######## scarf_bram_wide ########
### Logic cells by family, scarf_bram_wide

Scale bar: 20 um.
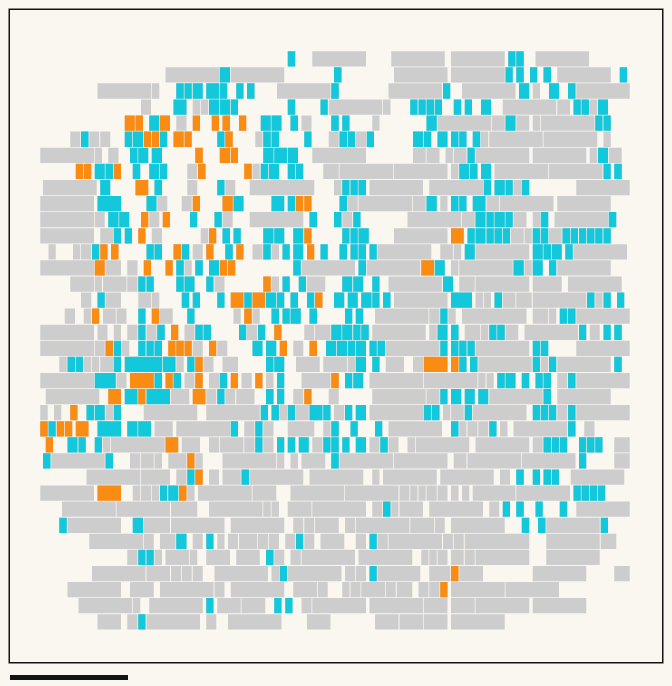
### Local utilization, scarf_bram_wide

11 x 11 tiles, from dark blue (low) to red (high), 0 to 100% covered.
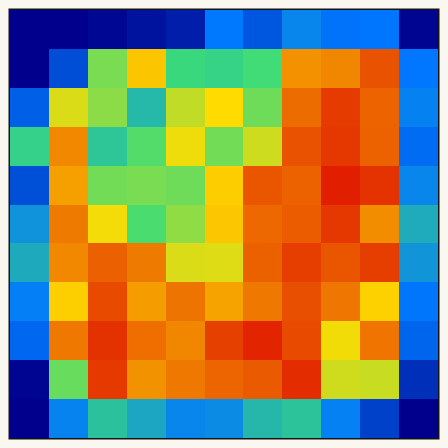
$ cat config.mk
export PLATFORM = sky130hd
export DESIGN_NAME = scarf_bram_wide
export DESIGN_NICKNAME = d
export VERILOG_FILES = /design/src/rtl/scarf_pkg.sv /design/src/rtl/scarf_byte_packer.sv /design/src/rtl/scarf_bram_wide.sv
export SDC_FILE = /design/constraint.sdc
export NUM_CORES = 1
export LEC_CHECK = 0
export ABC_AREA = 1
export CORE_MARGIN = 5
export CORE_UTILIZATION = 65
export CTS_CLUSTER_DIAMETER = 150
export DETAILED_ROUTE_END_ITERATION = 8
export DONT_BUFFER_PORTS = 1
export GPL_TIMING_DRIVEN = 0
export MAX_ROUTING_LAYER = met4
export PLACE_DENSITY = 0.88
export SLEW_MARGIN = 0
export SYNTH_ARGS = -nofsm -noshare
export SYNTH_HDL_FRONTEND = slang
export SYNTH_HIERARCHICAL = 1
export SYNTH_SLANG_ARGS = --single-unit
$ cat constraint.sdc
create_clock -name clk -period 3.1 [get_ports clk]
set_input_delay 0.62 -clock clk [delete_from_list [all_inputs] [get_ports clk]]
set_output_delay 0.62 -clock clk [all_outputs]
set_load 0.01 [all_outputs]
$ cat src/rtl/scarf_pkg.sv
// Shared types and elaboration helpers for the SCARF wide BRAM slave.
package scarf_pkg;

  typedef enum logic [2:0] {IDLE, SKIP, ADDR, WRITE, READ} state_e;

  // Only power-of-two lane counts up to 8 map onto a byte-lane BRAM.
  function automatic bit lanes_legal(input int n);
    return (n == 1) || (n == 2) || (n == 4) || (n == 8);
  endfunction

  // Byte-lane select width; a single-lane word needs no select bits.
  function automatic int lane_bits(input int n);
    return (n <= 1) ? 0 : $clog2(n);
  endfunction

  // Number of address bytes sent on the wire for a given byte-address width.
  function automatic int addr_bytes(input int bits);
    return (bits + 7) / 8;
  endfunction

endpackage

$ cat src/rtl/scarf_byte_packer.sv
// Assembles bytes into a BRAM word with per-lane enables and issues the
// write strobe. Macro SCARF_BRAM_BYTE_WEN_EN enables flushing a trailing
// partial word with its real lane enables on end of transaction.
module scarf_byte_packer
  import scarf_pkg::*;
#(
  parameter int DATA_BYTES = 4,
  parameter int LW         = 2
) (
  input  logic                       clk,
  input  logic                       rst,
  input  logic                       put_i,
  input  logic [LW-1:0]              lane_i,
  input  logic [7:0]                 byte_i,
  input  logic                       flush_i,
  input  logic                       clear_i,
  output logic                       wen_o,
  output logic [DATA_BYTES-1:0]      ben_o,
  output logic [DATA_BYTES-1:0][7:0] data_o
);

`ifdef SCARF_BRAM_BYTE_WEN_EN
  localparam bit PARTIAL = 1'b1;
`else
  localparam bit PARTIAL = 1'b0;
`endif

  logic [DATA_BYTES-1:0][7:0] acc_q, acc_d;
  logic [DATA_BYTES-1:0]      en_q, en_d, en_m, ben_d;
  logic                       full, wen_d;

  // Merge the incoming byte, detect word completion or partial flush.
  always_comb begin
    acc_d = acc_q;
    en_m  = en_q;
    for (int i = 0; i < DATA_BYTES; i++) begin
      if (put_i && (lane_i == LW'(i))) begin
        acc_d[i] = byte_i;
        en_m[i]  = 1'b1;
      end
    end
    full  = put_i && (lane_i == LW'(DATA_BYTES - 1));
    wen_d = full | (PARTIAL & flush_i & (|en_m));
    ben_d = wen_d ? (PARTIAL ? en_m : '1) : '0;
    en_d  = (full | clear_i) ? '0 : en_m;
  end

  // Lane accumulator, enables and registered write port.
  always_ff @(posedge clk or posedge rst) begin
    if (rst) begin
      acc_q  <= '0;
      en_q   <= '0;
      wen_o  <= 1'b0;
      ben_o  <= '0;
      data_o <= '0;
    end else begin
      acc_q <= acc_d;
      en_q  <= en_d;
      wen_o <= wen_d;
      ben_o <= ben_d;
      if (wen_d) data_o <= acc_d;
    end
  end

endmodule

$ cat src/rtl/scarf_bram_wide.sv
// SCARF slave bridging the UART byte stream to a multi-byte-wide block RAM.
// Byte-granular addressing with auto-increment and wrap. Optional macro
// SCARF_BRAM_BYTE_WEN_EN flushes trailing partial words with lane enables.
module scarf_bram_wide
  import scarf_pkg::*;
#(
  parameter logic [6:0] SLAVE_ID   = 7'h01,
  parameter int         DATA_BYTES = 4,
  parameter int         ADDR_BITS  = 11
) (
  input  logic                    clk,
  input  logic                    reset,
  input  logic [7:0]              data_in,
  input  logic                    data_in_valid,
  input  logic                    data_in_finished,
  input  logic [6:0]              slave_id,
  input  logic                    rnw,
  output logic [7:0]              read_data_out,
  output logic [ADDR_BITS-1:0]    bram_addr,
  output logic                    bram_wen,
  output logic [DATA_BYTES-1:0]   bram_byte_wen,
  output logic [8*DATA_BYTES-1:0] bram_write_data,
  output logic                    bram_ren,
  input  logic [8*DATA_BYTES-1:0] bram_read_data,
  output logic                    addr_wrap
);

  localparam int LANE_BITS      = lane_bits(DATA_BYTES);
  localparam int BYTE_ADDR_BITS = ADDR_BITS + LANE_BITS;
  localparam int ADDR_BYTES     = addr_bytes(BYTE_ADDR_BITS);
  localparam int LW             = (LANE_BITS == 0) ? 1 : LANE_BITS;
  localparam logic [LW-1:0] LANE_LAST = LW'(DATA_BYTES - 1);
  localparam logic [3:0]    CNT_LAST  = 4'(ADDR_BYTES - 1);

  if (!lanes_legal(DATA_BYTES)) begin : g_lane_check
    $error("scarf_bram_wide: DATA_BYTES must be 1, 2, 4 or 8");
  end

  function automatic logic [ADDR_BITS-1:0] word_of(input logic [BYTE_ADDR_BITS-1:0] b);
    return ADDR_BITS'(b >> LANE_BITS);
  endfunction

  state_e                      state_q, state_d;
  logic [BYTE_ADDR_BITS-1:0]   baddr_q, baddr_d, baddr_inc, addr_val;
  logic [3:0]                  cnt_q, cnt_d;
  logic [ADDR_BITS-1:0]        waddr_q, waddr_d;
  logic                        ren_q, ren_d, ren_dly_q, wrap_q, wrap_d;
  logic                        addr_done, put, flush;
  logic [LW-1:0]               lane;
  logic [DATA_BYTES-1:0][7:0]  word_q, wdata;

  assign baddr_inc = baddr_q + BYTE_ADDR_BITS'(1);
  assign lane      = LW'(baddr_q) & LANE_LAST;

  // Next-state: address collection, byte routing, read prefetch, finish.
  always_comb begin
    state_d   = state_q;
    baddr_d   = baddr_q;
    cnt_d     = cnt_q;
    waddr_d   = waddr_q;
    ren_d     = 1'b0;
    wrap_d    = 1'b0;
    put       = 1'b0;
    addr_val  = baddr_q;
    addr_done = 1'b0;
    case (state_q)
      IDLE: if (data_in_valid) begin
        if (slave_id == SLAVE_ID) begin
          addr_val  = BYTE_ADDR_BITS'(data_in);
          baddr_d   = addr_val;
          cnt_d     = 4'd1;
          state_d   = ADDR;
          addr_done = (ADDR_BYTES == 1);
        end else begin
          state_d = SKIP;
        end
      end
      ADDR: if (data_in_valid) begin
        addr_val  = BYTE_ADDR_BITS'({baddr_q, data_in});
        baddr_d   = addr_val;
        cnt_d     = cnt_q + 4'd1;
        addr_done = (cnt_q == CNT_LAST);
      end
      WRITE: begin
        // Tracks the word being filled, for both completion and flush.
        waddr_d = word_of(baddr_q);
        if (data_in_valid) begin
          put     = 1'b1;
          baddr_d = baddr_inc;
          wrap_d  = &baddr_q;
        end
      end
      READ: if (data_in_valid) begin
        baddr_d = baddr_inc;
        wrap_d  = &baddr_q;
        if (lane == LANE_LAST) begin
          ren_d   = 1'b1;
          waddr_d = word_of(baddr_inc);
        end
      end
      default: state_d = IDLE;
    endcase
    if (addr_done) begin
      state_d = rnw ? READ : WRITE;
      if (rnw) begin
        ren_d   = 1'b1;
        waddr_d = word_of(addr_val);
      end
    end
    // Finish wins after the byte; an address phase never reaches the BRAM.
    if (data_in_finished) begin
      state_d = IDLE;
      if (state_q != READ) ren_d = 1'b0;
    end
    flush = data_in_finished && (state_q == WRITE);
  end

  // Control registers and read-word latch (BRAM data lands a cycle after ren).
  always_ff @(posedge clk or posedge reset) begin
    if (reset) begin
      state_q   <= IDLE;
      baddr_q   <= '0;
      cnt_q     <= '0;
      waddr_q   <= '0;
      ren_q     <= 1'b0;
      ren_dly_q <= 1'b0;
      wrap_q    <= 1'b0;
      word_q    <= '0;
    end else begin
      state_q   <= state_d;
      baddr_q   <= baddr_d;
      cnt_q     <= cnt_d;
      waddr_q   <= waddr_d;
      ren_q     <= ren_d;
      ren_dly_q <= ren_q;
      wrap_q    <= wrap_d;
      if (ren_dly_q) word_q <= bram_read_data;
    end
  end

  scarf_byte_packer #(.DATA_BYTES(DATA_BYTES), .LW(LW)) u_packer (
    .clk     (clk),
    .rst     (reset),
    .put_i   (put),
    .lane_i  (lane),
    .byte_i  (data_in),
    .flush_i (flush),
    .clear_i (data_in_finished),
    .wen_o   (bram_wen),
    .ben_o   (bram_byte_wen),
    .data_o  (wdata)
  );

  assign bram_write_data = wdata;
  assign bram_addr       = waddr_q;
  assign bram_ren        = ren_q;
  assign addr_wrap       = wrap_q;
  assign read_data_out   = word_q[lane];

endmodule

==> results.txt <==
The layout was made with Yosys and OpenROAD.

The run finished with clean final reports. STA classifies the critical path endpoint as a primary output. For this run, the total global-route usage over all layers was measured as 0.345. The total number of warnings across the stage logs is 27. The cell at the slowest stage of the critical path is dfrtp_1.

The synthesis log from Yosys contains 6 warnings. The share of cells above drive strength 1 is 0.141. Across all checked pins, the minimum headroom to the slew limit is 0.479. The finished cells cover 0.00736 mm2. Per the gpl log, the routability congestion estimate is 0.972. The maximum net fanout on the critical path is 11.

The iteration count recorded for the first detailed-route pass is 7. A synthesized cell averages 7.71 um2. The routed layout reports a DRC error count of 0. The top power group is the clock network. The tightest hold path in the finished design has a slack of 0.110 ns. The final number of max-transition violations is 0. The count of mapped cells out of synthesis is 847. The via count of the first global-routing pass is 6128. The routed via count is 6139. Per STA, the worst path is made up of inv_2, clkbuf_1, o21ai_0, a21oi_1, a21oi_1. The switching part of the total is 0.298. The post-layout instance count excluding filler cells is 1015. The count of instances resized after the clock tree is built is 0. The first-iteration detailed-routing DRC count is 778.

Summed over all failing endpoints, the final setup total negative slack is 0 ns. The registers reported with the highest flop counts are u_packer/data_o x32, word_q x32, u_packer/acc_q x24. The relative area change from synthesis to final layout is 12.6%. The sequential power is 0.00183 W. Per the cell usage report, the commonest logic cells after layout are nand2_1, dfrtp_1, nand3_1, inv_1, nor2_1. The share of total power dissipated in sequential elements is 0.409.

Setup repair after global routing left no endpoint under its margin. The cell row count is 36. The fraction of power consumed by combinational cells is 0.136. The final setup violation count is 0. The power per unit of standard cell area is 608 mW/mm2. The clock-pin slew on the worst setup and hold paths is 0.07 ns. The final critical delay including setup and external delays is 2.85 ns.

The classification of the worst setup path is reg -> out. Per the post-synthesis report, the nets total 902. The total clock network power is 0.00203 W. The share of total power dissipated in the clock network is 0.455. The number of placed instances, taps included, is 982. The clock tree has to reach 123 sinks. The starting utilization of the core area is 0.668.

The pin count of the biggest net entering global routing is 43. The number of max-cap violations is 0. In the power breakdown, the internal column shows 0.00314 W. The largest vdd supply drop is 0.000405 V. After layout, the setup clock skew is reported as 0.0134 ns. In this design, the critical path's most frequently occurring cell is a21oi_1. Per the OpenROAD power report, switching power amounts to 0.00133 W. The number of diodes added for antenna fixing is 0.

The total congestion overflow after global routing is 0. Buffers placed on the I/O ports in this run total 0. The required time reported for the critical path endpoint is 2.48 ns. Dividing the final minimum period by the clock period gives 0.920. The maximum clock rate is 351 MHz.
Notes on 'Logic cells by family' of scarf_bram_wide above:
family	colour	cells	most used
NOR gates	orange	85	nor2_1
NAND gates	cyan	370	nand2_1

Notes on 'Local utilization' of scarf_bram_wide above:
emptiest ninth of the die	north-west
mean over tiles	59%
fullest tile	97%
nearly empty tiles	6.6%

## path summary, 6_finish.rpt
kind | depth (start not counted) | to | slack (ns) | from
hold / removal | 1 | addr_wrap | 0.11 | reset
setup / recovery | 5 | read_data_out[6] | 0.25 | register
hold reg to reg | 0 | ren_dly_q | 0.45 | bram_ren
max in group asynchronous | 3 | u_packer/data_o[11] | 2.04 | reset
min in group clk | 2 | word_q[10] | 0.21 | bram_read_data[10]
setup reg to reg | 9 | u_packer/data_o[8] | 0.87 | state_q[2]
## area by class of cell
cell class                 count  area (um2)
multi-input combinational    606        2920
fill                         690        2420
tap                          133         166
clock inverter                13         165
clock buffer                  19         442
buffer                        41         245
inverter                      77         292
timing repair buffer           3        50.0
sequential                   123        3080
## per-layer routing
layer / vias up / wire, um / share of wire / global-route usage
met5: - / 0 / 0 / -
li1: 2749 / - / - / -
met3: 100 / 1870 / 0.096 / 0.0815
met2: 424 / 9330 / 0.48 / 0.547
met1: 2866 / 7270 / 0.37 / 0.410
met4: 0 / 941 / 0.049 / 0.188
## worst max-delay path, delay by kind of cell, from the launching register on
family / cells / cell delay, ns
compound gates: 3 / 0.59
flops: 1 / 0.64
buf+inv: 2 / 0.46

######## multiport_regfile ########
### Routed clock nets over the placement, multiport_regfile

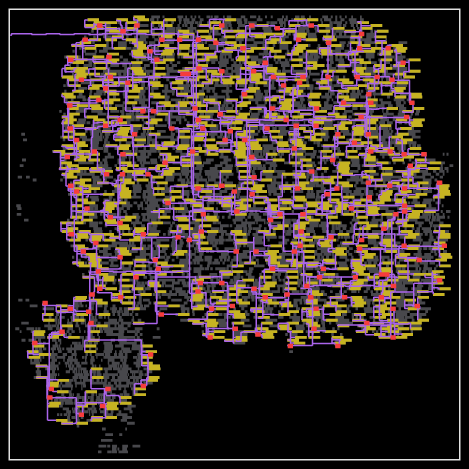
### Signal wires by layer, multiport_regfile

Scale bar: 100 um.
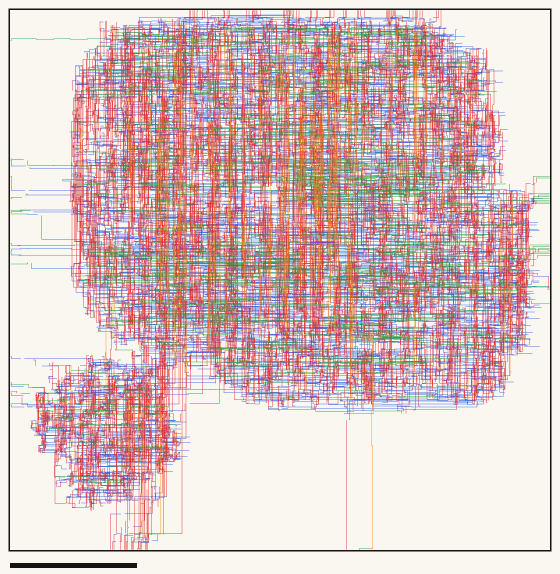
### Local utilization, multiport_regfile

21 x 21 tiles, from dark blue (low) to red (high), 0 to 100% covered.
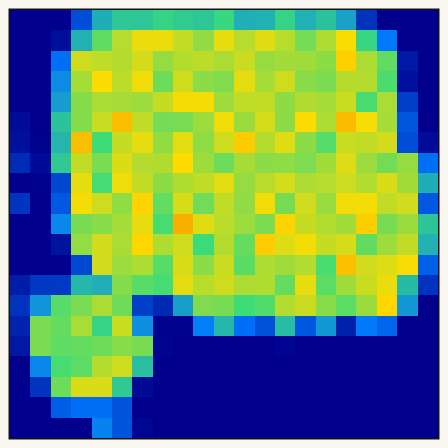
--- config.mk ---
export PLATFORM = sky130hd
export DESIGN_NAME = multiport_regfile
export DESIGN_NICKNAME = d
export VERILOG_FILES = /design/src/rtl/regfile_pkg.sv /design/src/rtl/reg_scoreboard.sv /design/src/rtl/multiport_regfile.sv
export SDC_FILE = /design/constraint.sdc
export NUM_CORES = 2
export LEC_CHECK = 0
export ABC_CLOCK_PERIOD_IN_PS = 2780
export CORE_MARGIN = 5
export CORE_UTILIZATION = 35
export CTS_BUF_LIST = sky130_fd_sc_hd__clkbuf_4 sky130_fd_sc_hd__clkbuf_8
export CTS_CLUSTER_SIZE = 10
export DETAILED_ROUTE_END_ITERATION = 8
export GPL_ROUTABILITY_DRIVEN = 0
export HOLD_SLACK_MARGIN = 0.02
export PLACE_DENSITY = 0.61
export SYNTH_ARGS = -nofsm -noshare
export SYNTH_HDL_FRONTEND = slang
export SYNTH_HIERARCHICAL = 1
export SYNTH_SLANG_ARGS = --single-unit
--- constraint.sdc ---
create_clock -name clk -period 2.78 [get_ports clk]
set_input_delay 0.278 -clock clk [delete_from_list [all_inputs] [get_ports clk]]
set_output_delay 0.278 -clock clk [all_outputs]
set_load 0.005 [all_outputs]
--- src/rtl/regfile_pkg.sv ---
// Shared defaults, address-width helper and address type for the integer register file.
package regfile_pkg;

   localparam int XLEN_DEF  = 32;
   localparam int NREGS_DEF = 32;
   localparam int CNT_W_DEF = 2;

   function automatic int addr_w(input int n);
      return $clog2(n);
   endfunction

   typedef logic [addr_w(NREGS_DEF)-1:0] reg_addr_t;

endpackage

--- src/rtl/reg_scoreboard.sv ---
// Per-register pending-write counters: reserved at issue, released at writeback commit.
module reg_scoreboard
   import regfile_pkg::*;
#(
   parameter int NREGS = NREGS_DEF,
   parameter int NRD   = 2,
   parameter int CNT_W = CNT_W_DEF,
   localparam int AW   = addr_w(NREGS)
) (
   input  logic              clk,
   input  logic              rst,
   input  logic [NRD*AW-1:0] rd_addr,
   output logic [NRD-1:0]    rd_busy,
   input  logic              wr_en,
   input  logic [AW-1:0]     wr_addr,
   input  logic              issue_en,
   input  logic [AW-1:0]     issue_addr,
   output logic              issue_ready
);

   localparam logic [CNT_W-1:0] CNT_MAX = '1;

   logic [CNT_W-1:0] cnt [NREGS];
   logic             issue_acc;
   logic             release_ok;

   assign issue_ready = (issue_addr == '0) || (cnt[issue_addr] != CNT_MAX);
   assign issue_acc   = issue_en && issue_ready && (issue_addr != '0);
   assign release_ok  = wr_en && (wr_addr != '0) && (cnt[wr_addr] != '0);

   // Counter 0 can never move: both issue and release exclude address 0.
   always_ff @(posedge clk) begin
      if (rst) begin
         for (int r = 0; r < NREGS; r++) cnt[r] <= '0;
      end else begin
         for (int r = 0; r < NREGS; r++) begin
            if ((issue_acc && issue_addr == AW'(r)) && !(release_ok && wr_addr == AW'(r)))
               cnt[r] <= cnt[r] + 1'b1;
            else if ((release_ok && wr_addr == AW'(r)) && !(issue_acc && issue_addr == AW'(r)))
               cnt[r] <= cnt[r] - 1'b1;
         end
      end
   end

   always_comb begin
      rd_busy = '0;
      for (int k = 0; k < NRD; k++)
         rd_busy[k] = (cnt[rd_addr[k*AW +: AW]] != '0);
   end

endmodule

--- src/rtl/multiport_regfile.sv ---
// RV32I register file: NRD combinational read ports, one write port, optional bypass, pending-write scoreboard.
module multiport_regfile
   import regfile_pkg::*;
#(
   parameter int XLEN   = XLEN_DEF,
   parameter int NREGS  = NREGS_DEF,
   parameter int NRD    = 2,
   parameter int BYPASS = 1,
   parameter int CNT_W  = CNT_W_DEF,
   localparam int AW    = addr_w(NREGS)
) (
   input  logic                clk,
   input  logic                rst,
   input  logic [NRD*AW-1:0]   rd_addr,
   output logic [NRD*XLEN-1:0] rd_data,
   output logic [NRD-1:0]      rd_busy,
   input  logic                wr_en,
   input  logic [AW-1:0]       wr_addr,
   input  logic [XLEN-1:0]     wr_data,
   input  logic                issue_en,
   input  logic [AW-1:0]       issue_addr,
   output logic                issue_ready
);

   logic [XLEN-1:0] mem [NREGS];

   always_ff @(posedge clk) begin
      if (rst) begin
         for (int r = 0; r < NREGS; r++) mem[r] <= '0;
      end else if (wr_en && wr_addr != '0) begin
         mem[wr_addr] <= wr_data;
      end
   end

   // Address 0 is forced to zero on the read side so it never depends on mem[0].
   always_comb begin
      rd_data = '0;
      for (int k = 0; k < NRD; k++) begin
         if (rd_addr[k*AW +: AW] == '0)
            rd_data[k*XLEN +: XLEN] = '0;
         else if (BYPASS == 1 && wr_en && !rst && wr_addr == rd_addr[k*AW +: AW])
            rd_data[k*XLEN +: XLEN] = wr_data;
         else
            rd_data[k*XLEN +: XLEN] = mem[rd_addr[k*AW +: AW]];
      end
   end

   reg_scoreboard #(
      .NREGS (NREGS),
      .NRD   (NRD),
      .CNT_W (CNT_W)
   ) u_scoreboard (
      .clk         (clk),
      .rst         (rst),
      .rd_addr     (rd_addr),
      .rd_busy     (rd_busy),
      .wr_en       (wr_en),
      .wr_addr     (wr_addr),
      .issue_en    (issue_en),
      .issue_addr  (issue_addr),
      .issue_ready (issue_ready)
   );

endmodule
==> results.txt <==
The layout was made with Yosys and OpenROAD.

The final reports fail on setup timing. The final timing report lists clock skew as 0.0325 ns. The power report attributes to the clock group a share of 0.360.

The global routing usage summed across all routing layers is 0.249. After detailed routing, the wire length on met1 is 87700 um. In the global route stage, met3 resource usage came out at 0.0615. The antenna violation net count after detailed routing is 0. Counting the fill cells in the layout gives 15400. Per the OpenROAD timing report, the critical path contains 7 cells. The met1 usage in global routing is 0.335.

The overall power of the completed layout is 0.0411 W. The endpoint class of the critical path is a primary output. The utilization after layout is 0.436. Prior to clock tree synthesis, the placed netlist has a worst setup slack of -0.964 ns. Once routing completed, OpenROAD measured the worst setup slack at -0.441 ns. The placement report lists the number of port buffers as 122. According to the floorplan log, the row count is 153. The beginning of the worst register-to-register path is u_scoreboard/cnt[15][1].

The type of the tightest min-delay check is in -> reg. After synthesis, the cell types taking the most area are edfxtp_1, mux4_2, and2_1. The final routed DRC violation total is 0. The multi-input combinational cells in the finished layout cover a total of 0.0282 mm2. The post-synthesis instance area is 0.0608 mm2. The met2 global-route usage is 0.378.

The floorplan step records an initial core utilization of 0.351. Endpoints with negative setup slack in the final report add up to 65. The flow ran to the end, but the final reports show violations.
Notes on 'Routed clock nets over the placement' of multiport_regfile above:
[cells driving clock nets] red | count: 191
[clock wires] purple | length: 16000 um
[flip-flops] yellow | count: 1088
routed clock nets	192

Notes on 'Signal wires by layer' of multiport_regfile above:
layer	colour	wire length
met5	purple	17.5 um
met4	orange	13000 um
met2	red	102 mm
met1	blue	87.7 mm
met3	green	27.8 mm

Notes on 'Local utilization' of multiport_regfile above:
mean over tiles	40%
tiles over 75% full	3.2%
fullest tile	80%
nearly empty tiles	27%

[per-stage QoR]
step / TNS [ns] / area, um2
finish: -15.55 / 75600
global placement: -75.26 / 70200
CTS: -20.55 / 75200
floorplan: 0 / 60900
detailed placement: -81.05 / 70200
global route: -22.05 / 75600
[cell families after synthesis]
family / after synthesis / synth area share
and+or+nand+nor: 1473 / 0.142
DFF: 1088 / 0.537
muxes: 697 / 0.201
AOI/OAI and AO/OA: 581 / 0.0757
buffers and inverters: 457 / 0.0356
xor gates and xnor gates: 56 / 0.00807
other: 2 / 0.000124
[timing repair]
item / in CTS / in global routing
cloned: 1 / 0
endpoints found under the hold margin: 19 / 0
buffers inserted: 26 / 16
setup endpoints to repair: 70 / 67
hold buffers: 1 / 0
resized: 572 / 56
pin swaps: 156 / 32
[area by class of cell]
class / count / share of cell area
Antenna cell: 8 / 0.000265
Timing Repair Buffer: 803 / 0.107
Tap cell: 2325 / 0.0385
Inverter: 8 / 0.000397
Sequential cell: 1088 / 0.432
Clock buffer: 251 / 0.0412
Clock inverter: 86 / 0.00742
Multi-Input combinational cell: 2841 / 0.373
[registers in the layout, summed over array words and instances, names as in the netlist]
signal            flops
u_scoreboard/cnt     64
mem                1024

######## param_sync_fifo ########
### Signal wires by layer, param_sync_fifo

Scale bar: 20 um.
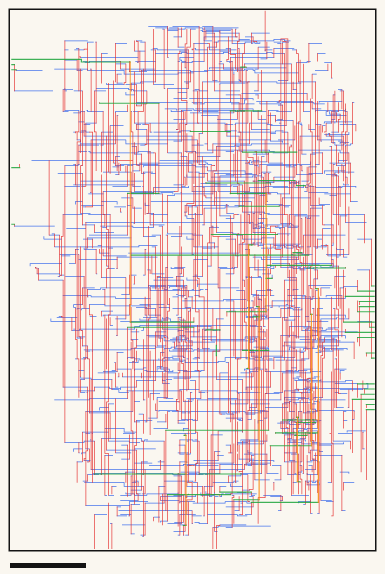
==> config.mk <==
export PLATFORM = sky130hd
export DESIGN_NAME = param_sync_fifo
export DESIGN_NICKNAME = d
export VERILOG_FILES = /design/src/rtl/param_sync_fifo.sv
export SDC_FILE = /design/constraint.sdc
export NUM_CORES = 1
export LEC_CHECK = 0
export CORE_ASPECT_RATIO = 1.5
export CORE_MARGIN = 2
export CORE_UTILIZATION = 50
export DETAILED_ROUTE_END_ITERATION = 8
export PLACE_DENSITY = 0.72
export SLEW_MARGIN = 20
export SYNTH_ARGS = -nofsm -noshare
export SYNTH_HDL_FRONTEND = slang
export SYNTH_SLANG_ARGS = --single-unit
==> constraint.sdc <==
create_clock -name clk -period 2.6 [get_ports clk]
set_clock_uncertainty 0.15 [all_clocks]
set_input_delay 0.52 -clock clk [delete_from_list [all_inputs] [get_ports clk]]
set_output_delay 0.52 -clock clk [all_outputs]
set_load 0.02 [all_outputs]
==> src/rtl/param_sync_fifo.sv <==
`default_nettype none
// ============================================================================
//  Module      : param_sync_fifo
//  Description : Parametrised single-clock FIFO with valid/ready handshakes
//                on both sides. It has a registered first-word output, a
//                fill-level count, and registered almost-full/almost-empty
//                flags.
//                Defining PARAM_SYNC_FIFO_ERR_EN adds two sticky flags:
//                overflow_err and underflow_err.
//  Revision    : 1.0 - initial release
// ============================================================================
module param_sync_fifo #(
    parameter int DATA_W   = 8,
    parameter int DEPTH    = 16,
    parameter int AF_LEVEL = 12,
    parameter int AE_LEVEL = 4
) (
    input  logic                       clk,
    input  logic                       rst,
    input  logic                       in_valid,
    output logic                       in_ready,
    input  logic [DATA_W-1:0]          in_data,
    output logic                       out_valid,
    input  logic                       out_ready,
    output logic [DATA_W-1:0]          out_data,
    output logic [$clog2(DEPTH):0]     count,
    output logic                       almost_full,
    output logic                       almost_empty
`ifdef PARAM_SYNC_FIFO_ERR_EN
    ,
    output logic                       overflow_err,
    output logic                       underflow_err
`endif
);

    localparam int c_PTR_W = $clog2(DEPTH);
    localparam int c_CNT_W = $clog2(DEPTH) + 1;

    localparam logic [c_CNT_W-1:0] c_FULL_CNT = c_CNT_W'(DEPTH);
    localparam logic [c_CNT_W-1:0] c_AF_CNT   = c_CNT_W'(AF_LEVEL);
    localparam logic [c_CNT_W-1:0] c_AE_CNT   = c_CNT_W'(AE_LEVEL);
    localparam logic [c_CNT_W-1:0] c_CNT_ONE  = c_CNT_W'(1);
    localparam logic [c_PTR_W-1:0] c_PTR_ONE  = c_PTR_W'(1);

    logic [DATA_W-1:0]  r_mem [DEPTH];
    logic [c_PTR_W-1:0] r_wr_ptr;
    logic [c_PTR_W-1:0] r_rd_ptr;
    logic [c_CNT_W-1:0] r_count;
    logic [DATA_W-1:0]  r_out_data;
    logic               r_almost_full;
    logic               r_almost_empty;

    logic               w_full;
    logic               w_empty;
    logic               w_wr_fire;
    logic               w_rd_fire;
    logic [c_PTR_W-1:0] w_rd_ptr_nxt;
    logic [c_CNT_W-1:0] w_count_nxt;

    // Status comes only from the registered count, so handshakes never see a
    // combinational path from the inputs.
    assign w_full       = (r_count == c_FULL_CNT);
    assign w_empty      = (r_count == '0);
    assign w_wr_fire    = in_valid  & ~w_full;
    assign w_rd_fire    = out_ready & ~w_empty;
    assign w_rd_ptr_nxt = r_rd_ptr + c_PTR_ONE;

    assign in_ready     = ~w_full;
    assign out_valid    = ~w_empty;
    assign out_data     = r_out_data;
    assign count        = r_count;
    assign almost_full  = r_almost_full;
    assign almost_empty = r_almost_empty;

    // Next fill level: +1 on write only, -1 on read only, else unchanged.
    always_comb begin
        w_count_nxt = r_count;
        case ({w_wr_fire, w_rd_fire})
            2'b10:   w_count_nxt = r_count + c_CNT_ONE;
            2'b01:   w_count_nxt = r_count - c_CNT_ONE;
            default: w_count_nxt = r_count;
        endcase
    end

    // Storage array; contents are deliberately not cleared by reset.
    always_ff @(posedge clk) begin
        if (w_wr_fire) begin
            r_mem[r_wr_ptr] <= in_data;
        end
    end

    // Pointers, count and the threshold flags, all computed from the next count.
    always_ff @(posedge clk or posedge rst) begin
        if (rst) begin
            r_wr_ptr       <= '0;
            r_rd_ptr       <= '0;
            r_count        <= '0;
            r_almost_full  <= 1'b0;
            r_almost_empty <= 1'b1;
        end else begin
            if (w_wr_fire) begin
                r_wr_ptr <= r_wr_ptr + c_PTR_ONE;
            end
            if (w_rd_fire) begin
                r_rd_ptr <= w_rd_ptr_nxt;
            end
            r_count        <= w_count_nxt;
            r_almost_full  <= (w_count_nxt >= c_AF_CNT);
            r_almost_empty <= (w_count_nxt <= c_AE_CNT);
        end
    end

    // First-word register. It reloads on a read, taking the next entry or,
    // when the last entry leaves, the word written in the same cycle. It
    // also loads when a word is written into an empty FIFO.
    always_ff @(posedge clk or posedge rst) begin
        if (rst) begin
            r_out_data <= '0;
        end else if (w_rd_fire) begin
            if (r_count == c_CNT_ONE) begin
                if (w_wr_fire) begin
                    r_out_data <= in_data;
                end
            end else begin
                r_out_data <= r_mem[w_rd_ptr_nxt];
            end
        end else if (w_wr_fire && w_empty) begin
            r_out_data <= in_data;
        end
    end

`ifdef PARAM_SYNC_FIFO_ERR_EN
    logic r_overflow_err;
    logic r_underflow_err;

    assign overflow_err  = r_overflow_err;
    assign underflow_err = r_underflow_err;

    // Sticky flags for requests that the handshake refused; only reset clears them.
    always_ff @(posedge clk or posedge rst) begin
        if (rst) begin
            r_overflow_err  <= 1'b0;
            r_underflow_err <= 1'b0;
        end else begin
            if (in_valid && w_full) begin
                r_overflow_err <= 1'b1;
            end
            if (out_ready && w_empty) begin
                r_underflow_err <= 1'b1;
            end
        end
    end
`endif

endmodule
`default_nettype wire

==> results.txt <==
The layout was made with Yosys and OpenROAD.

The cell row count is 50. The required time reported for the critical path endpoint is 1.93 ns. The via count of the first global-routing pass is 3827.

For this design, the slowest cell found on the critical path is clkdlybuf4s50_1. The slew check shows that the tightest pin keeps a relative margin of 0.518. The number of cells on the critical path is 3.

Once placement finished, the instance area stood at 0.00720 mm2. The sum of net half-perimeters after detailed placement is 9160 um. The leakage power figure is 2.90 nW. The total clock network power is 0.00249 W. The post-synth count of flops with an enable pin is 128. The cell at the root of the clock tree is clkbuf_16. The per-cell via count in the routed design is 5.74. The number of antenna violations at the first check in global routing was 0. The design draws 0.00954 W. The internal power component is 0.00633 W. By area the synthesized netlist is led by edfxtp_1, mux4_2, dfrtp_1.

The core outline area is 0.0125 mm2. The die is 96.4 um wide. The global route stage reports its total congestion overflow as 0.

The run finished with clean final reports. After layout, the worst setup slack is 0.115 ns. The number of port buffers is 28. The stage logs contain a warning count of 34. In the final design database the tool counted 471 nets. The count of cells in the finished layout, fillers not included, comes to 617. The classification of the worst setup path is reg -> out.

The group that draws the most power in this run is combinational cells. The number of maximum-capacitance violations recorded for the run is 0. OpenSTA lists the critical path endpoint as in_ready. The final timing report lists a hold violation count of 0. The maximum net fanout on the critical path is 5.

The number of cells reported by Yosys stat comes to 379. The y dimension of the die is 143 um. The global routing usage summed across all routing layers is 0.214. The met1 usage in global routing is 0.232.

Dividing the detail-routed wire length by the instance count gives 21.5 um. Of the total power, the clock network draws 0.261. The met2 global-route usage is 0.382.

The share of total power dissipated in combinational logic is 0.395. The antenna violation net count after detailed routing is 0. The number of buffers and inverters on the critical path is 1. The worst setup timing slack at the placement stage is -0.0302 ns.

The depth of the worst register-to-register path is 12. The worst register-to-register path begins at count[1]. The count of mapped cells out of synthesis is 379.

The tightest min-delay check is of the in -> async type. The slew at the pin closest to its max-slew limit is 0.720 ns. The yosys warning tally is 0. The power per unit of standard cell area is 1210 mW/mm2. The relative area change from synthesis to final layout is 22.8%. The largest vdd supply drop is 0.000573 V. The layer with the highest usage after global routing is met2.

The first-pass GRT wire length is 20400 um. The period utilization is 0.956. The area share of the largest cell type after synthesis is 0.600. The top cell type by total area after synthesis is edfxtp_1.

The most used standard cell by instance count after synthesis is edfxtp_1. A synthesized cell averages 16.9 um2. Yosys reports that the most numerous cell types are edfxtp_1, inv_1, mux4_2.

Entering global routing, the biggest net connects 36 pins. The die outline area is 0.0137 mm2.
Notes on 'Signal wires by layer' of param_sync_fifo above:
layer	colour	wire length
met1	blue	4800 um
met2	red	7600 um
met4	orange	316 um
met3	green	523 um

state kept, by name, summed over array words and instances (netlist names):
| register | flops |
|---|---|
| r_wr_ptr | 4 |
| almost_empty | 1 |
| count | 5 |
| r_rd_ptr | 4 |
| out_data | 8 |
| almost_full | 1 |
| r_mem | 128 |
layer usage:
metal,up-vias,routed length [um]
met2,100,7600
met4,0,315
met3,18,523
met1,1828,4800
met5,-,0
li1,1595,-
area by class of cell:
type	instances	area, um2
multi-input cells	167	1780
clock buffers	22	518
well taps	156	195
inverters	46	173
repair buffers	65	669
fillers	891	4650
clock inverters	10	103
flip-flops and latches	151	4420
cell families (layout without fill, tap and decap cells):
logic type,Yosys count,in the layout,share of synthesized area
xor gates and xnor gates,6,6,0.00821
adders and majority gates,11,11,0.0215
buffers and inverters,61,143,0.0405
muxes,42,42,0.128
DFF,151,151,0.690
and+or+nand+nor,60,60,0.0514
AOI/OAI and AO/OA,48,48,0.0596
repair_timing:
action                                  in CTS  in global routing
buffers inserted                             1                  0
hold endpoints to repair                     0                  0
resized                                      1                  7
endpoints found under the setup margin       2                  3

######## rsa_cycle_meter_ctrl_flat ########
### src/rtl/rsa_cycle_meter_ctrl_if.sv
// Signal bundle between the cycle meter controller, the RSA core strobes,
// the shared cycle counter and the register file.
interface rsa_cycle_meter_ctrl_if #(
   parameter int unsigned COUNTER_LENGTH = 128,
   parameter int unsigned SAMPLE_W       = 16
);
   logic [COUNTER_LENGTH-1:0] COUNT;
   logic                      CNT_CLR;
   logic                      ARM;
   logic                      CONT;
   logic                      ABORT;
   logic                      CLEAR;
   logic                      OP_START;
   logic                      OP_DONE;
   logic [COUNTER_LENGTH-1:0] TIMEOUT_CYCLES;
   logic [1:0]                STATE;
   logic                      BUSY;
   logic                      VALID;
   logic [COUNTER_LENGTH-1:0] LAST;
   logic [COUNTER_LENGTH-1:0] MIN;
   logic [COUNTER_LENGTH-1:0] MAX;
   logic [SAMPLE_W-1:0]       SAMPLES;
   logic                      TIMED_OUT;
   logic                      ERR;

   // Environment side: software commands, core strobes, counter value.
   modport master (
      output COUNT, ARM, CONT, ABORT, CLEAR, OP_START, OP_DONE, TIMEOUT_CYCLES,
      input  CNT_CLR, STATE, BUSY, VALID, LAST, MIN, MAX, SAMPLES, TIMED_OUT, ERR
   );

   // Controller side.
   modport slave (
      input  COUNT, ARM, CONT, ABORT, CLEAR, OP_START, OP_DONE, TIMEOUT_CYCLES,
      output CNT_CLR, STATE, BUSY, VALID, LAST, MIN, MAX, SAMPLES, TIMED_OUT, ERR
   );
endinterface

### src/rtl/rsa_cycle_meter_ctrl.sv
// Cycle meter controller: timestamps RSA core start/done strobes against the
// shared free-running counter and keeps last/min/max/count statistics.
module rsa_cycle_meter_ctrl #(
   parameter int unsigned COUNTER_LENGTH = 128,
   parameter int unsigned SAMPLE_W       = 16
) (
   input logic                   CLOCK,
   input logic                   RESET,
   rsa_cycle_meter_ctrl_if.slave bus
);

   localparam int unsigned CW = COUNTER_LENGTH;
   localparam int unsigned SW = SAMPLE_W;

   typedef enum logic [1:0] {
      IDLE    = 2'b00,
      ARMED   = 2'b01,
      RUNNING = 2'b10
   } state_t;

   state_t          state_q, state_d;
   logic [CW-1:0]   start_q, start_d;
   logic [CW-1:0]   last_q, last_d;
   logic [CW-1:0]   min_q, min_d;
   logic [CW-1:0]   max_q, max_d;
   logic [SW-1:0]   samples_q, samples_d;
   logic            timed_out_q, timed_out_d;
   logic            err_q, err_d;
   logic            valid_q, valid_d;
   logic            cnt_clr_q, cnt_clr_d;
   logic            busy_q, busy_d;

   logic [CW-1:0]   elapsed_c;
   logic            timeout_hit_c;
   logic            rec_c;
   logic [CW-1:0]   rec_val_c;

   // Modular subtraction keeps the result correct across a counter wrap.
   assign elapsed_c     = bus.COUNT - start_q;
   assign timeout_hit_c = (bus.TIMEOUT_CYCLES != '0) && (elapsed_c >= bus.TIMEOUT_CYCLES);

   // State and statistics registers.
   always_ff @(posedge CLOCK) begin
      if (RESET) begin
         state_q     <= IDLE;
         start_q     <= '0;
         last_q      <= '0;
         min_q       <= '1;
         max_q       <= '0;
         samples_q   <= '0;
         timed_out_q <= 1'b0;
         err_q       <= 1'b0;
         valid_q     <= 1'b0;
         cnt_clr_q   <= 1'b0;
         busy_q      <= 1'b0;
      end else begin
         state_q     <= state_d;
         start_q     <= start_d;
         last_q      <= last_d;
         min_q       <= min_d;
         max_q       <= max_d;
         samples_q   <= samples_d;
         timed_out_q <= timed_out_d;
         err_q       <= err_d;
         valid_q     <= valid_d;
         cnt_clr_q   <= cnt_clr_d;
         busy_q      <= busy_d;
      end
   end

   // Next-state, command priority and sample recording.
   always_comb begin
      state_d     = state_q;
      start_d     = start_q;
      last_d      = last_q;
      min_d       = min_q;
      max_d       = max_q;
      samples_d   = samples_q;
      timed_out_d = timed_out_q;
      err_d       = err_q;
      valid_d     = 1'b0;
      cnt_clr_d   = 1'b0;
      rec_c       = 1'b0;
      rec_val_c   = '0;

      if (bus.CLEAR) begin
         state_d     = IDLE;
         start_d     = '0;
         last_d      = '0;
         min_d       = '1;
         max_d       = '0;
         samples_d   = '0;
         timed_out_d = 1'b0;
         err_d       = 1'b0;
         cnt_clr_d   = 1'b1;
      end else if (bus.ABORT) begin
         state_d = IDLE;
         start_d = '0;
      end else begin
         unique case (state_q)
            IDLE: begin
               if (bus.ARM) state_d = ARMED;
            end
            ARMED: begin
               if (bus.OP_START && bus.OP_DONE) begin
                  rec_c     = 1'b1;
                  rec_val_c = '0;
               end else if (bus.OP_START) begin
                  state_d = RUNNING;
                  start_d = bus.COUNT;
               end else if (bus.OP_DONE) begin
                  err_d = 1'b1;
               end
            end
            RUNNING: begin
               if (bus.OP_DONE) begin
                  rec_c     = 1'b1;
                  rec_val_c = elapsed_c;
                  if (bus.OP_START) err_d = 1'b1;
               end else if (bus.OP_START) begin
                  err_d   = 1'b1;
                  start_d = bus.COUNT;
               end else if (timeout_hit_c) begin
                  timed_out_d = 1'b1;
                  state_d     = IDLE;
                  start_d     = '0;
               end
            end
            default: state_d = IDLE;
         endcase

         if (rec_c) begin
            last_d  = rec_val_c;
            valid_d = 1'b1;
            if (rec_val_c < min_q) min_d = rec_val_c;
            if (rec_val_c > max_q) max_d = rec_val_c;
            if (samples_q != '1) samples_d = samples_q + SW'(1);
            state_d = bus.CONT ? ARMED : IDLE;
         end
      end

      busy_d = (state_d != IDLE);
   end

   assign bus.STATE     = state_q;
   assign bus.BUSY      = busy_q;
   assign bus.VALID     = valid_q;
   assign bus.CNT_CLR   = cnt_clr_q;
   assign bus.LAST      = last_q;
   assign bus.MIN       = min_q;
   assign bus.MAX       = max_q;
   assign bus.SAMPLES   = samples_q;
   assign bus.TIMED_OUT = timed_out_q;
   assign bus.ERR       = err_q;

endmodule
### src/flat_wrapper.sv
// flat-port wrapper written by rule: the top's interface ports become plain ports
module rsa_cycle_meter_ctrl_flat 
#(
   parameter int unsigned COUNTER_LENGTH = 128,
   parameter int unsigned SAMPLE_W       = 16
)
  (CLOCK, RESET, bus_COUNT, bus_ARM, bus_CONT, bus_ABORT, bus_CLEAR, bus_OP_START, bus_OP_DONE, bus_TIMEOUT_CYCLES, bus_CNT_CLR, bus_STATE, bus_BUSY, bus_VALID, bus_LAST, bus_MIN, bus_MAX, bus_SAMPLES, bus_TIMED_OUT, bus_ERR);
  rsa_cycle_meter_ctrl_if #(.COUNTER_LENGTH(COUNTER_LENGTH), .SAMPLE_W(SAMPLE_W)) bus_i ();
  input logic CLOCK;
  input logic RESET;
  input wire logic [$bits(bus_i.COUNT)-1:0] bus_COUNT;
  input wire logic [$bits(bus_i.ARM)-1:0] bus_ARM;
  input wire logic [$bits(bus_i.CONT)-1:0] bus_CONT;
  input wire logic [$bits(bus_i.ABORT)-1:0] bus_ABORT;
  input wire logic [$bits(bus_i.CLEAR)-1:0] bus_CLEAR;
  input wire logic [$bits(bus_i.OP_START)-1:0] bus_OP_START;
  input wire logic [$bits(bus_i.OP_DONE)-1:0] bus_OP_DONE;
  input wire logic [$bits(bus_i.TIMEOUT_CYCLES)-1:0] bus_TIMEOUT_CYCLES;
  output wire logic [$bits(bus_i.CNT_CLR)-1:0] bus_CNT_CLR;
  output wire logic [$bits(bus_i.STATE)-1:0] bus_STATE;
  output wire logic [$bits(bus_i.BUSY)-1:0] bus_BUSY;
  output wire logic [$bits(bus_i.VALID)-1:0] bus_VALID;
  output wire logic [$bits(bus_i.LAST)-1:0] bus_LAST;
  output wire logic [$bits(bus_i.MIN)-1:0] bus_MIN;
  output wire logic [$bits(bus_i.MAX)-1:0] bus_MAX;
  output wire logic [$bits(bus_i.SAMPLES)-1:0] bus_SAMPLES;
  output wire logic [$bits(bus_i.TIMED_OUT)-1:0] bus_TIMED_OUT;
  output wire logic [$bits(bus_i.ERR)-1:0] bus_ERR;
  assign bus_i.COUNT = bus_COUNT;
  assign bus_i.ARM = bus_ARM;
  assign bus_i.CONT = bus_CONT;
  assign bus_i.ABORT = bus_ABORT;
  assign bus_i.CLEAR = bus_CLEAR;
  assign bus_i.OP_START = bus_OP_START;
  assign bus_i.OP_DONE = bus_OP_DONE;
  assign bus_i.TIMEOUT_CYCLES = bus_TIMEOUT_CYCLES;
  assign bus_CNT_CLR = bus_i.CNT_CLR;
  assign bus_STATE = bus_i.STATE;
  assign bus_BUSY = bus_i.BUSY;
  assign bus_VALID = bus_i.VALID;
  assign bus_LAST = bus_i.LAST;
  assign bus_MIN = bus_i.MIN;
  assign bus_MAX = bus_i.MAX;
  assign bus_SAMPLES = bus_i.SAMPLES;
  assign bus_TIMED_OUT = bus_i.TIMED_OUT;
  assign bus_ERR = bus_i.ERR;
  rsa_cycle_meter_ctrl #(.COUNTER_LENGTH(COUNTER_LENGTH), .SAMPLE_W(SAMPLE_W)) u_core (.CLOCK(CLOCK), .RESET(RESET), .bus(bus_i));
endmodule
### config.mk
export PLATFORM = sky130hd
export DESIGN_NAME = rsa_cycle_meter_ctrl_flat
export DESIGN_NICKNAME = d
export VERILOG_FILES = /design/src/rtl/rsa_cycle_meter_ctrl_if.sv /design/src/rtl/rsa_cycle_meter_ctrl.sv /design/src/flat_wrapper.sv
export SDC_FILE = /design/constraint.sdc
export NUM_CORES = 2
export LEC_CHECK = 0
export ABC_AREA = 1
export CAP_MARGIN = 20
export CELL_PAD_IN_SITES_DETAIL_PLACEMENT = 1
export CELL_PAD_IN_SITES_GLOBAL_PLACEMENT = 1
export CORE_AREA = 5 5 352 441
export DETAILED_ROUTE_END_ITERATION = 8
export DIE_AREA = 0 0 357 446
export PLACE_DENSITY = 0.71
export SYNTH_ARGS = -nofsm -noshare
export SYNTH_HDL_FRONTEND = slang
export SYNTH_SLANG_ARGS = --single-unit
### constraint.sdc
create_clock -name CLOCK -period 5.1 [get_ports CLOCK]
set_input_delay 0.765 -clock CLOCK [delete_from_list [all_inputs] [get_ports CLOCK]]
set_output_delay 0.765 -clock CLOCK [all_outputs]
set_load 0.01 [all_outputs]
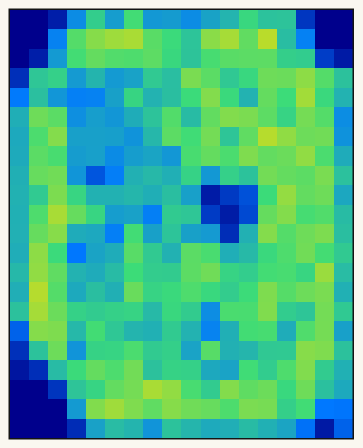
*Local utilization, rsa_cycle_meter_ctrl_flat*
18 x 22 tiles, from dark blue (low) to red (high), 0 to 100% covered.
nearly empty tiles	4.3%
fullest tile	66%
mean over tiles	43%

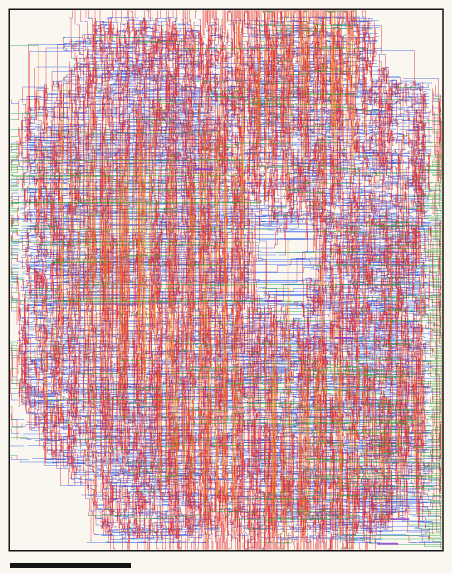
*Signal wires by layer, rsa_cycle_meter_ctrl_flat*
Scale bar: 100 um.
layer	colour	wire length
met4	orange	22.7 mm
met3	green	14700 um
met1	blue	108 mm
met2	red	131 mm
met5	purple	81.9 um

==> final cells by class <==
class / count / area (um2) / share of cell area
Multi-Input combinational cell: 5372 / 32100 / 0.455
Tap cell: 2025 / 2530 / 0.0359
Timing Repair Buffer: 1960 / 17600 / 0.250
Clock inverter: 31 / 408 / 0.00578
Clock buffer: 81 / 1710 / 0.0243
Sequential cell: 535 / 10700 / 0.152
Inverter: 1438 / 5430 / 0.0770
Antenna cell: 8 / 20.0 / 0.000284
==> sequential cells by signal (all words and copies together), names as in the netlist <==
| name | count |
|---|---|
| u_core.bus.VALID | 1 |
| u_core.bus.LAST | 128 |
| u_core.bus.SAMPLES | 16 |
| u_core.bus.BUSY | 1 |
| u_core.bus.ERR | 1 |
| u_core.start_q | 128 |
| u_core.bus.CNT_CLR | 1 |
| u_core.bus.TIMED_OUT | 1 |
| u_core.bus.MIN | 128 |
| u_core.bus.MAX | 128 |
| u_core.bus.STATE | 2 |
==> metal layers <==
layer  wire length, um  global-route usage
met3             14700              0.0496
met4             22700               0.202
met2            131000               0.570
met5                81                   0
met1            108000               0.373
==> repair_timing <==
action	in CTS	in global routing
pin swaps	115	157
endpoints found under the setup margin	388	387
gates resized	621	548
setup buffers	45	35
gates cloned	4	11
==> results.txt <==
The layout was made with Yosys and OpenROAD.

The share of the Yosys chip area taken by registers is 0.239. The period utilization is 0.980. Per the detail_route report, DRC violations left total 0.

The number of cells on the worst hold path is listed as 3. The sum of net half-perimeters after detailed placement is 229000 um. Of the total power, registers draw 0.336.

The final setup violation count is 0. The cell sitting at the root of the clock tree is a clkbuf_16. The worst setup path is of the in -> reg kind. TritonCTS built the clock tree. The share of cells above drive strength 1 is 0.241. The simple-gate share of the synthesized area is 0.354. The flow ran to the end, and the final reports show no timing, DRC or antenna violations.

In this run the number of H-tree levels came out at 2. The final cell area excluding filler cells is 0.0705 mm2. The top power group is the clock network. The share of total power dissipated in the clock network is 0.390. For this run, the number of Yosys warnings is 0.

The number of antenna violations at the first check in global routing is 16. Across the routed clock network, the largest skew measured is 0.0386 ns. Counting flops with a built-in enable in the synthesized netlist gives 0. The sequential power is 0.00419 W. Of the post-synthesis cell area, the part taken by muxes is 0. The worst pin sits at a relative slew slack of 0.226. In this run the layout overhead on the synthesized area is reported as 57.3%. In this run the cell area of the synthesized design comes to 0.0448 mm2. The slew at the pin closest to its max-slew limit is 1.16 ns.

The number of max-cap violations is 0. The synthesized instance count is 7560. In the Yosys stats the netlist draws on 51 distinct library cells. Looking at the gate-level netlist, the highest instance count belongs to nand2_1. STA shows the worst min-delay path finishing at u_core.start_q[104]. The horizontal die dimension reported for this design is 357 um.

######## rv32i_fetch_queue ########
[src/rtl/rv32i_fetch_queue.sv]
// rv32i_fetch_queue
//   Sequential instruction fetch unit: PC generator, valid/ready request
//   port to instruction memory, and an instruction FIFO feeding decode.
//   A redirect from execute flushes the FIFO, marks all in-flight
//   responses for dropping and restarts fetch at the target.
//
// Ports
//   clk_in, reset_in            clock, synchronous active-high reset
//   redirect_valid_in/addr_in   one-cycle redirect strobe and target
//   imem_req_valid_o/addr_o     fetch request (word aligned)
//   imem_req_ready_in           memory accepts request
//   imem_rsp_valid_in/data_in   in-order response, always accepted
//   inst_valid_o/data_o/pc_o    FIFO head to decode
//   inst_ready_in               decode consumes head
module rv32i_fetch_queue #(
  parameter int unsigned     XLEN         = 32,
  parameter int unsigned     FIFO_DEPTH   = 4,
  parameter logic [XLEN-1:0] RESET_VECTOR = '0
) (
  input  logic            clk_in,
  input  logic            reset_in,
  input  logic            redirect_valid_in,
  input  logic [XLEN-1:0] redirect_addr_in,
  output logic            imem_req_valid_o,
  output logic [XLEN-1:0] imem_req_addr_o,
  input  logic            imem_req_ready_in,
  input  logic            imem_rsp_valid_in,
  input  logic [31:0]     imem_rsp_data_in,
  output logic            inst_valid_o,
  output logic [31:0]     inst_data_o,
  output logic [XLEN-1:0] inst_pc_o,
  input  logic            inst_ready_in
);

  localparam int unsigned     AW      = $clog2(FIFO_DEPTH);
  localparam int unsigned     CW      = $clog2(FIFO_DEPTH) + 1;
  localparam logic [CW-1:0]   DEPTH_C = CW'(FIFO_DEPTH);
  localparam logic [XLEN-1:0] STEP_C  = XLEN'(4);

  logic [XLEN-1:0] fetch_pc_q, fetch_pc_d;
  logic [XLEN-1:0] deliver_pc_q, deliver_pc_d;
  logic [CW-1:0]   outst_q, outst_d;
  logic [CW-1:0]   drop_q, drop_d;
  logic [CW-1:0]   count_q, count_d;
  logic [AW-1:0]   rd_ptr_q, rd_ptr_d;
  logic [AW-1:0]   wr_ptr_q, wr_ptr_d;
  logic [31:0]     fifo_q [FIFO_DEPTH];

  logic            req_fire;
  logic            rsp_take;
  logic            push;
  logic            pop;
  logic [XLEN-1:0] target;

  always_comb begin
    target = redirect_addr_in & ~XLEN'(3);
  end

  // Credits come only from registered counters, so a slot freed by a pop
  // or response this cycle is not reused until the next one.
  always_comb begin
    imem_req_valid_o = !reset_in && !redirect_valid_in && ((outst_q + count_q) < DEPTH_C);
    imem_req_addr_o  = reset_in ? RESET_VECTOR : fetch_pc_q;
    inst_valid_o     = !reset_in && (count_q != '0);
    inst_data_o      = fifo_q[rd_ptr_q];
    inst_pc_o        = reset_in ? RESET_VECTOR : deliver_pc_q;
  end

  always_comb begin
    req_fire = imem_req_valid_o && imem_req_ready_in;
    rsp_take = imem_rsp_valid_in && (outst_q != '0);
    pop      = inst_valid_o && inst_ready_in && !redirect_valid_in;
    push     = rsp_take && (drop_q == '0) && !redirect_valid_in;
  end

  always_comb begin
    fetch_pc_d   = fetch_pc_q;
    deliver_pc_d = deliver_pc_q;
    drop_d       = drop_q;
    count_d      = count_q;
    rd_ptr_d     = rd_ptr_q;
    wr_ptr_d     = wr_ptr_q;
    outst_d      = outst_q + CW'(req_fire) - CW'(rsp_take);

    if (redirect_valid_in) begin
      // Everything still in flight after this cycle belongs to the old
      // stream and must be discarded on arrival.
      fetch_pc_d   = target;
      deliver_pc_d = target;
      count_d      = '0;
      rd_ptr_d     = wr_ptr_q;
      drop_d       = outst_d;
    end else begin
      if (req_fire) fetch_pc_d = fetch_pc_q + STEP_C;
      if (pop) begin
        deliver_pc_d = deliver_pc_q + STEP_C;
        rd_ptr_d     = rd_ptr_q + AW'(1);
      end
      if (push) wr_ptr_d = wr_ptr_q + AW'(1);
      if (rsp_take && (drop_q != '0)) drop_d = drop_q - CW'(1);
      count_d = count_q + CW'(push) - CW'(pop);
    end
  end

  always_ff @(posedge clk_in) begin
    if (reset_in) begin
      fetch_pc_q   <= RESET_VECTOR;
      deliver_pc_q <= RESET_VECTOR;
      outst_q      <= '0;
      drop_q       <= '0;
      count_q      <= '0;
      rd_ptr_q     <= '0;
      wr_ptr_q     <= '0;
    end else begin
      fetch_pc_q   <= fetch_pc_d;
      deliver_pc_q <= deliver_pc_d;
      outst_q      <= outst_d;
      drop_q       <= drop_d;
      count_q      <= count_d;
      rd_ptr_q     <= rd_ptr_d;
      wr_ptr_q     <= wr_ptr_d;
    end
  end

  always_ff @(posedge clk_in) begin
    if (push && !reset_in) fifo_q[wr_ptr_q] <= imem_rsp_data_in;
  end

endmodule
[config.mk]
export PLATFORM = sky130hd
export DESIGN_NAME = rv32i_fetch_queue
export DESIGN_NICKNAME = d
export VERILOG_FILES = /design/src/rtl/rv32i_fetch_queue.sv
export SDC_FILE = /design/constraint.sdc
export NUM_CORES = 1
export LEC_CHECK = 0
export ABC_AREA = 1
export CAP_MARGIN = 20
export CORE_UTILIZATION = 34
export CTS_CLUSTER_DIAMETER = 80
export DETAILED_ROUTE_END_ITERATION = 6
export SYNTH_ARGS = -nofsm -noshare
export SYNTH_HDL_FRONTEND = slang
export SYNTH_SLANG_ARGS = --single-unit
[constraint.sdc]
create_clock -name clk_in -period 4.6 [get_ports clk_in]
set_input_delay 1.38 -clock clk_in [delete_from_list [all_inputs] [get_ports clk_in]]
set_output_delay 1.38 -clock clk_in [all_outputs]
set_load 0.005 [all_outputs]
==> results.txt <==
The layout was made with Yosys and OpenROAD.

The internal power component is 0.00344 W. The end point of the critical path is imem_req_addr_o[13]. In the per-layer breakdown of the detailed-route log, met1 shows 12800 um. The total congestion overflow after global routing is 0.

The reg-to-reg critical path endpoint is drop_q[2]. The clock network area share is 0.0587. In this run, placement finished with an instance count of 1758.

The most critical setup path has its startpoint at reset_in. The die span in x is 175 um. Clock-pin slew was measured on the worst setup and hold paths at 0.06 ns. Of the synthesized area, sequential elements account for 0.524. The die covers 0.0307 mm2. The run finished with clean final reports. The flip-flop count of the largest register after layout is 128. The required time reported for the critical path endpoint is 3.22 ns.
-- critical path: cells and delay by family --
family / cells / cell delay, ns
buffers and inverters: 3 / 1.00
AND/OR/NAND/NOR: 1 / 0.17
-- cells in the final DEF (no fill, tap or decap), types with 3 or more instances in the layout --
master	synthesis	layout
a21boi_1	3	3
a21oi_1	54	54
a31oi_1	5	5
buf_12	0	3
buf_4	7	18
clkbuf_1	28	7
clkbuf_16	0	23
clkbuf_8	0	4
clkdlybuf4s50_1	0	159
clkinv_2	0	4
conb_1	1	4
dfxtp_1	75	74
edfxtp_1	128	128
ha_1	13	13
inv_1	135	135
inv_2	8	8
nand2_1	236	236
nand2_2	12	12
nand3_1	83	83
nand4_1	12	12
nor2_1	212	208
nor2_2	10	10
nor2_4	6	10
nor3_1	10	10
o211ai_1	3	3
o21a_1	3	3
o21ai_0	102	102
o21ai_1	4	4
o22ai_1	33	33
xor2_1	16	16
-- cells by family (layout without fill, tap and decap cells) --
group,count (synthesis),in the layout
buffers and inverters,197,367
AOI/OAI and AO/OA,210,210
xor gates and xnor gates,18,18
muxes,1,1
adders and majority gates,15,15
DFF,203,203
other,1,4
and+or+nand+nor,592,592
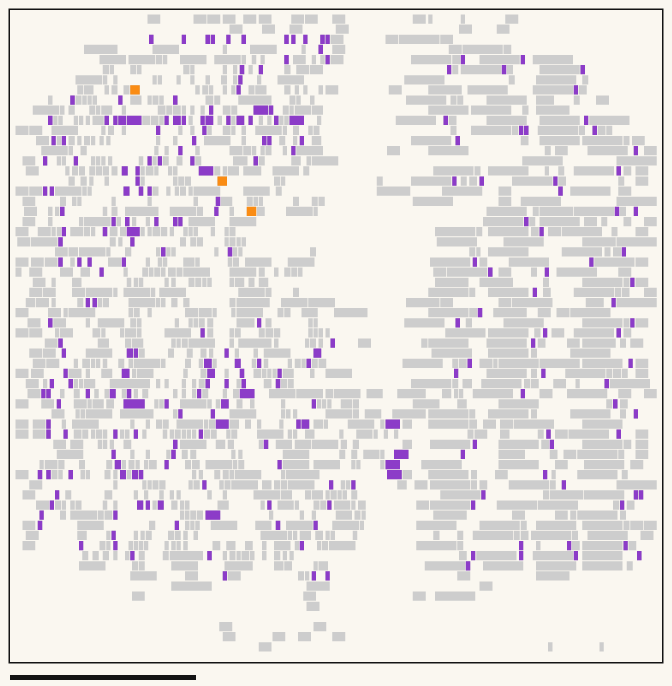
*Logic cells by family, rv32i_fetch_queue*
Scale bar: 50 um.
family	colour	cells	most used
AND-OR and OR-AND gates	orange	3	o21a_1
NOR gates	purple	241	nor2_1


######## conbus_rr ########
<file path="src/rtl/conbus_pkg.sv">
// rtl/conbus_pkg.sv - shared widths, arbiter state encoding and helpers for conbus_rr
//   WB_AW / WB_DW / WB_SW : Wishbone address, data and byte-select widths
//   ERR_CNT_W             : width of the saturating error counter
//   arb_state_e           : arbiter state (ARB_IDLE / ARB_BUSY)
package conbus_pkg;

  localparam int WB_AW     = 32;
  localparam int WB_DW     = 32;
  localparam int WB_SW     = 4;
  localparam int ERR_CNT_W = 8;

  typedef enum logic {
    ARB_IDLE = 1'b0,
    ARB_BUSY = 1'b1
  } arb_state_e;

  // Increment that sticks at all-ones instead of wrapping.
  function automatic logic [ERR_CNT_W-1:0] sat_inc(input logic [ERR_CNT_W-1:0] v);
    return (&v) ? v : v + 1'b1;
  endfunction

endpackage

</file>
<file path="src/rtl/conbus_rr_arbiter.sv">
// rtl/conbus_rr_arbiter.sv - round-robin grant holder for the shared Wishbone path
//   clk_i, rst_i : clock, synchronous active-high reset
//   cyc_i        : per-master cycle requests
//   grant_o      : index of the owning master (valid while busy_o)
//   busy_o       : a master owns the bus
module conbus_rr_arbiter
  import conbus_pkg::*;
#(
  parameter int NM = 2,
  localparam int GW = (NM > 1) ? $clog2(NM) : 1
) (
  input  logic          clk_i,
  input  logic          rst_i,
  input  logic [NM-1:0] cyc_i,
  output logic [GW-1:0] grant_o,
  output logic          busy_o
);

  arb_state_e    state_q;
  logic [GW-1:0] last_q;
  logic [GW-1:0] grant_q;
  logic [GW-1:0] grant_d;

  // First requester strictly after the previous winner, wrapping around;
  // the previous winner itself is considered last.
  always_comb begin
    int idx;
    logic found;
    idx     = 0;
    found   = 1'b0;
    grant_d = last_q;
    for (int i = 1; i <= NM; i++) begin
      idx = (int'(last_q) + i) % NM;
      if (!found && cyc_i[GW'(idx)]) begin
        found   = 1'b1;
        grant_d = GW'(idx);
      end
    end
  end

  always_ff @(posedge clk_i) begin
    if (rst_i) begin
      state_q <= ARB_IDLE;
      last_q  <= GW'(NM - 1);
      grant_q <= '0;
    end else begin
      case (state_q)
        ARB_IDLE: begin
          if (|cyc_i) begin
            state_q <= ARB_BUSY;
            grant_q <= grant_d;
            last_q  <= grant_d;
          end
        end
        ARB_BUSY: begin
          if (!cyc_i[grant_q]) begin
            state_q <= ARB_IDLE;
          end
        end
        default: state_q <= ARB_IDLE;
      endcase
    end
  end

  assign grant_o = grant_q;
  assign busy_o  = (state_q == ARB_BUSY);

endmodule

</file>
<file path="src/rtl/conbus_rr.sv">
// rtl/conbus_rr.sv - NM-master / NS-slave shared Wishbone bus, round-robin, with error termination
//   sys_clk, sys_rst          : clock, synchronous active-high reset
//   m_*_i / m_dat_o, m_ack_o, m_err_o : master side (packed per-master vectors)
//   s_*_o / s_dat_i, s_ack_i  : slave side (cyc/stb one-hot, rest broadcast)
//   err_adr_o, err_cnt_o      : last errored address, saturating error count
module conbus_rr
  import conbus_pkg::*;
#(
  parameter int                     NM       = 2,
  parameter int                     NS       = 5,
  parameter int                     S_ADDR_W = 3,
  parameter logic [NS*S_ADDR_W-1:0] S_ADDR   = {3'b100, 3'b011, 3'b010, 3'b001, 3'b000},
  parameter int                     TIMEOUT  = 255
) (
  input  logic                 sys_clk,
  input  logic                 sys_rst,
  input  logic [NM*WB_AW-1:0]  m_adr_i,
  input  logic [NM*WB_DW-1:0]  m_dat_i,
  input  logic [NM*WB_SW-1:0]  m_sel_i,
  input  logic [NM-1:0]        m_we_i,
  input  logic [NM-1:0]        m_cyc_i,
  input  logic [NM-1:0]        m_stb_i,
  output logic [WB_DW-1:0]     m_dat_o,
  output logic [NM-1:0]        m_ack_o,
  output logic [NM-1:0]        m_err_o,
  output logic [WB_AW-1:0]     s_adr_o,
  output logic [WB_DW-1:0]     s_dat_o,
  output logic [WB_SW-1:0]     s_sel_o,
  output logic                 s_we_o,
  output logic [NS-1:0]        s_cyc_o,
  output logic [NS-1:0]        s_stb_o,
  input  logic [NS*WB_DW-1:0]  s_dat_i,
  input  logic [NS-1:0]        s_ack_i,
  output logic [WB_AW-1:0]     err_adr_o,
  output logic [ERR_CNT_W-1:0] err_cnt_o
);

  localparam int GW  = (NM > 1) ? $clog2(NM) : 1;
  localparam int SW  = (NS > 1) ? $clog2(NS) : 1;
  // Wide enough to hold TIMEOUT itself.
  localparam int WCW = $clog2(TIMEOUT + 1) + 1;

  logic [GW-1:0]        grant;
  logic                 busy;
  logic [WB_AW-1:0]     own_adr;
  logic                 own_cyc;
  logic                 own_stb;
  logic [SW-1:0]        sel;
  logic                 miss;
  logic                 ack_sel;
  logic                 err_fire;

  logic [NM-1:0]        err_q,     err_d;
  logic [WCW-1:0]       wait_q,    wait_d;
  logic [WB_AW-1:0]     err_adr_q, err_adr_d;
  logic [ERR_CNT_W-1:0] err_cnt_q, err_cnt_d;

  conbus_rr_arbiter #(
    .NM(NM)
  ) u_arbiter (
    .clk_i  (sys_clk),
    .rst_i  (sys_rst),
    .cyc_i  (m_cyc_i),
    .grant_o(grant),
    .busy_o (busy)
  );

  assign own_adr = m_adr_i[grant*WB_AW +: WB_AW];
  assign own_cyc = busy & m_cyc_i[grant];
  assign own_stb = busy & m_stb_i[grant];

  // Descending scan so the lowest matching slave index wins.
  always_comb begin
    sel  = '0;
    miss = 1'b1;
    for (int k = NS - 1; k >= 0; k--) begin
      if (own_adr[WB_AW-1 -: S_ADDR_W] == S_ADDR[k*S_ADDR_W +: S_ADDR_W]) begin
        sel  = SW'(k);
        miss = 1'b0;
      end
    end
  end

  assign ack_sel = own_stb & ~miss & s_ack_i[sel];

  always_comb begin
    s_cyc_o = '0;
    s_stb_o = '0;
    m_ack_o = '0;
    m_dat_o = '0;
    if (busy && !miss) begin
      s_cyc_o[sel] = own_cyc;
      s_stb_o[sel] = own_stb;
      m_dat_o      = s_dat_i[sel*WB_DW +: WB_DW];
    end
    m_ack_o[grant] = ack_sel;
  end

  assign s_adr_o = busy ? own_adr : '0;
  assign s_dat_o = busy ? m_dat_i[grant*WB_DW +: WB_DW] : '0;
  assign s_sel_o = busy ? m_sel_i[grant*WB_SW +: WB_SW] : '0;
  assign s_we_o  = busy & m_we_i[grant];

  // The cycle in which err is presented terminates the access: it neither
  // fires again nor counts toward a timeout, even though stb is still high.
  // A same-cycle ack beats a timeout.
  assign err_fire = own_stb & ~(|err_q) &
                    (miss | ((TIMEOUT != 0) & ~ack_sel & (wait_q == WCW'(TIMEOUT))));

  always_comb begin
    err_d     = '0;
    err_adr_d = err_adr_q;
    err_cnt_d = err_cnt_q;
    if (err_fire) begin
      err_d[grant] = 1'b1;
      err_adr_d    = own_adr;
      err_cnt_d    = sat_inc(err_cnt_q);
    end
    if (!own_stb || ack_sel || miss || (|err_q) || err_fire || (TIMEOUT == 0)) begin
      wait_d = '0;
    end else begin
      wait_d = wait_q + 1'b1;
    end
  end

  always_ff @(posedge sys_clk) begin
    if (sys_rst) begin
      err_q     <= '0;
      wait_q    <= '0;
      err_adr_q <= '0;
      err_cnt_q <= '0;
    end else begin
      err_q     <= err_d;
      wait_q    <= wait_d;
      err_adr_q <= err_adr_d;
      err_cnt_q <= err_cnt_d;
    end
  end

  assign m_err_o   = err_q;
  assign err_adr_o = err_adr_q;
  assign err_cnt_o = err_cnt_q;

endmodule

</file>
<file path="config.mk">
export PLATFORM = sky130hd
export DESIGN_NAME = conbus_rr
export DESIGN_NICKNAME = d
export VERILOG_FILES = /design/src/rtl/conbus_pkg.sv /design/src/rtl/conbus_rr_arbiter.sv /design/src/rtl/conbus_rr.sv
export SDC_FILE = /design/constraint.sdc
export NUM_CORES = 1
export LEC_CHECK = 0
export CORE_AREA = 3 3 179 181
export CTS_CLUSTER_SIZE = 14
export DETAILED_ROUTE_END_ITERATION = 6
export DIE_AREA = 0 0 182 184
export HOLD_SLACK_MARGIN = 0.05
export SLEW_MARGIN = 10
export SYNTH_ARGS = -nofsm -noshare
export SYNTH_HDL_FRONTEND = slang
export SYNTH_SLANG_ARGS = --single-unit
</file>
<file path="constraint.sdc">
create_clock -name sys_clk -period 2.2 [get_ports sys_clk]
set_input_delay 0.44 -clock sys_clk [delete_from_list [all_inputs] [get_ports sys_clk]]
set_output_delay 0.44 -clock sys_clk [all_outputs]
set_load 0.01 [all_outputs]
</file>
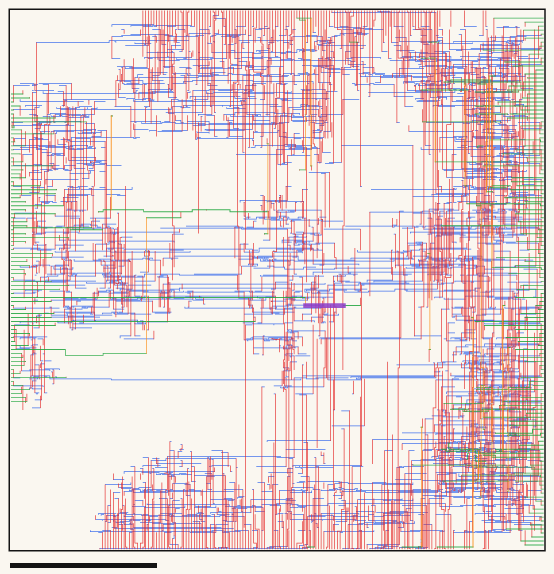
*Signal wires by layer, conbus_rr*
Scale bar: 50 um.
layer	colour	wire length
met2	red	17100 um
met1	blue	12200 um
met4	orange	812 um
met3	green	2260 um
met5	purple	12.9 um

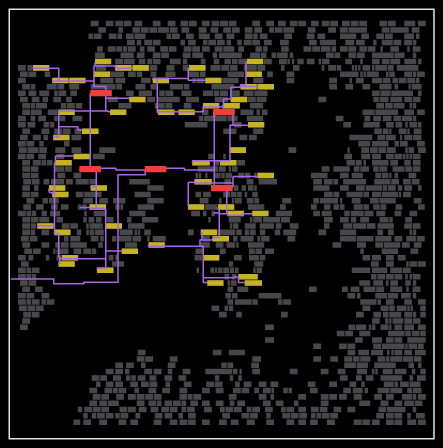
*Routed clock nets over the placement, conbus_rr*
[cells driving clock nets] red | count: 5
[flip-flops] yellow | count: 54
[clock wires] purple | length: 857 um
routed clock nets	6

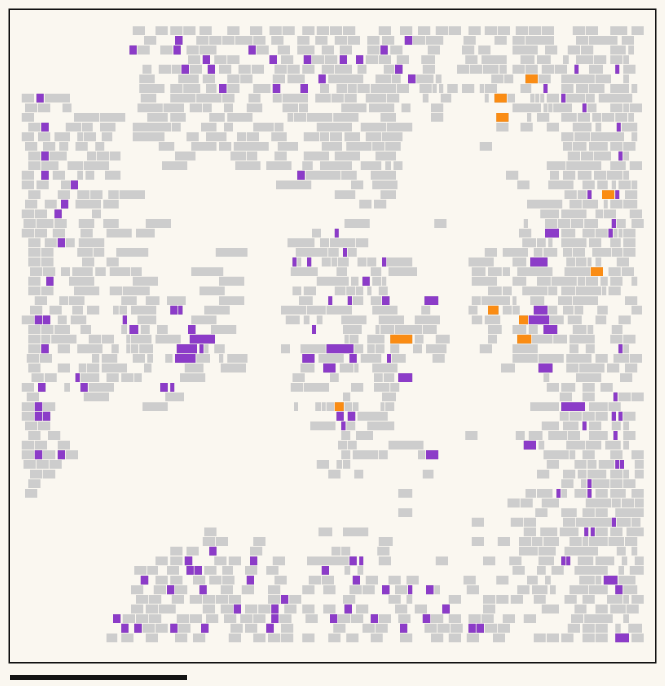
*Logic cells by family, conbus_rr*
Scale bar: 50 um.
family	colour	cells	most used
NOR gates	purple	144	nor2b_1
AND-OR and OR-AND gates	orange	10	a311o_1

==> results.txt <==
The layout was made with Yosys and OpenROAD.

The script logs the ratio of routed vias to standard cells as 4.44. The checks that failed: setup timing. The flip-flop and latch count after synthesis is 54.

Leaving out fill and tap cells, the most frequent cell in the layout is clkdlybuf4s50_1. The flip-flop count of the largest register after layout is 32. The worst hold path begins at u_arbiter.last_q. The clock net in this run drives a total of 54 sinks. The final report lists the setup-violating endpoint count as 148. Yosys reports a chip area of 0.00498 mm2. The count of mapped cells out of synthesis is 593. The post-layout worst setup margin is -0.423 ns. The worst hold endpoint is u_arbiter.last_q. 464 I/O pins were placed. Per the post-route antenna check, the number of violating nets is 0. The cell sequence reported for the critical path is buf_8, or3b_4, nand2_8, buf_12, nand2_1, a311o_1, a21oi_2, buf_2.

The worst setup timing slack at the placement stage is -1.07 ns. After clock tree synthesis, the flow added hold-fix buffers numbering 0. Setup repair after global routing could not meet its margin everywhere. The total number of warnings across the stage logs is 29. The depth of the worst register-to-register path is 11. The number of cells on the worst hold path is 2.

The total wire length after detailed routing is 32500 um. The utilization after layout is 0.427. Yosys printed 0 warnings. After floorplanning, the core was sized to cover 0.0306 mm2.

Per the OpenROAD floorplan log, the area of the die is 0.0335 mm2. In this run the number of cells on the critical path is 8. The count of instances resized after the clock tree is built is 363. The routed design uses 2260 um of met3 wire.

The period utilization is 1.19. The global routing report lists combined usage of all routing layers as 0.175. The final timing report lists clock skew as 0.00494 ns. On the worst setup and hold paths after CTS, the clock-pin slew comes to 0.07 ns. The final cell area excluding filler cells is 0.0131 mm2.

The end point of the critical path is m_dat_o[5]. The tightest hold margin is 0.500 ns. The routed layout reports a DRC error count of 0. TritonCTS built the clock tree. After clock tree synthesis, the setup repair step added 47 buffers. Looking at the reg2reg group, the worst path ends at err_cnt_o[3].

The final hold violation count recorded for this run is 0. The switching power is 0.00156 W. The post-layout instance count excluding filler cells is 1586. Together, buffers and inverters on the worst path number 3. After layout, the minimum clock period comes to 2.62 ns. Combinational power for this build is 0.00278 W. The worst max-slew margin expressed relative to the limit is 0.712. The layer with the highest usage after global routing is met2. The launching element type of the critical path is a register. For this run, global-route usage on met2 was measured as 0.323. The routed via count is 7045. The number of antenna violations at the first check in global routing is 3. The flow ran to the end, but the final reports show violations. The number of nets handed over by synthesis was 905.

The global routing usage on met3 is 0.0396. The placed instances occupy a cell area of 0.0110 mm2.
==> synthesized netlist by cell type, types with 3 or more instances <==
cell type,instances
a211oi_1,32
a211oi_2,29
a21oi_1,39
a311o_1,5
and3_1,5
buf_1,3
buf_2,12
buf_6,5
clkbuf_1,26
dfxtp_1,54
ha_1,3
inv_1,5
mux2_1,3
mux2i_1,95
nand2_1,37
nand2b_1,7
nand3_1,8
nand4_1,4
nor2_1,55
nor2b_1,76
nor3_1,5
o221ai_1,25
o22ai_1,7
xnor2_1,3
xor2_1,3
==> logic make-up after synthesis <==
group | Yosys count | share of synthesized area
adder cells (fa/ha/maj) | 3 | 0.00753
flip-flops | 54 | 0.217
XOR/XNOR | 6 | 0.0105
AND/OR/NAND/NOR | 216 | 0.234
multiplexers | 102 | 0.210
AND-OR/OR-AND | 157 | 0.260
buffers and inverters | 55 | 0.0605
==> cell type report <==
class,instances,area [um2]
clock inverter,3,40.0
clock buffer,5,125
timing repair buffer,637,6520
antenna,2,5.00
tap,396,495
inverter,5,18.8
multi-input combinational,484,4760
fill,2957,17500
sequential,54,1090

######## brightness_keys ########
### Routing congestion, brightness_keys

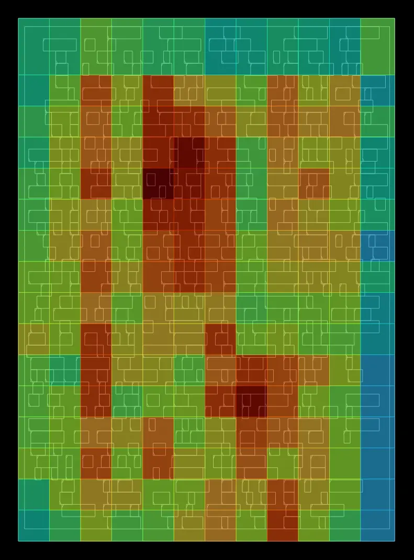
### Local utilization, brightness_keys

8 x 12 tiles, from dark blue (low) to red (high), 0 to 100% covered.
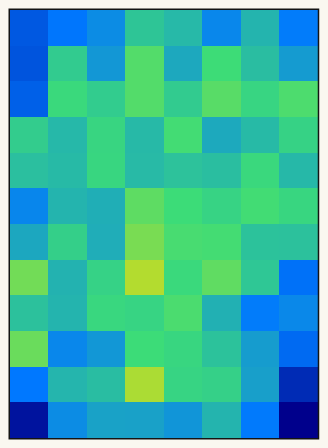
==> src/rtl/brightness_keys.sv <==
// Two-key brightness front end: synchronizes and debounces the active-low
// up/down keys, then issues one-clock inc/dec strobes with hold-to-repeat.
// Strobes that the brightness stage would ignore at level 0 or 15 are dropped,
// while the repeat timing carries on as if they had been sent.
//
// Strobe handshake: inc/dec are single-cycle, valid-only strobes with no ready.
// The stage consumes each strobe on the next clock edge.
module brightness_keys #(
    parameter int DEBOUNCE_CYCLES = 500000,
    parameter int REPEAT_DELAY    = 25000000,
    parameter int REPEAT_PERIOD   = 5000000
) (
    input  logic       clk,
    input  logic       rst,
    input  logic       key_up_n,
    input  logic       key_dn_n,
    input  logic [3:0] level_in,
    output logic       inc,
    output logic       dec,
    output logic       held
);

    localparam int DBW  = $clog2(DEBOUNCE_CYCLES);
    localparam int TMAX = (REPEAT_DELAY > REPEAT_PERIOD) ? REPEAT_DELAY : REPEAT_PERIOD;
    localparam int TW   = $clog2(TMAX);

    localparam logic [DBW-1:0] DB_LAST     = DBW'(DEBOUNCE_CYCLES - 1);
    localparam logic [TW-1:0]  DELAY_LOAD  = TW'(REPEAT_DELAY - 1);
    localparam logic [TW-1:0]  PERIOD_LOAD = TW'(REPEAT_PERIOD - 1);

    typedef enum logic [1:0] {
        IDLE = 2'd0,
        HOLD = 2'd1,
        RPT  = 2'd2,
        LOCK = 2'd3
    } state_t;

    logic [1:0]     up_sync;
    logic [1:0]     dn_sync;
    logic           up_s;
    logic           dn_s;
    logic [DBW-1:0] up_cnt;
    logic [DBW-1:0] dn_cnt;
    logic           up_db;
    logic           dn_db;

    // Current FSM state; named so checkers can bind to it directly.
    state_t         state;
    state_t         state_next;
    logic           dir_up;
    logic           dir_next;
    logic [TW-1:0]  timer;
    logic [TW-1:0]  timer_next;
    logic           fire;
    logic           inc_next;
    logic           dec_next;
    logic           key_mine;
    logic           key_other;

    // Two-flop synchronizers; reset to the released (high) pin level.
    always_ff @(posedge clk) begin
        if (rst) begin
            up_sync <= 2'b11;
            dn_sync <= 2'b11;
        end else begin
            up_sync <= {up_sync[0], key_up_n};
            dn_sync <= {dn_sync[0], key_dn_n};
        end
    end

    assign up_s = ~up_sync[1];
    assign dn_s = ~dn_sync[1];

    // Up-key debounce: accept a change only after DEBOUNCE_CYCLES stable samples.
    always_ff @(posedge clk) begin
        if (rst) begin
            up_cnt <= '0;
            up_db  <= 1'b0;
        end else if (up_s == up_db) begin
            up_cnt <= '0;
        end else if (up_cnt == DB_LAST) begin
            up_db  <= up_s;
            up_cnt <= '0;
        end else begin
            up_cnt <= up_cnt + DBW'(1);
        end
    end

    // Down-key debounce, identical to the up key.
    always_ff @(posedge clk) begin
        if (rst) begin
            dn_cnt <= '0;
            dn_db  <= 1'b0;
        end else if (dn_s == dn_db) begin
            dn_cnt <= '0;
        end else if (dn_cnt == DB_LAST) begin
            dn_db  <= dn_s;
            dn_cnt <= '0;
        end else begin
            dn_cnt <= dn_cnt + DBW'(1);
        end
    end

    // Next-state logic: press/hold/repeat/lock sequencing plus limit suppression.
    always_comb begin
        state_next = state;
        dir_next   = dir_up;
        timer_next = timer;
        fire       = 1'b0;
        inc_next   = 1'b0;
        dec_next   = 1'b0;
        key_mine   = dir_up ? up_db : dn_db;
        key_other  = dir_up ? dn_db : up_db;

        case (state)
            IDLE: begin
                if (up_db && dn_db) begin
                    state_next = LOCK;
                end else if (up_db || dn_db) begin
                    dir_next   = up_db;
                    fire       = 1'b1;
                    timer_next = DELAY_LOAD;
                    state_next = HOLD;
                end
            end
            HOLD, RPT: begin
                if (!key_mine) begin
                    state_next = IDLE;
                end else if (key_other) begin
                    state_next = LOCK;
                end else if (timer == '0) begin
                    fire       = 1'b1;
                    timer_next = PERIOD_LOAD;
                    state_next = RPT;
                end else begin
                    timer_next = timer - TW'(1);
                end
            end
            LOCK: begin
                if (!up_db && !dn_db) begin
                    state_next = IDLE;
                end
            end
            default: begin
                state_next = IDLE;
            end
        endcase

        // A due pulse the stage would ignore is dropped; sequencing is unchanged.
        if (fire) begin
            if (dir_next && (level_in != 4'd15)) begin
                inc_next = 1'b1;
            end
            if (!dir_next && (level_in != 4'd0)) begin
                dec_next = 1'b1;
            end
        end
    end

    // State, timer and registered outputs; held trails the state by one cycle.
    always_ff @(posedge clk) begin
        if (rst) begin
            state  <= IDLE;
            dir_up <= 1'b0;
            timer  <= '0;
            inc    <= 1'b0;
            dec    <= 1'b0;
            held   <= 1'b0;
        end else begin
            state  <= state_next;
            dir_up <= dir_next;
            timer  <= timer_next;
            inc    <= inc_next;
            dec    <= dec_next;
            held   <= (state == HOLD) || (state == RPT);
        end
    end

endmodule

==> config.mk <==
export PLATFORM = sky130hd
export DESIGN_NAME = brightness_keys
export DESIGN_NICKNAME = d
export VERILOG_FILES = /design/src/rtl/brightness_keys.sv
export SDC_FILE = /design/constraint.sdc
export NUM_CORES = 1
export LEC_CHECK = 0
export CAP_MARGIN = 20
export CELL_PAD_IN_SITES_DETAIL_PLACEMENT = 2
export CELL_PAD_IN_SITES_GLOBAL_PLACEMENT = 2
export CORE_ASPECT_RATIO = 1.4
export CORE_UTILIZATION = 39
export CTS_BUF_LIST = sky130_fd_sc_hd__clkbuf_8
export DETAILED_ROUTE_END_ITERATION = 6
export PLACE_DENSITY = 0.83
export SYNTH_ARGS = -nofsm -noshare
export SYNTH_HDL_FRONTEND = slang
export SYNTH_SLANG_ARGS = --single-unit
==> constraint.sdc <==
create_clock -name clk -period 3 [get_ports clk]
set_clock_uncertainty 0.1 [all_clocks]
set_input_delay 0.6 -clock clk [delete_from_list [all_inputs] [get_ports clk]]
set_output_delay 0.6 -clock clk [all_outputs]
set_load 0.05 [all_outputs]
==> results.txt <==
The layout was made with Yosys and OpenROAD.

The flow ran to the end, and the final reports show no timing, DRC or antenna violations. Relative to the synthesized area, the layout overhead comes to 12.3%. The share of async-settable or async-resettable flops after synthesis is 0. The area share of the largest cell type after synthesis is 0.414. The beginning of the worst register-to-register path is timer[4]. Buffers inserted to repair hold after CTS numbered 0. The maximum clock rate is 372 MHz. The depth of the worst register-to-register path is 5. By count the netlist is led by dfxtp_1, nor2_1, nand2_1. The share of total power dissipated in combinational logic is 0.455.

Across the VDD grid, the largest voltage drop is 0.000555 V. Sorting the synthesis cell report by count puts at the top dfxtp_1. For the worst setup path, the data required time is 3.19 ns. Data arrives at the worst endpoint at 2.87 ns. The share of total power in the clock network is 0.207. The cell row count is 41. Counting flops with a built-in enable in the synthesized netlist gives 0. The most common logic cell in the final layout is dfxtp_1.

Total power for the finished layout comes to 0.00353 W. At the end of routability-driven placement, the weighted congestion stood at 0.775. A synthesized cell averages 8.31 um2. The launching element of the worst setup path is timer[4]. By area the synthesized netlist is led by dfxtp_1, nor2_1, xor2_1. The area recorded from the Yosys report for this design is 0.00362 mm2. Counting every net in the synthesized netlist gives 453. Across every metal layer, demand over resource in global routing totals 0.227. The number of buffers on the longest clock path is 2.

The cell occurring most often along the worst timing path is or3_1. The worst min-delay path startpoint is up_sync[0]. The count of instances resized after the clock tree is built is 0. Looking at the critical path, the single cell with the biggest stage delay is or4_1. According to the I/O placement log, the pin count is 11. Once placement finished, the instance area stood at 0.00389 mm2.

The final critical delay including setup and external delays is 2.69 ns. After layout, the worst setup slack is 0.314 ns. The post-CTS setup-driven buffer insertion count is 0. The first-iteration detailed-routing DRC count is 62.
About 'Routing congestion' of brightness_keys:
detailed-route wire length per cell: 18.2 um
utilization after layout: 0.451

About 'Local utilization' of brightness_keys:
fullest tile	65%
mean over tiles	41%
emptiest ninth of the die	south-east
densest ninth of the die	centre

==> cell type report <==
| cell class | instances | area (um2) |
|---|---|---|
| inverter | 14 | 52.6 |
| multi-input combinational | 328 | 2000 |
| fill | 1045 | 4960 |
| timing repair buffer | 24 | 205 |
| clock buffer | 12 | 165 |
| clock inverter | 3 | 15.0 |
| sequential | 75 | 1500 |
| tap | 107 | 134 |
==> per-layer routing <==
layer,GRT usage,share of wire,up-vias
li1,-,-,1593
met1,0.221,0.39,1638
met2,0.464,0.57,24
met3,0.0399,0.015,22
met4,0.101,0.024,0
met5,0,0,-
==> cells by family (layout without fill, tap and decap cells) <==
kind of cell             after synthesis  in the layout  synth area share
AND/OR/NAND/NOR                      204            204             0.285
multiplexers                           3              3           0.00863
flip-flops                            75             75             0.414
adder cells (fa/ha/maj)                9              9            0.0311
AND-OR/OR-AND                         76             76             0.139
XOR/XNOR                              36             36            0.0870
buffers and inverters                 33             53            0.0349
==> flip-flops by register name, summed over array words and instances (netlist names) <==
signal / cells
timer: 25
dn_cnt: 19
up_cnt: 19
dn_sync: 2
state: 2
up_sync: 2
dec: 1
dir_up: 1
dn_db: 1
held: 1
inc: 1
up_db: 1

######## wash_billing ########
### Signal wires by layer, wash_billing

Scale bar: 20 um.
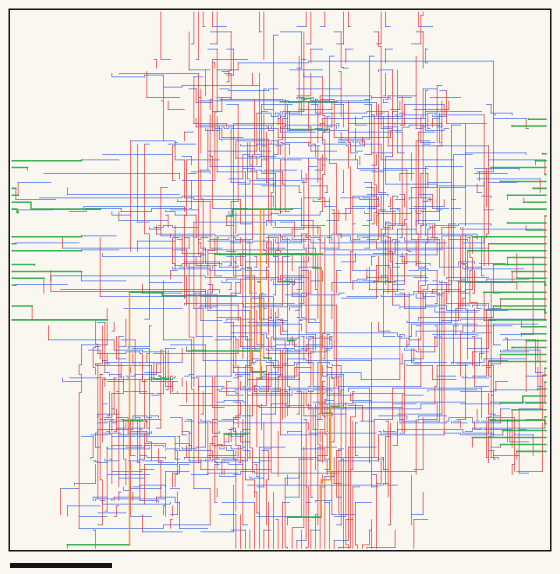
### Routed clock nets over the placement, wash_billing

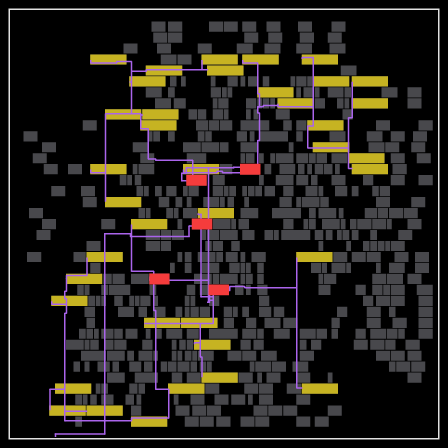
[config.mk]
export PLATFORM = sky130hd
export DESIGN_NAME = wash_billing
export DESIGN_NICKNAME = d
export VERILOG_FILES = /design/src/rtl/wash_billing.sv
export SDC_FILE = /design/constraint.sdc
export NUM_CORES = 1
export LEC_CHECK = 0
export CORE_UTILIZATION = 32
export DETAILED_ROUTE_END_ITERATION = 16
export PLACE_DENSITY = 0.64
export SLEW_MARGIN = 10
export SYNTH_ARGS = -nofsm -noshare
export SYNTH_HDL_FRONTEND = slang
export SYNTH_SLANG_ARGS = --single-unit
[constraint.sdc]
create_clock -name clk -period 14.53 [get_ports clk]
set_input_delay 2.906 -clock clk [delete_from_list [all_inputs] [get_ports clk]]
set_output_delay 2.906 -clock clk [all_outputs]
set_load 0.03 [all_outputs]
[src/rtl/wash_billing.sv]
// Billing stage of the washing-machine controller: prices each order, adds
// overtime fines while clothes wait uncollected, and banks the bill into profit.
module wash_billing #(
  parameter int GRACE       = 10,
  parameter int FINE_PERIOD = 60,
  parameter int SEC_W       = 8
) (
  input  logic        clk,
  input  logic        rst,
  input  logic [11:0] dy_price,
  input  logic [11:0] s_price,
  input  logic [11:0] m_price,
  input  logic [11:0] b_price,
  input  logic [11:0] setfine,
  input  logic [11:0] profit_in,
  input  logic        load_profit,
  input  logic [1:0]  size,
  input  logic        dry,
  input  logic        start,
  input  logic        wash_done,
  input  logic        collect,
  input  logic        tick_1s,
  output logic [11:0] bill,
  output logic [11:0] profit,
  output logic        busy,
  output logic        overdue,
  output logic        paid,
  output logic [2:0]  state
);

  typedef enum logic [2:0] {
    S_IDLE   = 3'd0,
    S_PRICE  = 3'd1,
    S_WASH   = 3'd2,
    S_HOLD   = 3'd3,
    S_OVER   = 3'd4,
    S_SETTLE = 3'd5
  } state_t;

  localparam logic [SEC_W:0] GRACE_CNT = (SEC_W+1)'(GRACE);
  localparam logic [SEC_W:0] FINE_CNT  = (SEC_W+1)'(FINE_PERIOD);

  // Digit-wise BCD add; digits above 9 count as 9, and a carry out of the
  // hundreds digit pins the result at 999.
  function automatic logic [11:0] bcd_add(input logic [11:0] a, input logic [11:0] b);
    logic [11:0] sum;
    logic        carry;
    logic [3:0]  da;
    logic [3:0]  db;
    logic [4:0]  d;
    sum   = '0;
    carry = 1'b0;
    for (int i = 0; i < 3; i++) begin
      da = a[4*i +: 4];
      db = b[4*i +: 4];
      if (da > 4'd9) da = 4'd9;
      if (db > 4'd9) db = 4'd9;
      d = {1'b0, da} + {1'b0, db} + {4'b0, carry};
      if (d > 5'd9) begin
        d     = d - 5'd10;
        carry = 1'b1;
      end else begin
        carry = 1'b0;
      end
      sum[4*i +: 4] = d[3:0];
    end
    return carry ? 12'h999 : sum;
  endfunction

  state_t          state_q, state_n;
  logic [11:0]     bill_n, profit_n;
  logic [SEC_W-1:0] sec_q, sec_n;
  logic [SEC_W:0]  sec_inc;
  logic [11:0]     add_a, add_b, add_sum, size_price;

  assign sec_inc = {1'b0, sec_q} + {{SEC_W{1'b0}}, 1'b1};
  assign state   = state_q;

  always_comb begin
    case (size)
      2'b01:   size_price = s_price;
      2'b10:   size_price = m_price;
      2'b11:   size_price = b_price;
      default: size_price = 12'h000;
    endcase
  end

  // Operand steering for the single shared adder.
  always_comb begin
    add_a = 12'h000;
    add_b = 12'h000;
    case (state_q)
      S_IDLE:   add_b = size_price;
      S_PRICE: begin
        add_a = bill;
        add_b = dry ? dy_price : 12'h000;
      end
      S_OVER: begin
        add_a = bill;
        add_b = setfine;
      end
      S_SETTLE: begin
        add_a = load_profit ? profit_in : profit;
        add_b = bill;
      end
      default: ;
    endcase
  end

  assign add_sum = bcd_add(add_a, add_b);

  // NOTE: every variable gets a default before the case so no path leaves it
  // unassigned; a missed assignment in always_comb would infer a latch.
  always_comb begin
    state_n  = state_q;
    bill_n   = bill;
    profit_n = profit;
    sec_n    = sec_q;
    case (state_q)
      S_IDLE: begin
        if (start && size != 2'b00) begin
          bill_n  = add_sum;
          state_n = S_PRICE;
        end
      end
      S_PRICE: begin
        bill_n  = add_sum;
        state_n = S_WASH;
      end
      S_WASH: begin
        if (wash_done) begin
          sec_n   = '0;
          state_n = S_HOLD;
        end
      end
      S_HOLD: begin
        if (collect) begin
          state_n = S_SETTLE;
        end else if (tick_1s) begin
          if (sec_inc == GRACE_CNT) begin
            sec_n   = '0;
            state_n = S_OVER;
          end else begin
            sec_n = sec_inc[SEC_W-1:0];
          end
        end
      end
      S_OVER: begin
        if (collect) begin
          state_n = S_SETTLE;
        end else if (tick_1s) begin
          if (sec_inc == FINE_CNT) begin
            bill_n = add_sum;
            sec_n  = '0;
          end else begin
            sec_n = sec_inc[SEC_W-1:0];
          end
        end
      end
      S_SETTLE: begin
        profit_n = add_sum;
        state_n  = S_IDLE;
      end
      default: state_n = S_IDLE;
    endcase
    // Outside SETTLE an admin load simply overwrites the register.
    if (load_profit && state_q != S_SETTLE) profit_n = profit_in;
  end

  // NOTE: sequential state uses non-blocking assignments so every register
  // samples pre-edge values regardless of statement order.
  always_ff @(posedge clk or negedge rst) begin
    if (!rst) begin
      state_q <= S_IDLE;
      bill    <= 12'h000;
      profit  <= 12'h000;
      sec_q   <= '0;
      busy    <= 1'b0;
      overdue <= 1'b0;
      paid    <= 1'b0;
    end else begin
      state_q <= state_n;
      bill    <= bill_n;
      profit  <= profit_n;
      sec_q   <= sec_n;
      busy    <= (state_n != S_IDLE);
      overdue <= (state_n == S_OVER);
      paid    <= (state_q == S_SETTLE);
    end
  end

endmodule

==> results.txt <==
The layout was made with Yosys and OpenROAD.

The flow ran to the end, and the final reports show no timing, DRC or antenna violations. The number of multi-input combinational cells in the layout is 332. The number of antenna violations at the first check in global routing came to 0. The die span in x is 106 um. VDD sags by at most 0.0000651 V. Of the total synthesized cell area, the portion taken by XOR and XNOR cells is 0.0354. The beginning of the worst register-to-register path is state[1].

The pin count of the biggest net entering global routing is 39. The number of antenna diodes in the final layout is 0. The report lists the power per cell area as 170 mW/mm2. The final net count is 605.

At the worst endpoint, the arrival time is 10.72 ns. STA classifies the critical path endpoint as a register. The count of instances resized after the clock tree is built is 0.

The count of mapped cells out of synthesis is 406. The first-pass GRT wire length is 17500 um.
## Picture notes: 'Signal wires by layer' of wash_billing
layer	colour	wire length
met1	blue	4860 um
met4	orange	156 um
met3	green	581 um
met2	red	5280 um

## Picture notes: 'Routed clock nets over the placement' of wash_billing
[flip-flops] yellow | count: 38
[cells driving clock nets] red | count: 5
[clock wires] purple | length: 673 um
routed clock nets	6

## stage by stage
step                      total power, W   util  hold WS, ns
after floorplan                 0.000551      -        0.543
after global placement          0.000708  0.445        0.559
after detailed placement        0.000719  0.445        0.557
final                           0.000802  0.454        0.569
after CTS                       0.000805  0.454        0.575
after global routing            0.000869  0.454        0.603
## placed cells by master (no fill, tap or decap), types with 10 or more instances in the layout
cell type,n
a21oi_1,32
a22oi_1,22
clkdlybuf4s50_1,110
mux2_2,25
dfrtp_1,38
inv_1,11
o21ai_0,32
ha_1,17
nor2_1,33
mux2i_1,10
nand2_1,45
## final timing paths
check	end	cells after the start
min	bill[4]	1
max	bill[3]	27
min in group asynchronous	sec_q[0]	1
max in group asynchronous	profit[10]	1
max reg2reg	bill[3]	28
min reg2reg	bill[4]	1
## sequential cells by signal (all words and copies together) (netlist names)
register and count:
profit 12, sec_q 8, state 3, paid 1, overdue 1, bill 12, busy 1
## kinds of logic after synthesis
| family | count (synthesis) |
|---|---|
| XOR/XNOR | 14 |
| multiplexers | 39 |
| buffers and inverters | 36 |
| adder cells (fa/ha/maj) | 22 |
| AND/OR/NAND/NOR | 121 |
| AND-OR/OR-AND | 136 |
| flip-flops | 38 |

######## m_store_buffer ########
`src/rtl/m_store_buffer.sv`:
```
// Write-combining store buffer: queues word-aligned M-stage stores, merges
// back-to-back stores to the same word and drains them over a req/ack bus.
module m_store_buffer #(
  parameter int DEPTH = 4
) (
  input  logic                     clk,
  input  logic                     reset,
  input  logic                     st_valid,
  input  logic [31:0]              st_addr,
  input  logic [3:0]               st_byteen,
  input  logic [31:0]              st_wdata,
  input  logic                     ld_valid,
  input  logic [31:0]              ld_addr,
  output logic                     stall,
  output logic                     mem_req,
  output logic [31:0]              mem_addr,
  output logic [3:0]               mem_byteen,
  output logic [31:0]              mem_wdata,
  input  logic                     mem_ack,
  output logic [$clog2(DEPTH):0]   count,
  output logic                     empty
);

  localparam int PW = $clog2(DEPTH);
  localparam int CW = PW + 1;
  localparam logic [CW-1:0] FULL_CNT = CW'(DEPTH);

  typedef enum logic {S_IDLE, S_REQ} state_t;

  state_t              state_q, state_d;
  logic [PW-1:0]       head_q, head_d;
  logic [PW-1:0]       tail_q, tail_d;
  logic [CW-1:0]       count_q, count_d;
  logic [DEPTH-1:0]    vld_q, vld_d;
  logic [29:0]         ent_addr_q [DEPTH];
  logic [29:0]         ent_addr_d [DEPTH];
  logic [3:0]          ent_be_q   [DEPTH];
  logic [3:0]          ent_be_d   [DEPTH];
  logic [31:0]         ent_data_q [DEPTH];
  logic [31:0]         ent_data_d [DEPTH];
  logic                mem_req_q, mem_req_d;
  logic [31:0]         mem_addr_q, mem_addr_d;
  logic [3:0]          mem_be_q, mem_be_d;
  logic [31:0]         mem_data_q, mem_data_d;

  logic [PW-1:0]       young;
  logic                st_qual;
  logic                young_inflight;
  logic                merge_hit;
  logic                full;
  logic                ld_hit;
  logic                do_merge;
  logic                do_push;
  logic                do_pop;
  logic                unused_addr_lsb;

  assign unused_addr_lsb = ^{st_addr[1:0], ld_addr[1:0]};

  function automatic logic [31:0] merge_bytes(input logic [31:0] old_w,
                                              input logic [31:0] new_w,
                                              input logic [3:0]  be);
    logic [31:0] res;
    res = old_w;
    for (int b = 0; b < 4; b++) begin
      if (be[b]) res[b*8 +: 8] = new_w[b*8 +: 8];
    end
    return res;
  endfunction

  // Hazard detection and store acceptance
  always_comb begin
    young          = tail_q - PW'(1);
    st_qual        = st_valid && (st_byteen != 4'b0000);
    full           = (count_q == FULL_CNT);
    // The youngest entry is the head only when exactly one entry is queued.
    young_inflight = (state_q == S_REQ) && (young == head_q);
    merge_hit      = st_qual && (count_q != '0) &&
                     (ent_addr_q[young] == st_addr[31:2]) && !young_inflight;
    ld_hit = 1'b0;
    for (int i = 0; i < DEPTH; i++) begin
      if (vld_q[i] && (ent_addr_q[i] == ld_addr[31:2])) ld_hit = 1'b1;
    end
    stall    = (st_qual && !merge_hit && full) || (ld_valid && ld_hit);
    do_merge = merge_hit && !stall;
    do_push  = st_qual && !merge_hit && !full && !stall;
    do_pop   = (state_q == S_REQ) && mem_ack;
  end

  always_comb begin
    ent_addr_d = ent_addr_q;
    ent_be_d   = ent_be_q;
    ent_data_d = ent_data_q;
    vld_d      = vld_q;
    head_d     = head_q;
    tail_d     = tail_q;
    count_d    = count_q;
    if (do_merge) begin
      ent_be_d[young]   = ent_be_q[young] | st_byteen;
      ent_data_d[young] = merge_bytes(ent_data_q[young], st_wdata, st_byteen);
    end
    if (do_push) begin
      ent_addr_d[tail_q] = st_addr[31:2];
      ent_be_d[tail_q]   = st_byteen;
      ent_data_d[tail_q] = st_wdata;
      vld_d[tail_q]      = 1'b1;
      tail_d             = tail_q + PW'(1);
    end
    if (do_pop) begin
      vld_d[head_q] = 1'b0;
      head_d        = head_q + PW'(1);
    end
    case ({do_push, do_pop})
      2'b10:   count_d = count_q + CW'(1);
      2'b01:   count_d = count_q - CW'(1);
      default: count_d = count_q;
    endcase
  end

  // Drain FSM; the bus registers load from post-update entry contents so a
  // same-edge merge or push into the next head is never presented stale.
  always_comb begin
    state_d    = state_q;
    mem_req_d  = mem_req_q;
    mem_addr_d = mem_addr_q;
    mem_be_d   = mem_be_q;
    mem_data_d = mem_data_q;
    case (state_q)
      S_IDLE: begin
        if (count_q != '0) begin
          mem_req_d  = 1'b1;
          mem_addr_d = {ent_addr_d[head_d], 2'b00};
          mem_be_d   = ent_be_d[head_d];
          mem_data_d = ent_data_d[head_d];
          state_d    = S_REQ;
        end
      end
      S_REQ: begin
        if (mem_ack) begin
          if (count_d != '0) begin
            mem_addr_d = {ent_addr_d[head_d], 2'b00};
            mem_be_d   = ent_be_d[head_d];
            mem_data_d = ent_data_d[head_d];
          end else begin
            mem_req_d = 1'b0;
            state_d   = S_IDLE;
          end
        end
      end
      default: state_d = S_IDLE;
    endcase
  end

  always_ff @(posedge clk or posedge reset) begin
    if (reset) begin
      state_q    <= S_IDLE;
      head_q     <= '0;
      tail_q     <= '0;
      count_q    <= '0;
      vld_q      <= '0;
      mem_req_q  <= 1'b0;
      mem_addr_q <= '0;
      mem_be_q   <= '0;
      mem_data_q <= '0;
    end else begin
      state_q    <= state_d;
      head_q     <= head_d;
      tail_q     <= tail_d;
      count_q    <= count_d;
      vld_q      <= vld_d;
      mem_req_q  <= mem_req_d;
      mem_addr_q <= mem_addr_d;
      mem_be_q   <= mem_be_d;
      mem_data_q <= mem_data_d;
    end
  end

  always_ff @(posedge clk) begin
    ent_addr_q <= ent_addr_d;
    ent_be_q   <= ent_be_d;
    ent_data_q <= ent_data_d;
  end

  assign mem_req    = mem_req_q;
  assign mem_addr   = mem_addr_q;
  assign mem_byteen = mem_be_q;
  assign mem_wdata  = mem_data_q;
  assign count      = count_q;
  assign empty      = (count_q == '0);

endmodule

```
`config.mk`:
```
export PLATFORM = sky130hd
export DESIGN_NAME = m_store_buffer
export DESIGN_NICKNAME = d
export VERILOG_FILES = /design/src/rtl/m_store_buffer.sv
export SDC_FILE = /design/constraint.sdc
export NUM_CORES = 1
export LEC_CHECK = 0
export CAP_MARGIN = 15
export CORE_MARGIN = 1.5
export CORE_UTILIZATION = 46
export DETAILED_ROUTE_END_ITERATION = 8
export GPL_ROUTABILITY_DRIVEN = 1
export PLACE_DENSITY = 0.69
export SYNTH_ARGS = -nofsm -noshare
export SYNTH_HDL_FRONTEND = slang
export SYNTH_SLANG_ARGS = --single-unit
export TNS_END_PERCENT = 5
```
`constraint.sdc`:
```
create_clock -name clk -period 19.54 [get_ports clk]
set_clock_uncertainty 0.2 [all_clocks]
set_input_delay 3.908 -clock clk [delete_from_list [all_inputs] [get_ports clk]]
set_output_delay 3.908 -clock clk [all_outputs]
set_load 0.01 [all_outputs]
```
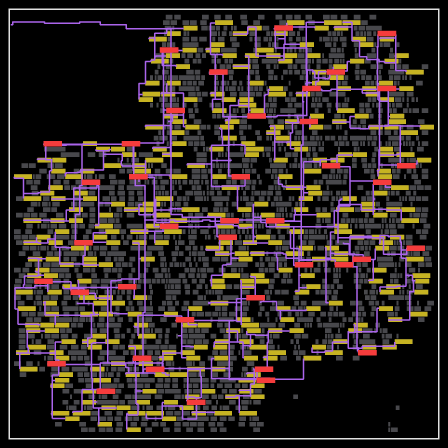
*Routed clock nets over the placement, m_store_buffer*
[cells driving clock nets] red | count: 40
[clock wires] purple | length: 4830 um
[flip-flops] yellow | count: 343
routed clock nets	41
flops lie	all over the die

==> results.txt <==
The layout was made with Yosys and OpenROAD.

The required time reported for the critical path endpoint is 15.43 ns. The per-cell via count in the routed design is 6.65. The per-instance average area after synthesis is 9.59 um2. The multiplexer share of the synthesized area is 0.195.

The antenna violation net count after detailed routing is 0. The placement summary gives the final routability congestion estimate as 0.967. The first global-routing pass estimated 105000 um of wire. Per the synthesis report, the AND-OR/OR-AND share of the synthesized area is 0.165.

VDD sags by at most 0.000134 V. The relative area change from synthesis to final layout is 16.0%. The TritonCTS sink count is 343.

Per the detail_route log, met3 wirelength is 7070 um. The OpenROAD report gives the critical path a data arrival time of 7.49 ns. During placement, the flow inserted port buffers numbering 172. The synthesis stats list as the most numerous cell dfxtp_1. From bottom edge to top edge, the die measures 212 um. The power per unit of standard cell area is 202 mW/mm2. The number of max-cap violations is 0.

Synthesis produced 2087 cells. The flip-flop and latch count after synthesis is 343. The dominant kind of cell by area is logic gates. The average wire per cell in the routed design is 25.3 um. The post-synthesis cell type count is 66. The layout sequential cell count is 343. The main area contributors are dfxtp_1, dfrtp_1, mux2_2. The met2 global-route usage is 0.476.

The sum of net half-perimeters after detailed placement is 42300 um. The layout buffering overhead excluding clock cells is 0.0855. The depth of the worst register-to-register path is 21. The final hold violation count recorded for this run is 0. The flip-flop cell with the highest count after synthesis is dfxtp_1. Per Yosys stat, the portion of area used by sequential elements is 0.363. Per the synthesis report, the adder-cell share of the synthesized area is 0.00913. The number of clock buffers inserted by TritonCTS is 40. The final report lists the setup-violating endpoint count as 0.

The layout report lists the combined flip-flop and latch area as 0.00727 mm2. For this run, the script counts the antenna cells in the layout as 1. During synthesis, Yosys emitted a total of 0 warnings.

For the worst reg-to-reg path, the endpoint reported by OpenROAD is mem_byteen[2]. The run finished with clean final reports. The number of detailed-route iterations in the first pass is 6. The report lists the number of cells resized after CTS as 0. The total number of warnings across the stage logs is 40. Headroom to the max-slew limit came out at 0.202. The setup slack of the worst register-to-register path is 10.78 ns.

The total congestion overflow after global routing is 0. The final critical delay including setup and external delays is 11.60 ns. The simple-gate share of the synthesized area is 0.148. The xor and xnor area share after synthesis is 0.0665. The final layout reports a setup TNS of 0 ns.

The synthesis report gives the async set-or-reset register share as 0.230. The min-delay analysis places its worst path in the category reg -> reg. By count the netlist is led by dfxtp_1, nand2_1, clkbuf_1. The power drawn by the combinational cells is 0.00249 W.

The number of buffers added to fix hold violations after cts is 0. The pin count of the biggest net entering global routing is 83. The share of cells above drive strength 1 is 0.146.

Detailed routing inserted a total of 18200 vias. The global routing usage on met3 is 0.0656. The die is 212 um wide. After floorplanning, the core was sized to cover 0.0430 mm2. The layer with the highest usage after global routing is met2. Setup repair after global routing left no endpoint under its margin. Ranking logic cells in the layout by count gives the top entries dfxtp_1, nand2_1, clkdlybuf4s50_1, xnor2_1, mux2_2.

The number of well-tap cells placed is 585. Clock buffers in the final layout number 60. Leaving out buffers and inverters, the combinational logic in the layout accounts for 0.0118 mm2. The die outline area is 0.0448 mm2.
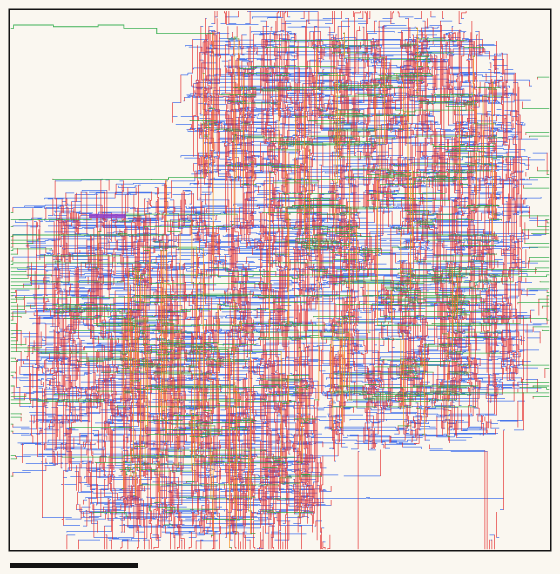
*Signal wires by layer, m_store_buffer*
Scale bar: 50 um.
layer	colour	wire length
met5	purple	12.9 um
met2	red	31.1 mm
met4	orange	3440 um
met3	green	7070 um
met1	blue	27.6 mm

[critical path, cell delays in order]
cell             delay, ns
clkdlybuf4s50_1       0.55
xnor2_1               0.43
nand2_1               0.10
a2111oi_0             0.70
nand4_1               0.20
a31o_4                0.26
buf_4                 0.39
o31ai_1               0.30
clkdlybuf4s50_1       0.65
[worst max path at each step]
stage | start | to | slack, ns
after floorplan | ld_addr[23] | stall | 9.44
after global placement | st_byteen[0] | stall | 7.97
after detailed placement | st_byteen[0] | stall | 7.97
after CTS | st_byteen[0] | stall | 7.96
after global routing | st_byteen[0] | stall | 7.80
final | ld_addr[23] | stall | 7.94
[sequential cells by signal, summed over array words and instances (netlist names)]
register,cells
mem_req,1
mem_byteen,4
vld_q,4
mem_wdata,32
state_q,1
head_q,2
ent_be_q,16
mem_addr,30
ent_addr_q,120
tail_q,2
count,3
ent_data_q,128
[per-stage QoR]
stage,instance area (um2),hold slack [ns],util,setup slack (ns),power [W]
CTS,23200,0.293,0.540,7.96,0.00464
floorplan,20000,0.275,-,9.44,0.00303
global placement,21800,0.284,0.508,7.97,0.00377
global route,23200,0.309,0.540,7.80,0.00491
finish,23200,0.290,0.540,7.94,0.00468
detailed placement,21800,0.274,0.508,7.97,0.00383

######## serial_subtractor ########
**src/rtl/serial_sub_pkg.sv**
```systemverilog
// Shared types and constants for the bit-serial subtractor.
// Optional borrow-in port is enabled with SERSUB_BORROW_IN_EN.
package serial_sub_pkg;

  localparam int SERSUB_DEFAULT_WIDTH = 8;

  typedef enum logic [1:0] {
    IDLE  = 2'd0,
    SHIFT = 2'd1,
    DONE  = 2'd2
  } state_t;

endpackage

```
**src/rtl/full_subtract.sv**
```systemverilog
// Combinational 1-bit full-subtract cell: {o_bo, o_d} = i_a - i_b - i_bin.
module full_subtract (
  input  logic i_a,
  input  logic i_b,
  input  logic i_bin,
  output logic o_d,
  output logic o_bo
);

  logic w_axb;

  assign w_axb = i_a ^ i_b;
  assign o_d   = w_axb ^ i_bin;
  assign o_bo  = (~i_a & i_b) | (~w_axb & i_bin);

endmodule

```
**src/rtl/serial_subtractor.sv**
```systemverilog
// Bit-serial unsigned subtractor, LSB first, one bit per clock.
// Define SERSUB_BORROW_IN_EN to add the borrow_in seed port.
module serial_subtractor
  import serial_sub_pkg::*;
#(
  parameter int WIDTH = SERSUB_DEFAULT_WIDTH
) (
  input  logic             clk,
  input  logic             rst,
  input  logic             start,
  input  logic [WIDTH-1:0] a,
  input  logic [WIDTH-1:0] b,
`ifdef SERSUB_BORROW_IN_EN
  input  logic             borrow_in,
`endif
  output logic             busy,
  output logic             done,
  output logic [WIDTH-1:0] diff,
  output logic             borrow_out
);

  localparam int CW = $clog2(WIDTH);
  localparam logic [CW-1:0] CNT_LAST = CW'(WIDTH - 1);

  state_t           r_state;
  logic [WIDTH-1:0] r_a_sh;
  logic [WIDTH-1:0] r_b_sh;
  logic [WIDTH-1:0] r_sh;
  logic [CW-1:0]    r_cnt;
  logic             r_borrow_q;
  logic [WIDTH-1:0] r_diff;
  logic             r_borrow_out;

  logic             w_d;
  logic             w_bo;
  logic             w_bin_seed;
  logic [WIDTH-1:0] w_sh_next;

`ifdef SERSUB_BORROW_IN_EN
  assign w_bin_seed = borrow_in;
`else
  assign w_bin_seed = 1'b0;
`endif

  full_subtract u_cell (
    .i_a   (r_a_sh[0]),
    .i_b   (r_b_sh[0]),
    .i_bin (r_borrow_q),
    .o_d   (w_d),
    .o_bo  (w_bo)
  );

  // The final bit must be included when publishing the result.
  assign w_sh_next = {w_d, r_sh[WIDTH-1:1]};

  always_ff @(posedge clk or posedge rst) begin
    if (rst) begin
      r_state      <= IDLE;
      r_a_sh       <= '0;
      r_b_sh       <= '0;
      r_sh         <= '0;
      r_cnt        <= '0;
      r_borrow_q   <= 1'b0;
      r_diff       <= '0;
      r_borrow_out <= 1'b0;
    end else begin
      unique case (r_state)
        IDLE: begin
          if (start) begin
            r_a_sh     <= a;
            r_b_sh     <= b;
            r_borrow_q <= w_bin_seed;
            r_cnt      <= CNT_LAST;
            r_state    <= SHIFT;
          end
        end
        SHIFT: begin
          r_a_sh     <= r_a_sh >> 1;
          r_b_sh     <= r_b_sh >> 1;
          r_sh       <= w_sh_next;
          r_borrow_q <= w_bo;
          r_cnt      <= r_cnt - CW'(1);
          if (r_cnt == '0) begin
            r_diff       <= w_sh_next;
            r_borrow_out <= w_bo;
            r_state      <= DONE;
          end
        end
        DONE: begin
          r_state <= IDLE;
        end
        default: begin
          r_state <= IDLE;
        end
      endcase
    end
  end

  assign busy       = (r_state != IDLE);
  assign done       = (r_state == DONE);
  assign diff       = r_diff;
  assign borrow_out = r_borrow_out;

endmodule

```
**config.mk**
```make
export PLATFORM = sky130hd
export DESIGN_NAME = serial_subtractor
export DESIGN_NICKNAME = d
export VERILOG_FILES = /design/src/rtl/serial_sub_pkg.sv /design/src/rtl/full_subtract.sv /design/src/rtl/serial_subtractor.sv
export SDC_FILE = /design/constraint.sdc
export NUM_CORES = 1
export LEC_CHECK = 0
export CAP_MARGIN = 20
export CORE_MARGIN = 1
export CORE_UTILIZATION = 52
export DETAILED_ROUTE_END_ITERATION = 10
export GPL_TIMING_DRIVEN = 0
export PLACE_DENSITY = 0.78
export SYNTH_ARGS = -nofsm -noshare
export SYNTH_HDL_FRONTEND = slang
export SYNTH_SLANG_ARGS = --single-unit
```
**constraint.sdc**
```tcl
create_clock -name clk -period 2 [get_ports clk]
set_clock_uncertainty 0.15 [all_clocks]
set_input_delay 0.4 -clock clk [delete_from_list [all_inputs] [get_ports clk]]
set_output_delay 0.4 -clock clk [all_outputs]
set_load 0.005 [all_outputs]
```
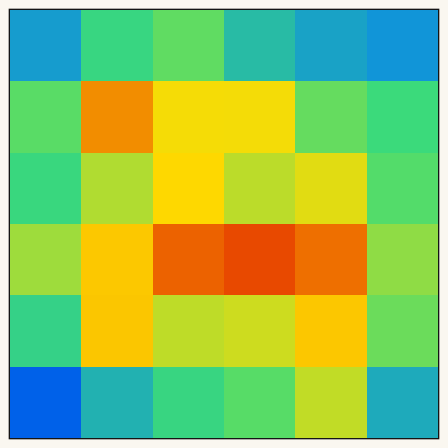
*Local utilization, serial_subtractor*
6 x 6 tiles, from dark blue (low) to red (high), 0 to 100% covered.
mean over tiles	60%
tiles over 75% full	22%
densest ninth of the die	centre

==> results.txt <==
The layout was made with Yosys and OpenROAD.

The run finished with clean final reports. The routed design could run at a clock period as short as 1.93 ns. The total congestion overflow after global routing is 0. The final count of hold timing violations is 0. 30 I/O pins were placed. The number of clock buffers inserted by TritonCTS is 5. For the sequential group, total power comes out at 0.00135 W.

CTS placed an instance of clkbuf_4 at the clock tree root. The share of synthesized area in the top cell type comes to 0.533. The switching power is 0.00106 W. Per the skew report, the later register of the worst-skew pair sees a clock latency of 0.34 ns. The first-iteration detailed-routing DRC count is 94. The per-instance average area after synthesis is 12.1 um2.

The average wire per cell in the routed design is 15.7 um. In this run, synthesis inferred 0 flip-flops with an integrated enable. The maximum net fanout on the critical path is 10. The part of the total power dissipated in sequential elements is 0.422.

The CTS tree is built. The slew at the pin closest to its max-slew limit is 0.780 ns. In this run the layout overhead on the synthesized area is reported as 25.5%. For this design, Yosys synthesis ends with a cell count of 147. In this run the worst setup path terminates at busy. Power attributed to combinational cells is 0.00143 W.

The pin count of the biggest net entering global routing is 39. The layout has 270 filler cells. The clock-pin slew on the worst setup and hold paths is 0.11 ns.

The number of port buffers is 29. The TritonCTS sink count is 38. The adder-cell area share of the yosys netlist is 0.0252.
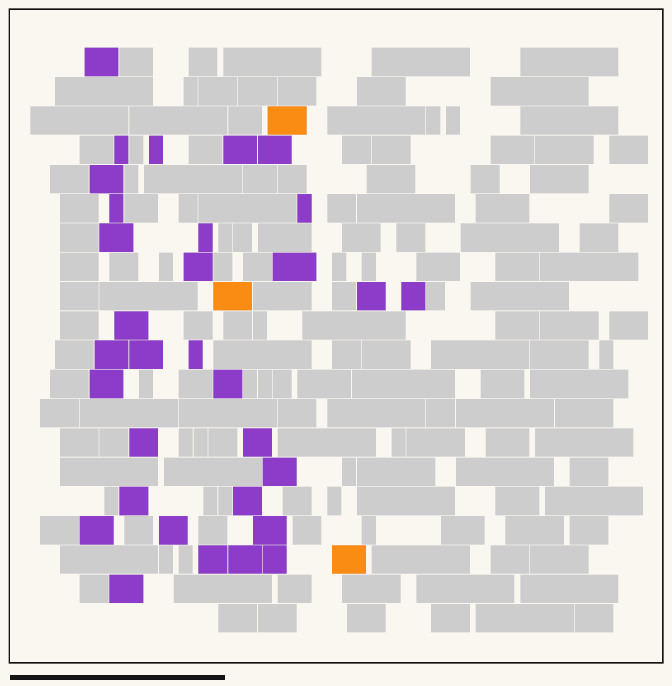
*Logic cells by family, serial_subtractor*
Scale bar: 20 um.
family	colour	cells	most used
NOR gates	purple	32	nor4b_1
AND-OR and OR-AND gates	orange	3	a32o_1

## critical path: stages (launching register included)
cell,delay [ns]
dfrtp_2,0.48
buf_8,0.16
nor2_4,0.09
inv_1,0.05
dlygate4sd2_1,0.25
## repair_timing
item	in CTS	in global routing
pin swaps	1	0
hold buffers	0	0
cloned	0	0
endpoints found under the setup margin	2	1
buffers inserted	3	0
resized	14	2
hold endpoints to repair	0	0
## sequential cells by signal, indices dropped and copies added, names as in the netlist
| signal | cells |
|---|---|
| diff | 8 |
| r_a_sh | 8 |
| r_borrow_q | 1 |
| r_cnt | 3 |
| r_b_sh | 8 |
| r_sh | 7 |
| r_state | 2 |
| borrow_out | 1 |
## final cells by class
class | count | area share
clock inverters | 1 | 0.00223
well taps | 44 | 0.0246
repair buffers | 32 | 0.138
flip-flops and latches | 38 | 0.425
inverters | 21 | 0.0352
plain buffers | 11 | 0.0380
multi-input cells | 75 | 0.312
clock buffers | 7 | 0.0246
## routing by layer
metal / GRT usage / routed length [um] / vias up
met1: 0.244 / 1500 / 660
met2: 0.429 / 1900 / 35
li1: - / - / 598
met5: 0 / 0 / -
met4: 0.104 / 65 / 0
met3: 0.0512 / 114 / 7

######## lsu_ctrl ########
### Routing congestion, lsu_ctrl

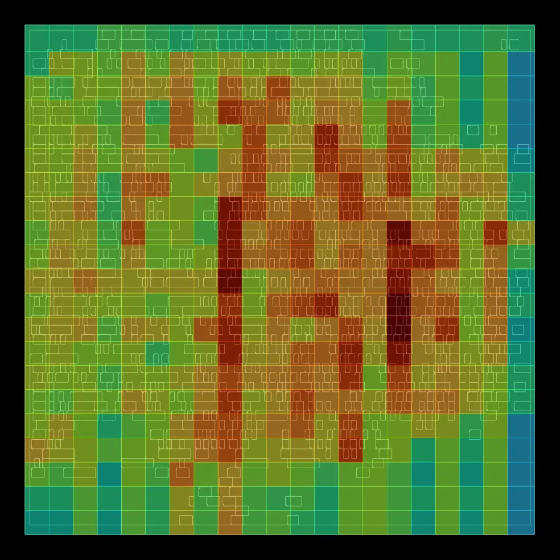
[config.mk]
export PLATFORM = sky130hd
export DESIGN_NAME = lsu_ctrl
export DESIGN_NICKNAME = d
export VERILOG_FILES = /design/src/rtl/lsu_ctrl.sv
export SDC_FILE = /design/constraint.sdc
export NUM_CORES = 1
export LEC_CHECK = 0
export ABC_AREA = 1
export CAP_MARGIN = 25
export CELL_PAD_IN_SITES_DETAIL_PLACEMENT = 1
export CELL_PAD_IN_SITES_GLOBAL_PLACEMENT = 1
export CORE_UTILIZATION = 28
export CTS_BUF_LIST = sky130_fd_sc_hd__clkbuf_16
export CTS_CLUSTER_SIZE = 24
export DETAILED_ROUTE_END_ITERATION = 8
export GPL_TIMING_DRIVEN = 0
export PLACE_DENSITY = 0.86
export SETUP_SLACK_MARGIN = 0.2
export SLEW_MARGIN = 15
export SYNTH_ARGS = -nofsm -noshare
export SYNTH_HDL_FRONTEND = slang
export SYNTH_SLANG_ARGS = --single-unit
[constraint.sdc]
create_clock -name clk -period 3.2 [get_ports clk]
set_input_delay 0.8 -clock clk [delete_from_list [all_inputs] [get_ports clk]]
set_output_delay 0.8 -clock clk [all_outputs]
set_load 0.005 [all_outputs]
[src/rtl/lsu_ctrl.sv]
// lsu_ctrl: load/store controller with sub-word extract/extend and read-modify-write over a word-only memory port
module lsu_ctrl (
    input  logic        clk,
    input  logic        rst,
    input  logic        req_valid,
    input  logic        req_we,
    input  logic [2:0]  req_funct3,
    input  logic [31:0] req_addr,
    input  logic [31:0] req_wdata,
    output logic        stall,
    output logic        resp_valid,
    output logic [31:0] resp_rdata,
    output logic        misaligned,
    output logic [31:0] mem_addr,
    output logic [31:0] mem_din,
    output logic        mem_we,
    input  logic [31:0] mem_dout
);
    typedef enum logic [2:0] {IDLE, LOAD, RMW_RD, WRITE, FAULT} state_t;
    state_t state, state_n;
    logic [2:0]  f3;
    logic [1:0]  off;
    logic [31:0] wdata, merged, load_v;
    logic [7:0]  byte_v;
    logic [15:0] half_v;
    logic        load_ok, store_ok, aligned, ok, accept;
    always_comb begin
        load_ok  = req_funct3[1:0] != 2'b11 && req_funct3 != 3'b110;
        store_ok = !req_funct3[2] && req_funct3[1:0] != 2'b11;
        aligned  = req_funct3[1:0] == 2'b01 ? !req_addr[0] :
                   req_funct3[1:0] == 2'b10 ? req_addr[1:0] == 2'b00 : 1'b1;
        ok       = (req_we ? store_ok : load_ok) && aligned;
        accept   = state == IDLE && req_valid && ok;
        state_n  = state == IDLE   ? (!req_valid ? IDLE : !ok ? FAULT : !req_we ? LOAD :
                                      req_funct3[1:0] == 2'b10 ? WRITE : RMW_RD) :
                   state == RMW_RD ? WRITE : IDLE;
        stall      = (state == IDLE && req_valid) || state == RMW_RD;
        resp_valid = state == LOAD;
        misaligned = state == FAULT;
    end
    // lane select and extension; unsigned variants have funct3[2] set
    always_comb begin
        byte_v = mem_dout[{off, 3'b000} +: 8];
        half_v = off[1] ? mem_dout[31:16] : mem_dout[15:0];
        load_v = f3[1:0] == 2'b00 ? {{24{byte_v[7] & ~f3[2]}}, byte_v} :
                 f3[1:0] == 2'b01 ? {{16{half_v[15] & ~f3[2]}}, half_v} : mem_dout;
        resp_rdata = resp_valid ? load_v : 32'd0;
        merged = mem_dout;
        if (f3[0])
            merged[{off[1], 4'b0000} +: 16] = wdata[15:0];
        else
            merged[{off, 3'b000} +: 8] = wdata[7:0];
    end
    always_ff @(posedge clk or posedge rst)
        if (rst)
            state <= IDLE;
        else
            state <= state_n;
    always_ff @(posedge clk or posedge rst) begin
        if (rst) begin
            mem_addr <= '0;
            mem_din  <= '0;
            mem_we   <= 1'b0;
            f3       <= '0;
            off      <= '0;
            wdata    <= '0;
        end else if (accept) begin
            mem_addr <= {req_addr[31:2], 2'b00};
            f3       <= req_funct3;
            off      <= req_addr[1:0];
            wdata    <= req_wdata;
            mem_din  <= req_we && req_funct3[1:0] == 2'b10 ? req_wdata : mem_din;
            mem_we   <= req_we && req_funct3[1:0] == 2'b10;
        end else if (state == RMW_RD) begin
            mem_din <= merged;
            mem_we  <= 1'b1;
        end else if (state == WRITE) begin
            mem_we <= 1'b0;
        end
    end
endmodule

==> results.txt <==
The layout was made with Yosys and OpenROAD.

The data required time reported for the critical path is 2.40 ns. The sum of negative setup slack is 0 ns. Row generation in the floorplan step produced 52 rows. The die span in x is 146 um. The worst setup timing slack at the placement stage is -0.537 ns. The endpoint arrival time on the critical path is 2.29 ns.

The cell at the root of the clock tree is clkbuf_16. In this design, the stage delay of the slowest critical-path cell is 0.50 ns. The tightest hold path in the finished design has a slack of 0.478 ns. The clock tree has to reach 87 sinks. Per STA, the endpoint of the critical path is resp_rdata[13]. The worst min-delay path startpoint is mem_din[9].

The area fraction of the largest cell type after synthesis is 0.377. The reg-to-reg critical path endpoint is mem_din[11]. The final number of max-transition violations is 0. The endpoint class of the critical path is a primary output. The total number of warnings across the stage logs is 32.

Per the Yosys statistics, synthesis produced 893 cells. For reference, the post-synthesis area per instance comes to 6.47 um2. The simple-gate share of the synthesized area is 0.311. The count of nets left with antenna violations once routing finished came out at 0. The number of antenna violations at the first check in global routing is 1.

The post-CTS hold buffer count recorded in the log is 0. The number of cells on the critical path is 6. The later-pin clock latency in the skew report is 0.35 ns. The sequential area share after synthesis is 0.377. The core region is 0.0202 mm2. The flip-flop cell with the highest count after synthesis is dfrtp_1. The floorplan step records an initial core utilization of 0.286. The share of total power in the clock network is 0.131. The share of total power dissipated in combinational logic is 0.616. The placed instance count is 1367. Per the TritonCTS log, the buffer count is 9.

The switching part of the total is 0.460. The post-layout worst setup margin is 0.109 ns. The maximum clock rate is 324 MHz.

The chip area line of the yosys report is 0.00578 mm2. The critical path is of the in -> out type. Counting the fill cells in the layout gives 2558. The post-synthesis compound-gate area fraction is 0.207. The final count of hold timing violations is 0. The top logic cell family in the synthesized netlist is simple AND/OR/NAND/NOR gates. After clock tree synthesis, the clock-pin slew on the worst setup and hold paths is 0.06 ns.

The run finished with clean final reports. The leakage power figure is 4.36 nW. The count of buffering cells on the critical path with inverters included is 3.

The number of cells on the worst hold path is 2. The setup slack of the worst register-to-register path is 0.54 ns. The die outline area is 0.0212 mm2.

In this run, power in combinational logic comes to 0.00493 W. Setup repair after global routing could not meet its margin everywhere. The final setup violation count is 0.

Measured in cells, the most critical reg-to-reg path has a length of 13. The post-synth count of flops with an enable pin is 0. The final clock skew is 0.00882 ns. Entering global routing, the biggest net connects 32 pins. The count of cells in the finished layout, fillers not included, comes to 1394. Per the timing report, the biggest fanout along the worst path comes to 3. The first-iteration detailed-routing DRC count is 316. The number of diodes added for antenna fixing is 0.

The power report lists cell-internal power as 0.00433 W. The cell occurring most often along the worst timing path is clkdlybuf4s50_1. Once the clock tree was built, the resizer swapped 94 gates to a different size. For this run the detailed placement stage logged an HPWL of 19100 um.

The launching element of the worst setup path is mem_dout[13]. Max-cap violations in this run came to 0.
## Picture notes: 'Routing congestion' of lsu_ctrl
utilization after layout: 0.429
GR Util All Layers: 0.230
peak-usage layer in the global routing report: met2
detailed-route wire length per cell: 17.4 um
met2 capacity usage during global routing: 0.390

## cell type report
| cell class | instances | area [um2] | area share |
|---|---|---|---|
| repair buffers | 214 | 2130 | 0.245 |
| inverters | 71 | 273 | 0.0314 |
| flip-flops and latches | 87 | 2180 | 0.251 |
| plain buffers | 56 | 327 | 0.0376 |
| clock buffers | 9 | 225 | 0.0260 |
| well taps | 270 | 338 | 0.0389 |
| clock inverters | 7 | 57.6 | 0.00663 |
| multi-input cells | 680 | 3150 | 0.363 |
## metal layers
metal | track usage | part of all wire
met1 | 0.283 | 0.44
met3 | 0.0677 | 0.075
met4 | 0.0605 | 0.014
met2 | 0.390 | 0.47
met5 | 0 | 0
## logic make-up (layout without fill, tap and decap cells)
kind of cell	count (synthesis)	count (layout)
DFF	87	87
AOI/OAI and AO/OA	225	225
other	1	2
buffers and inverters	127	357
adders and majority gates	5	5
and+or+nand+nor	448	448
## state kept, by name, summed over array words and instances, names as in the netlist
name	cells
mem_din	32
wdata	16
mem_we	1
state	3
f3	3
mem_addr	30
off	2


==> gallery <==
Routed clock nets over the placement.
picture 1
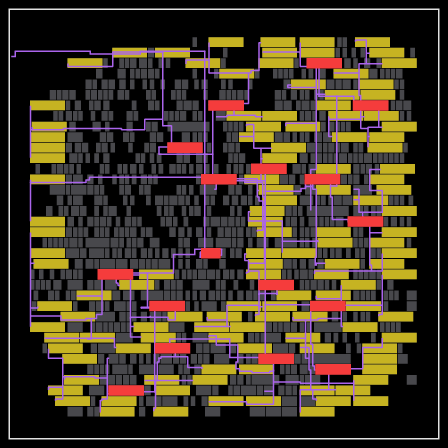
picture 2
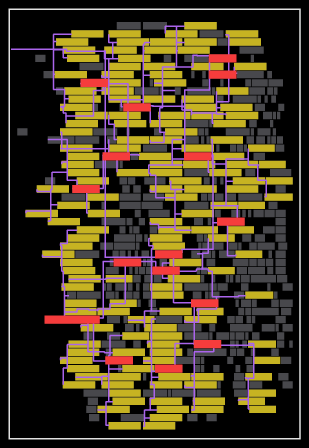
picture 3
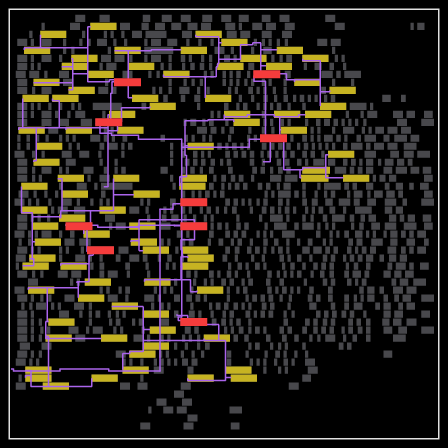
picture 4
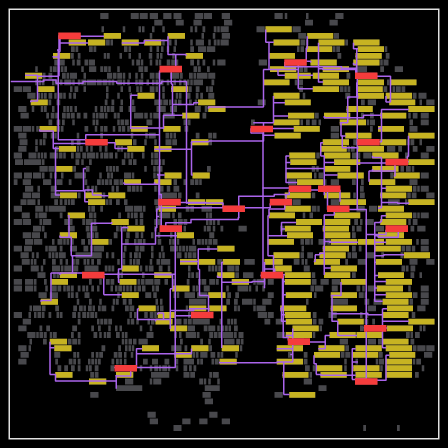
picture 5
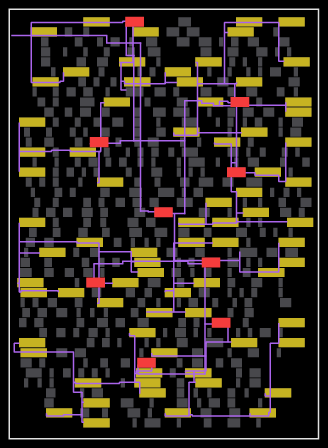
picture 6
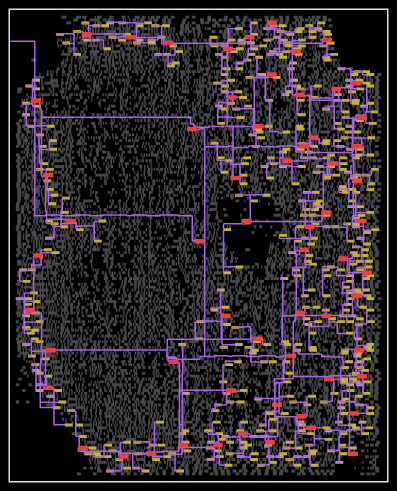
Of these, most sequential cells: picture 6
- picture 4 = rv32i_fetch_queue
- picture 2 = param_sync_fifo
- picture 5 = brightness_keys
- picture 6 = rsa_cycle_meter_ctrl_flat
- picture 3 = lsu_ctrl
- picture 1 = scarf_bram_wide


==> notes/layouts.md <==
Pictures saved along the way, in no particular order.

Routing congestion.
(a)
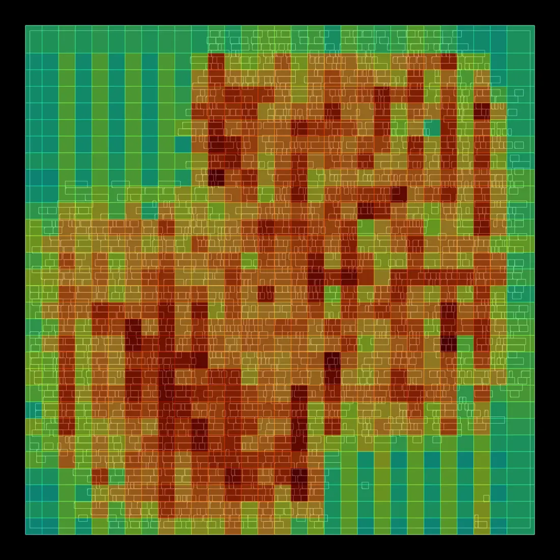
(b)
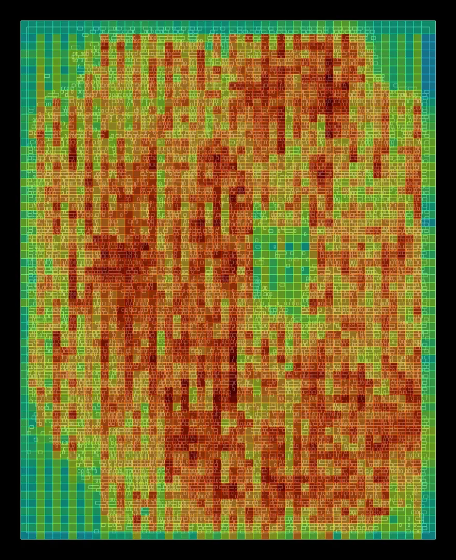
(c)
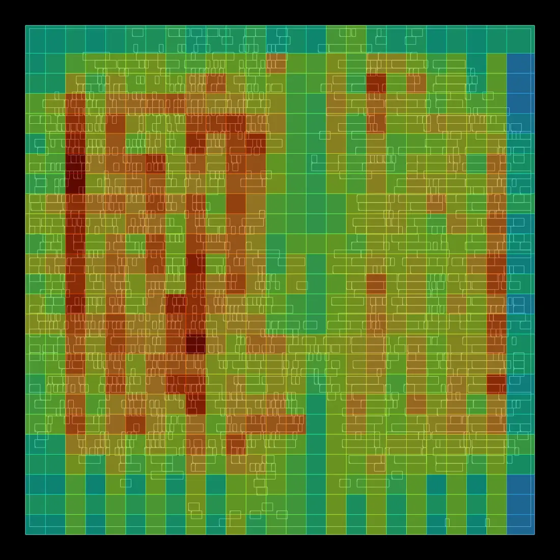
(d)
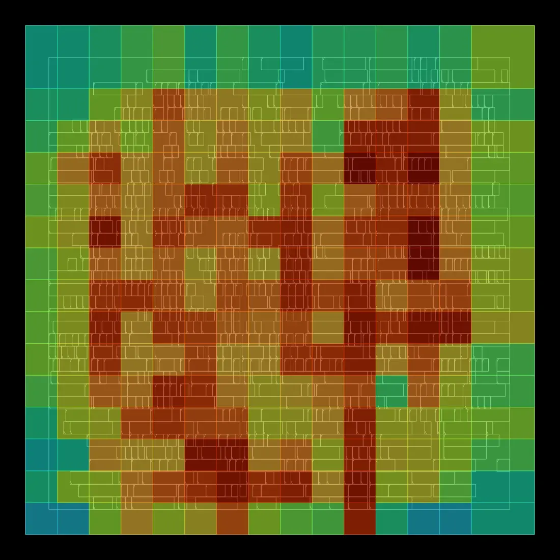
(e)
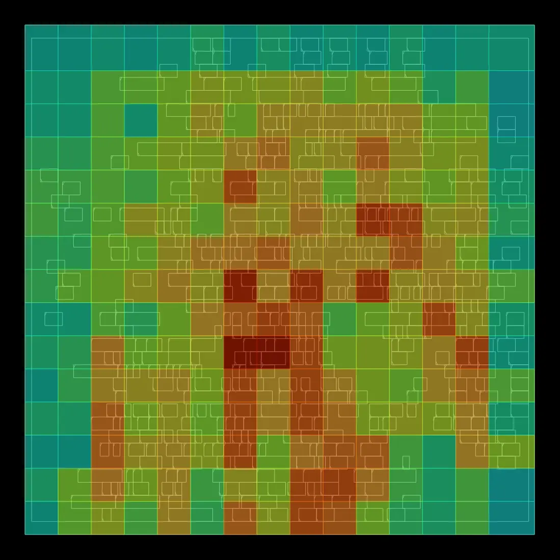
- scarf_bram_wide = (d)
- wash_billing = (e)
- rsa_cycle_meter_ctrl_flat = (b)
- rv32i_fetch_queue = (c)
- m_store_buffer = (a)
The one with the highest utilization is (d).

Power and IR drop assume default switching activity.
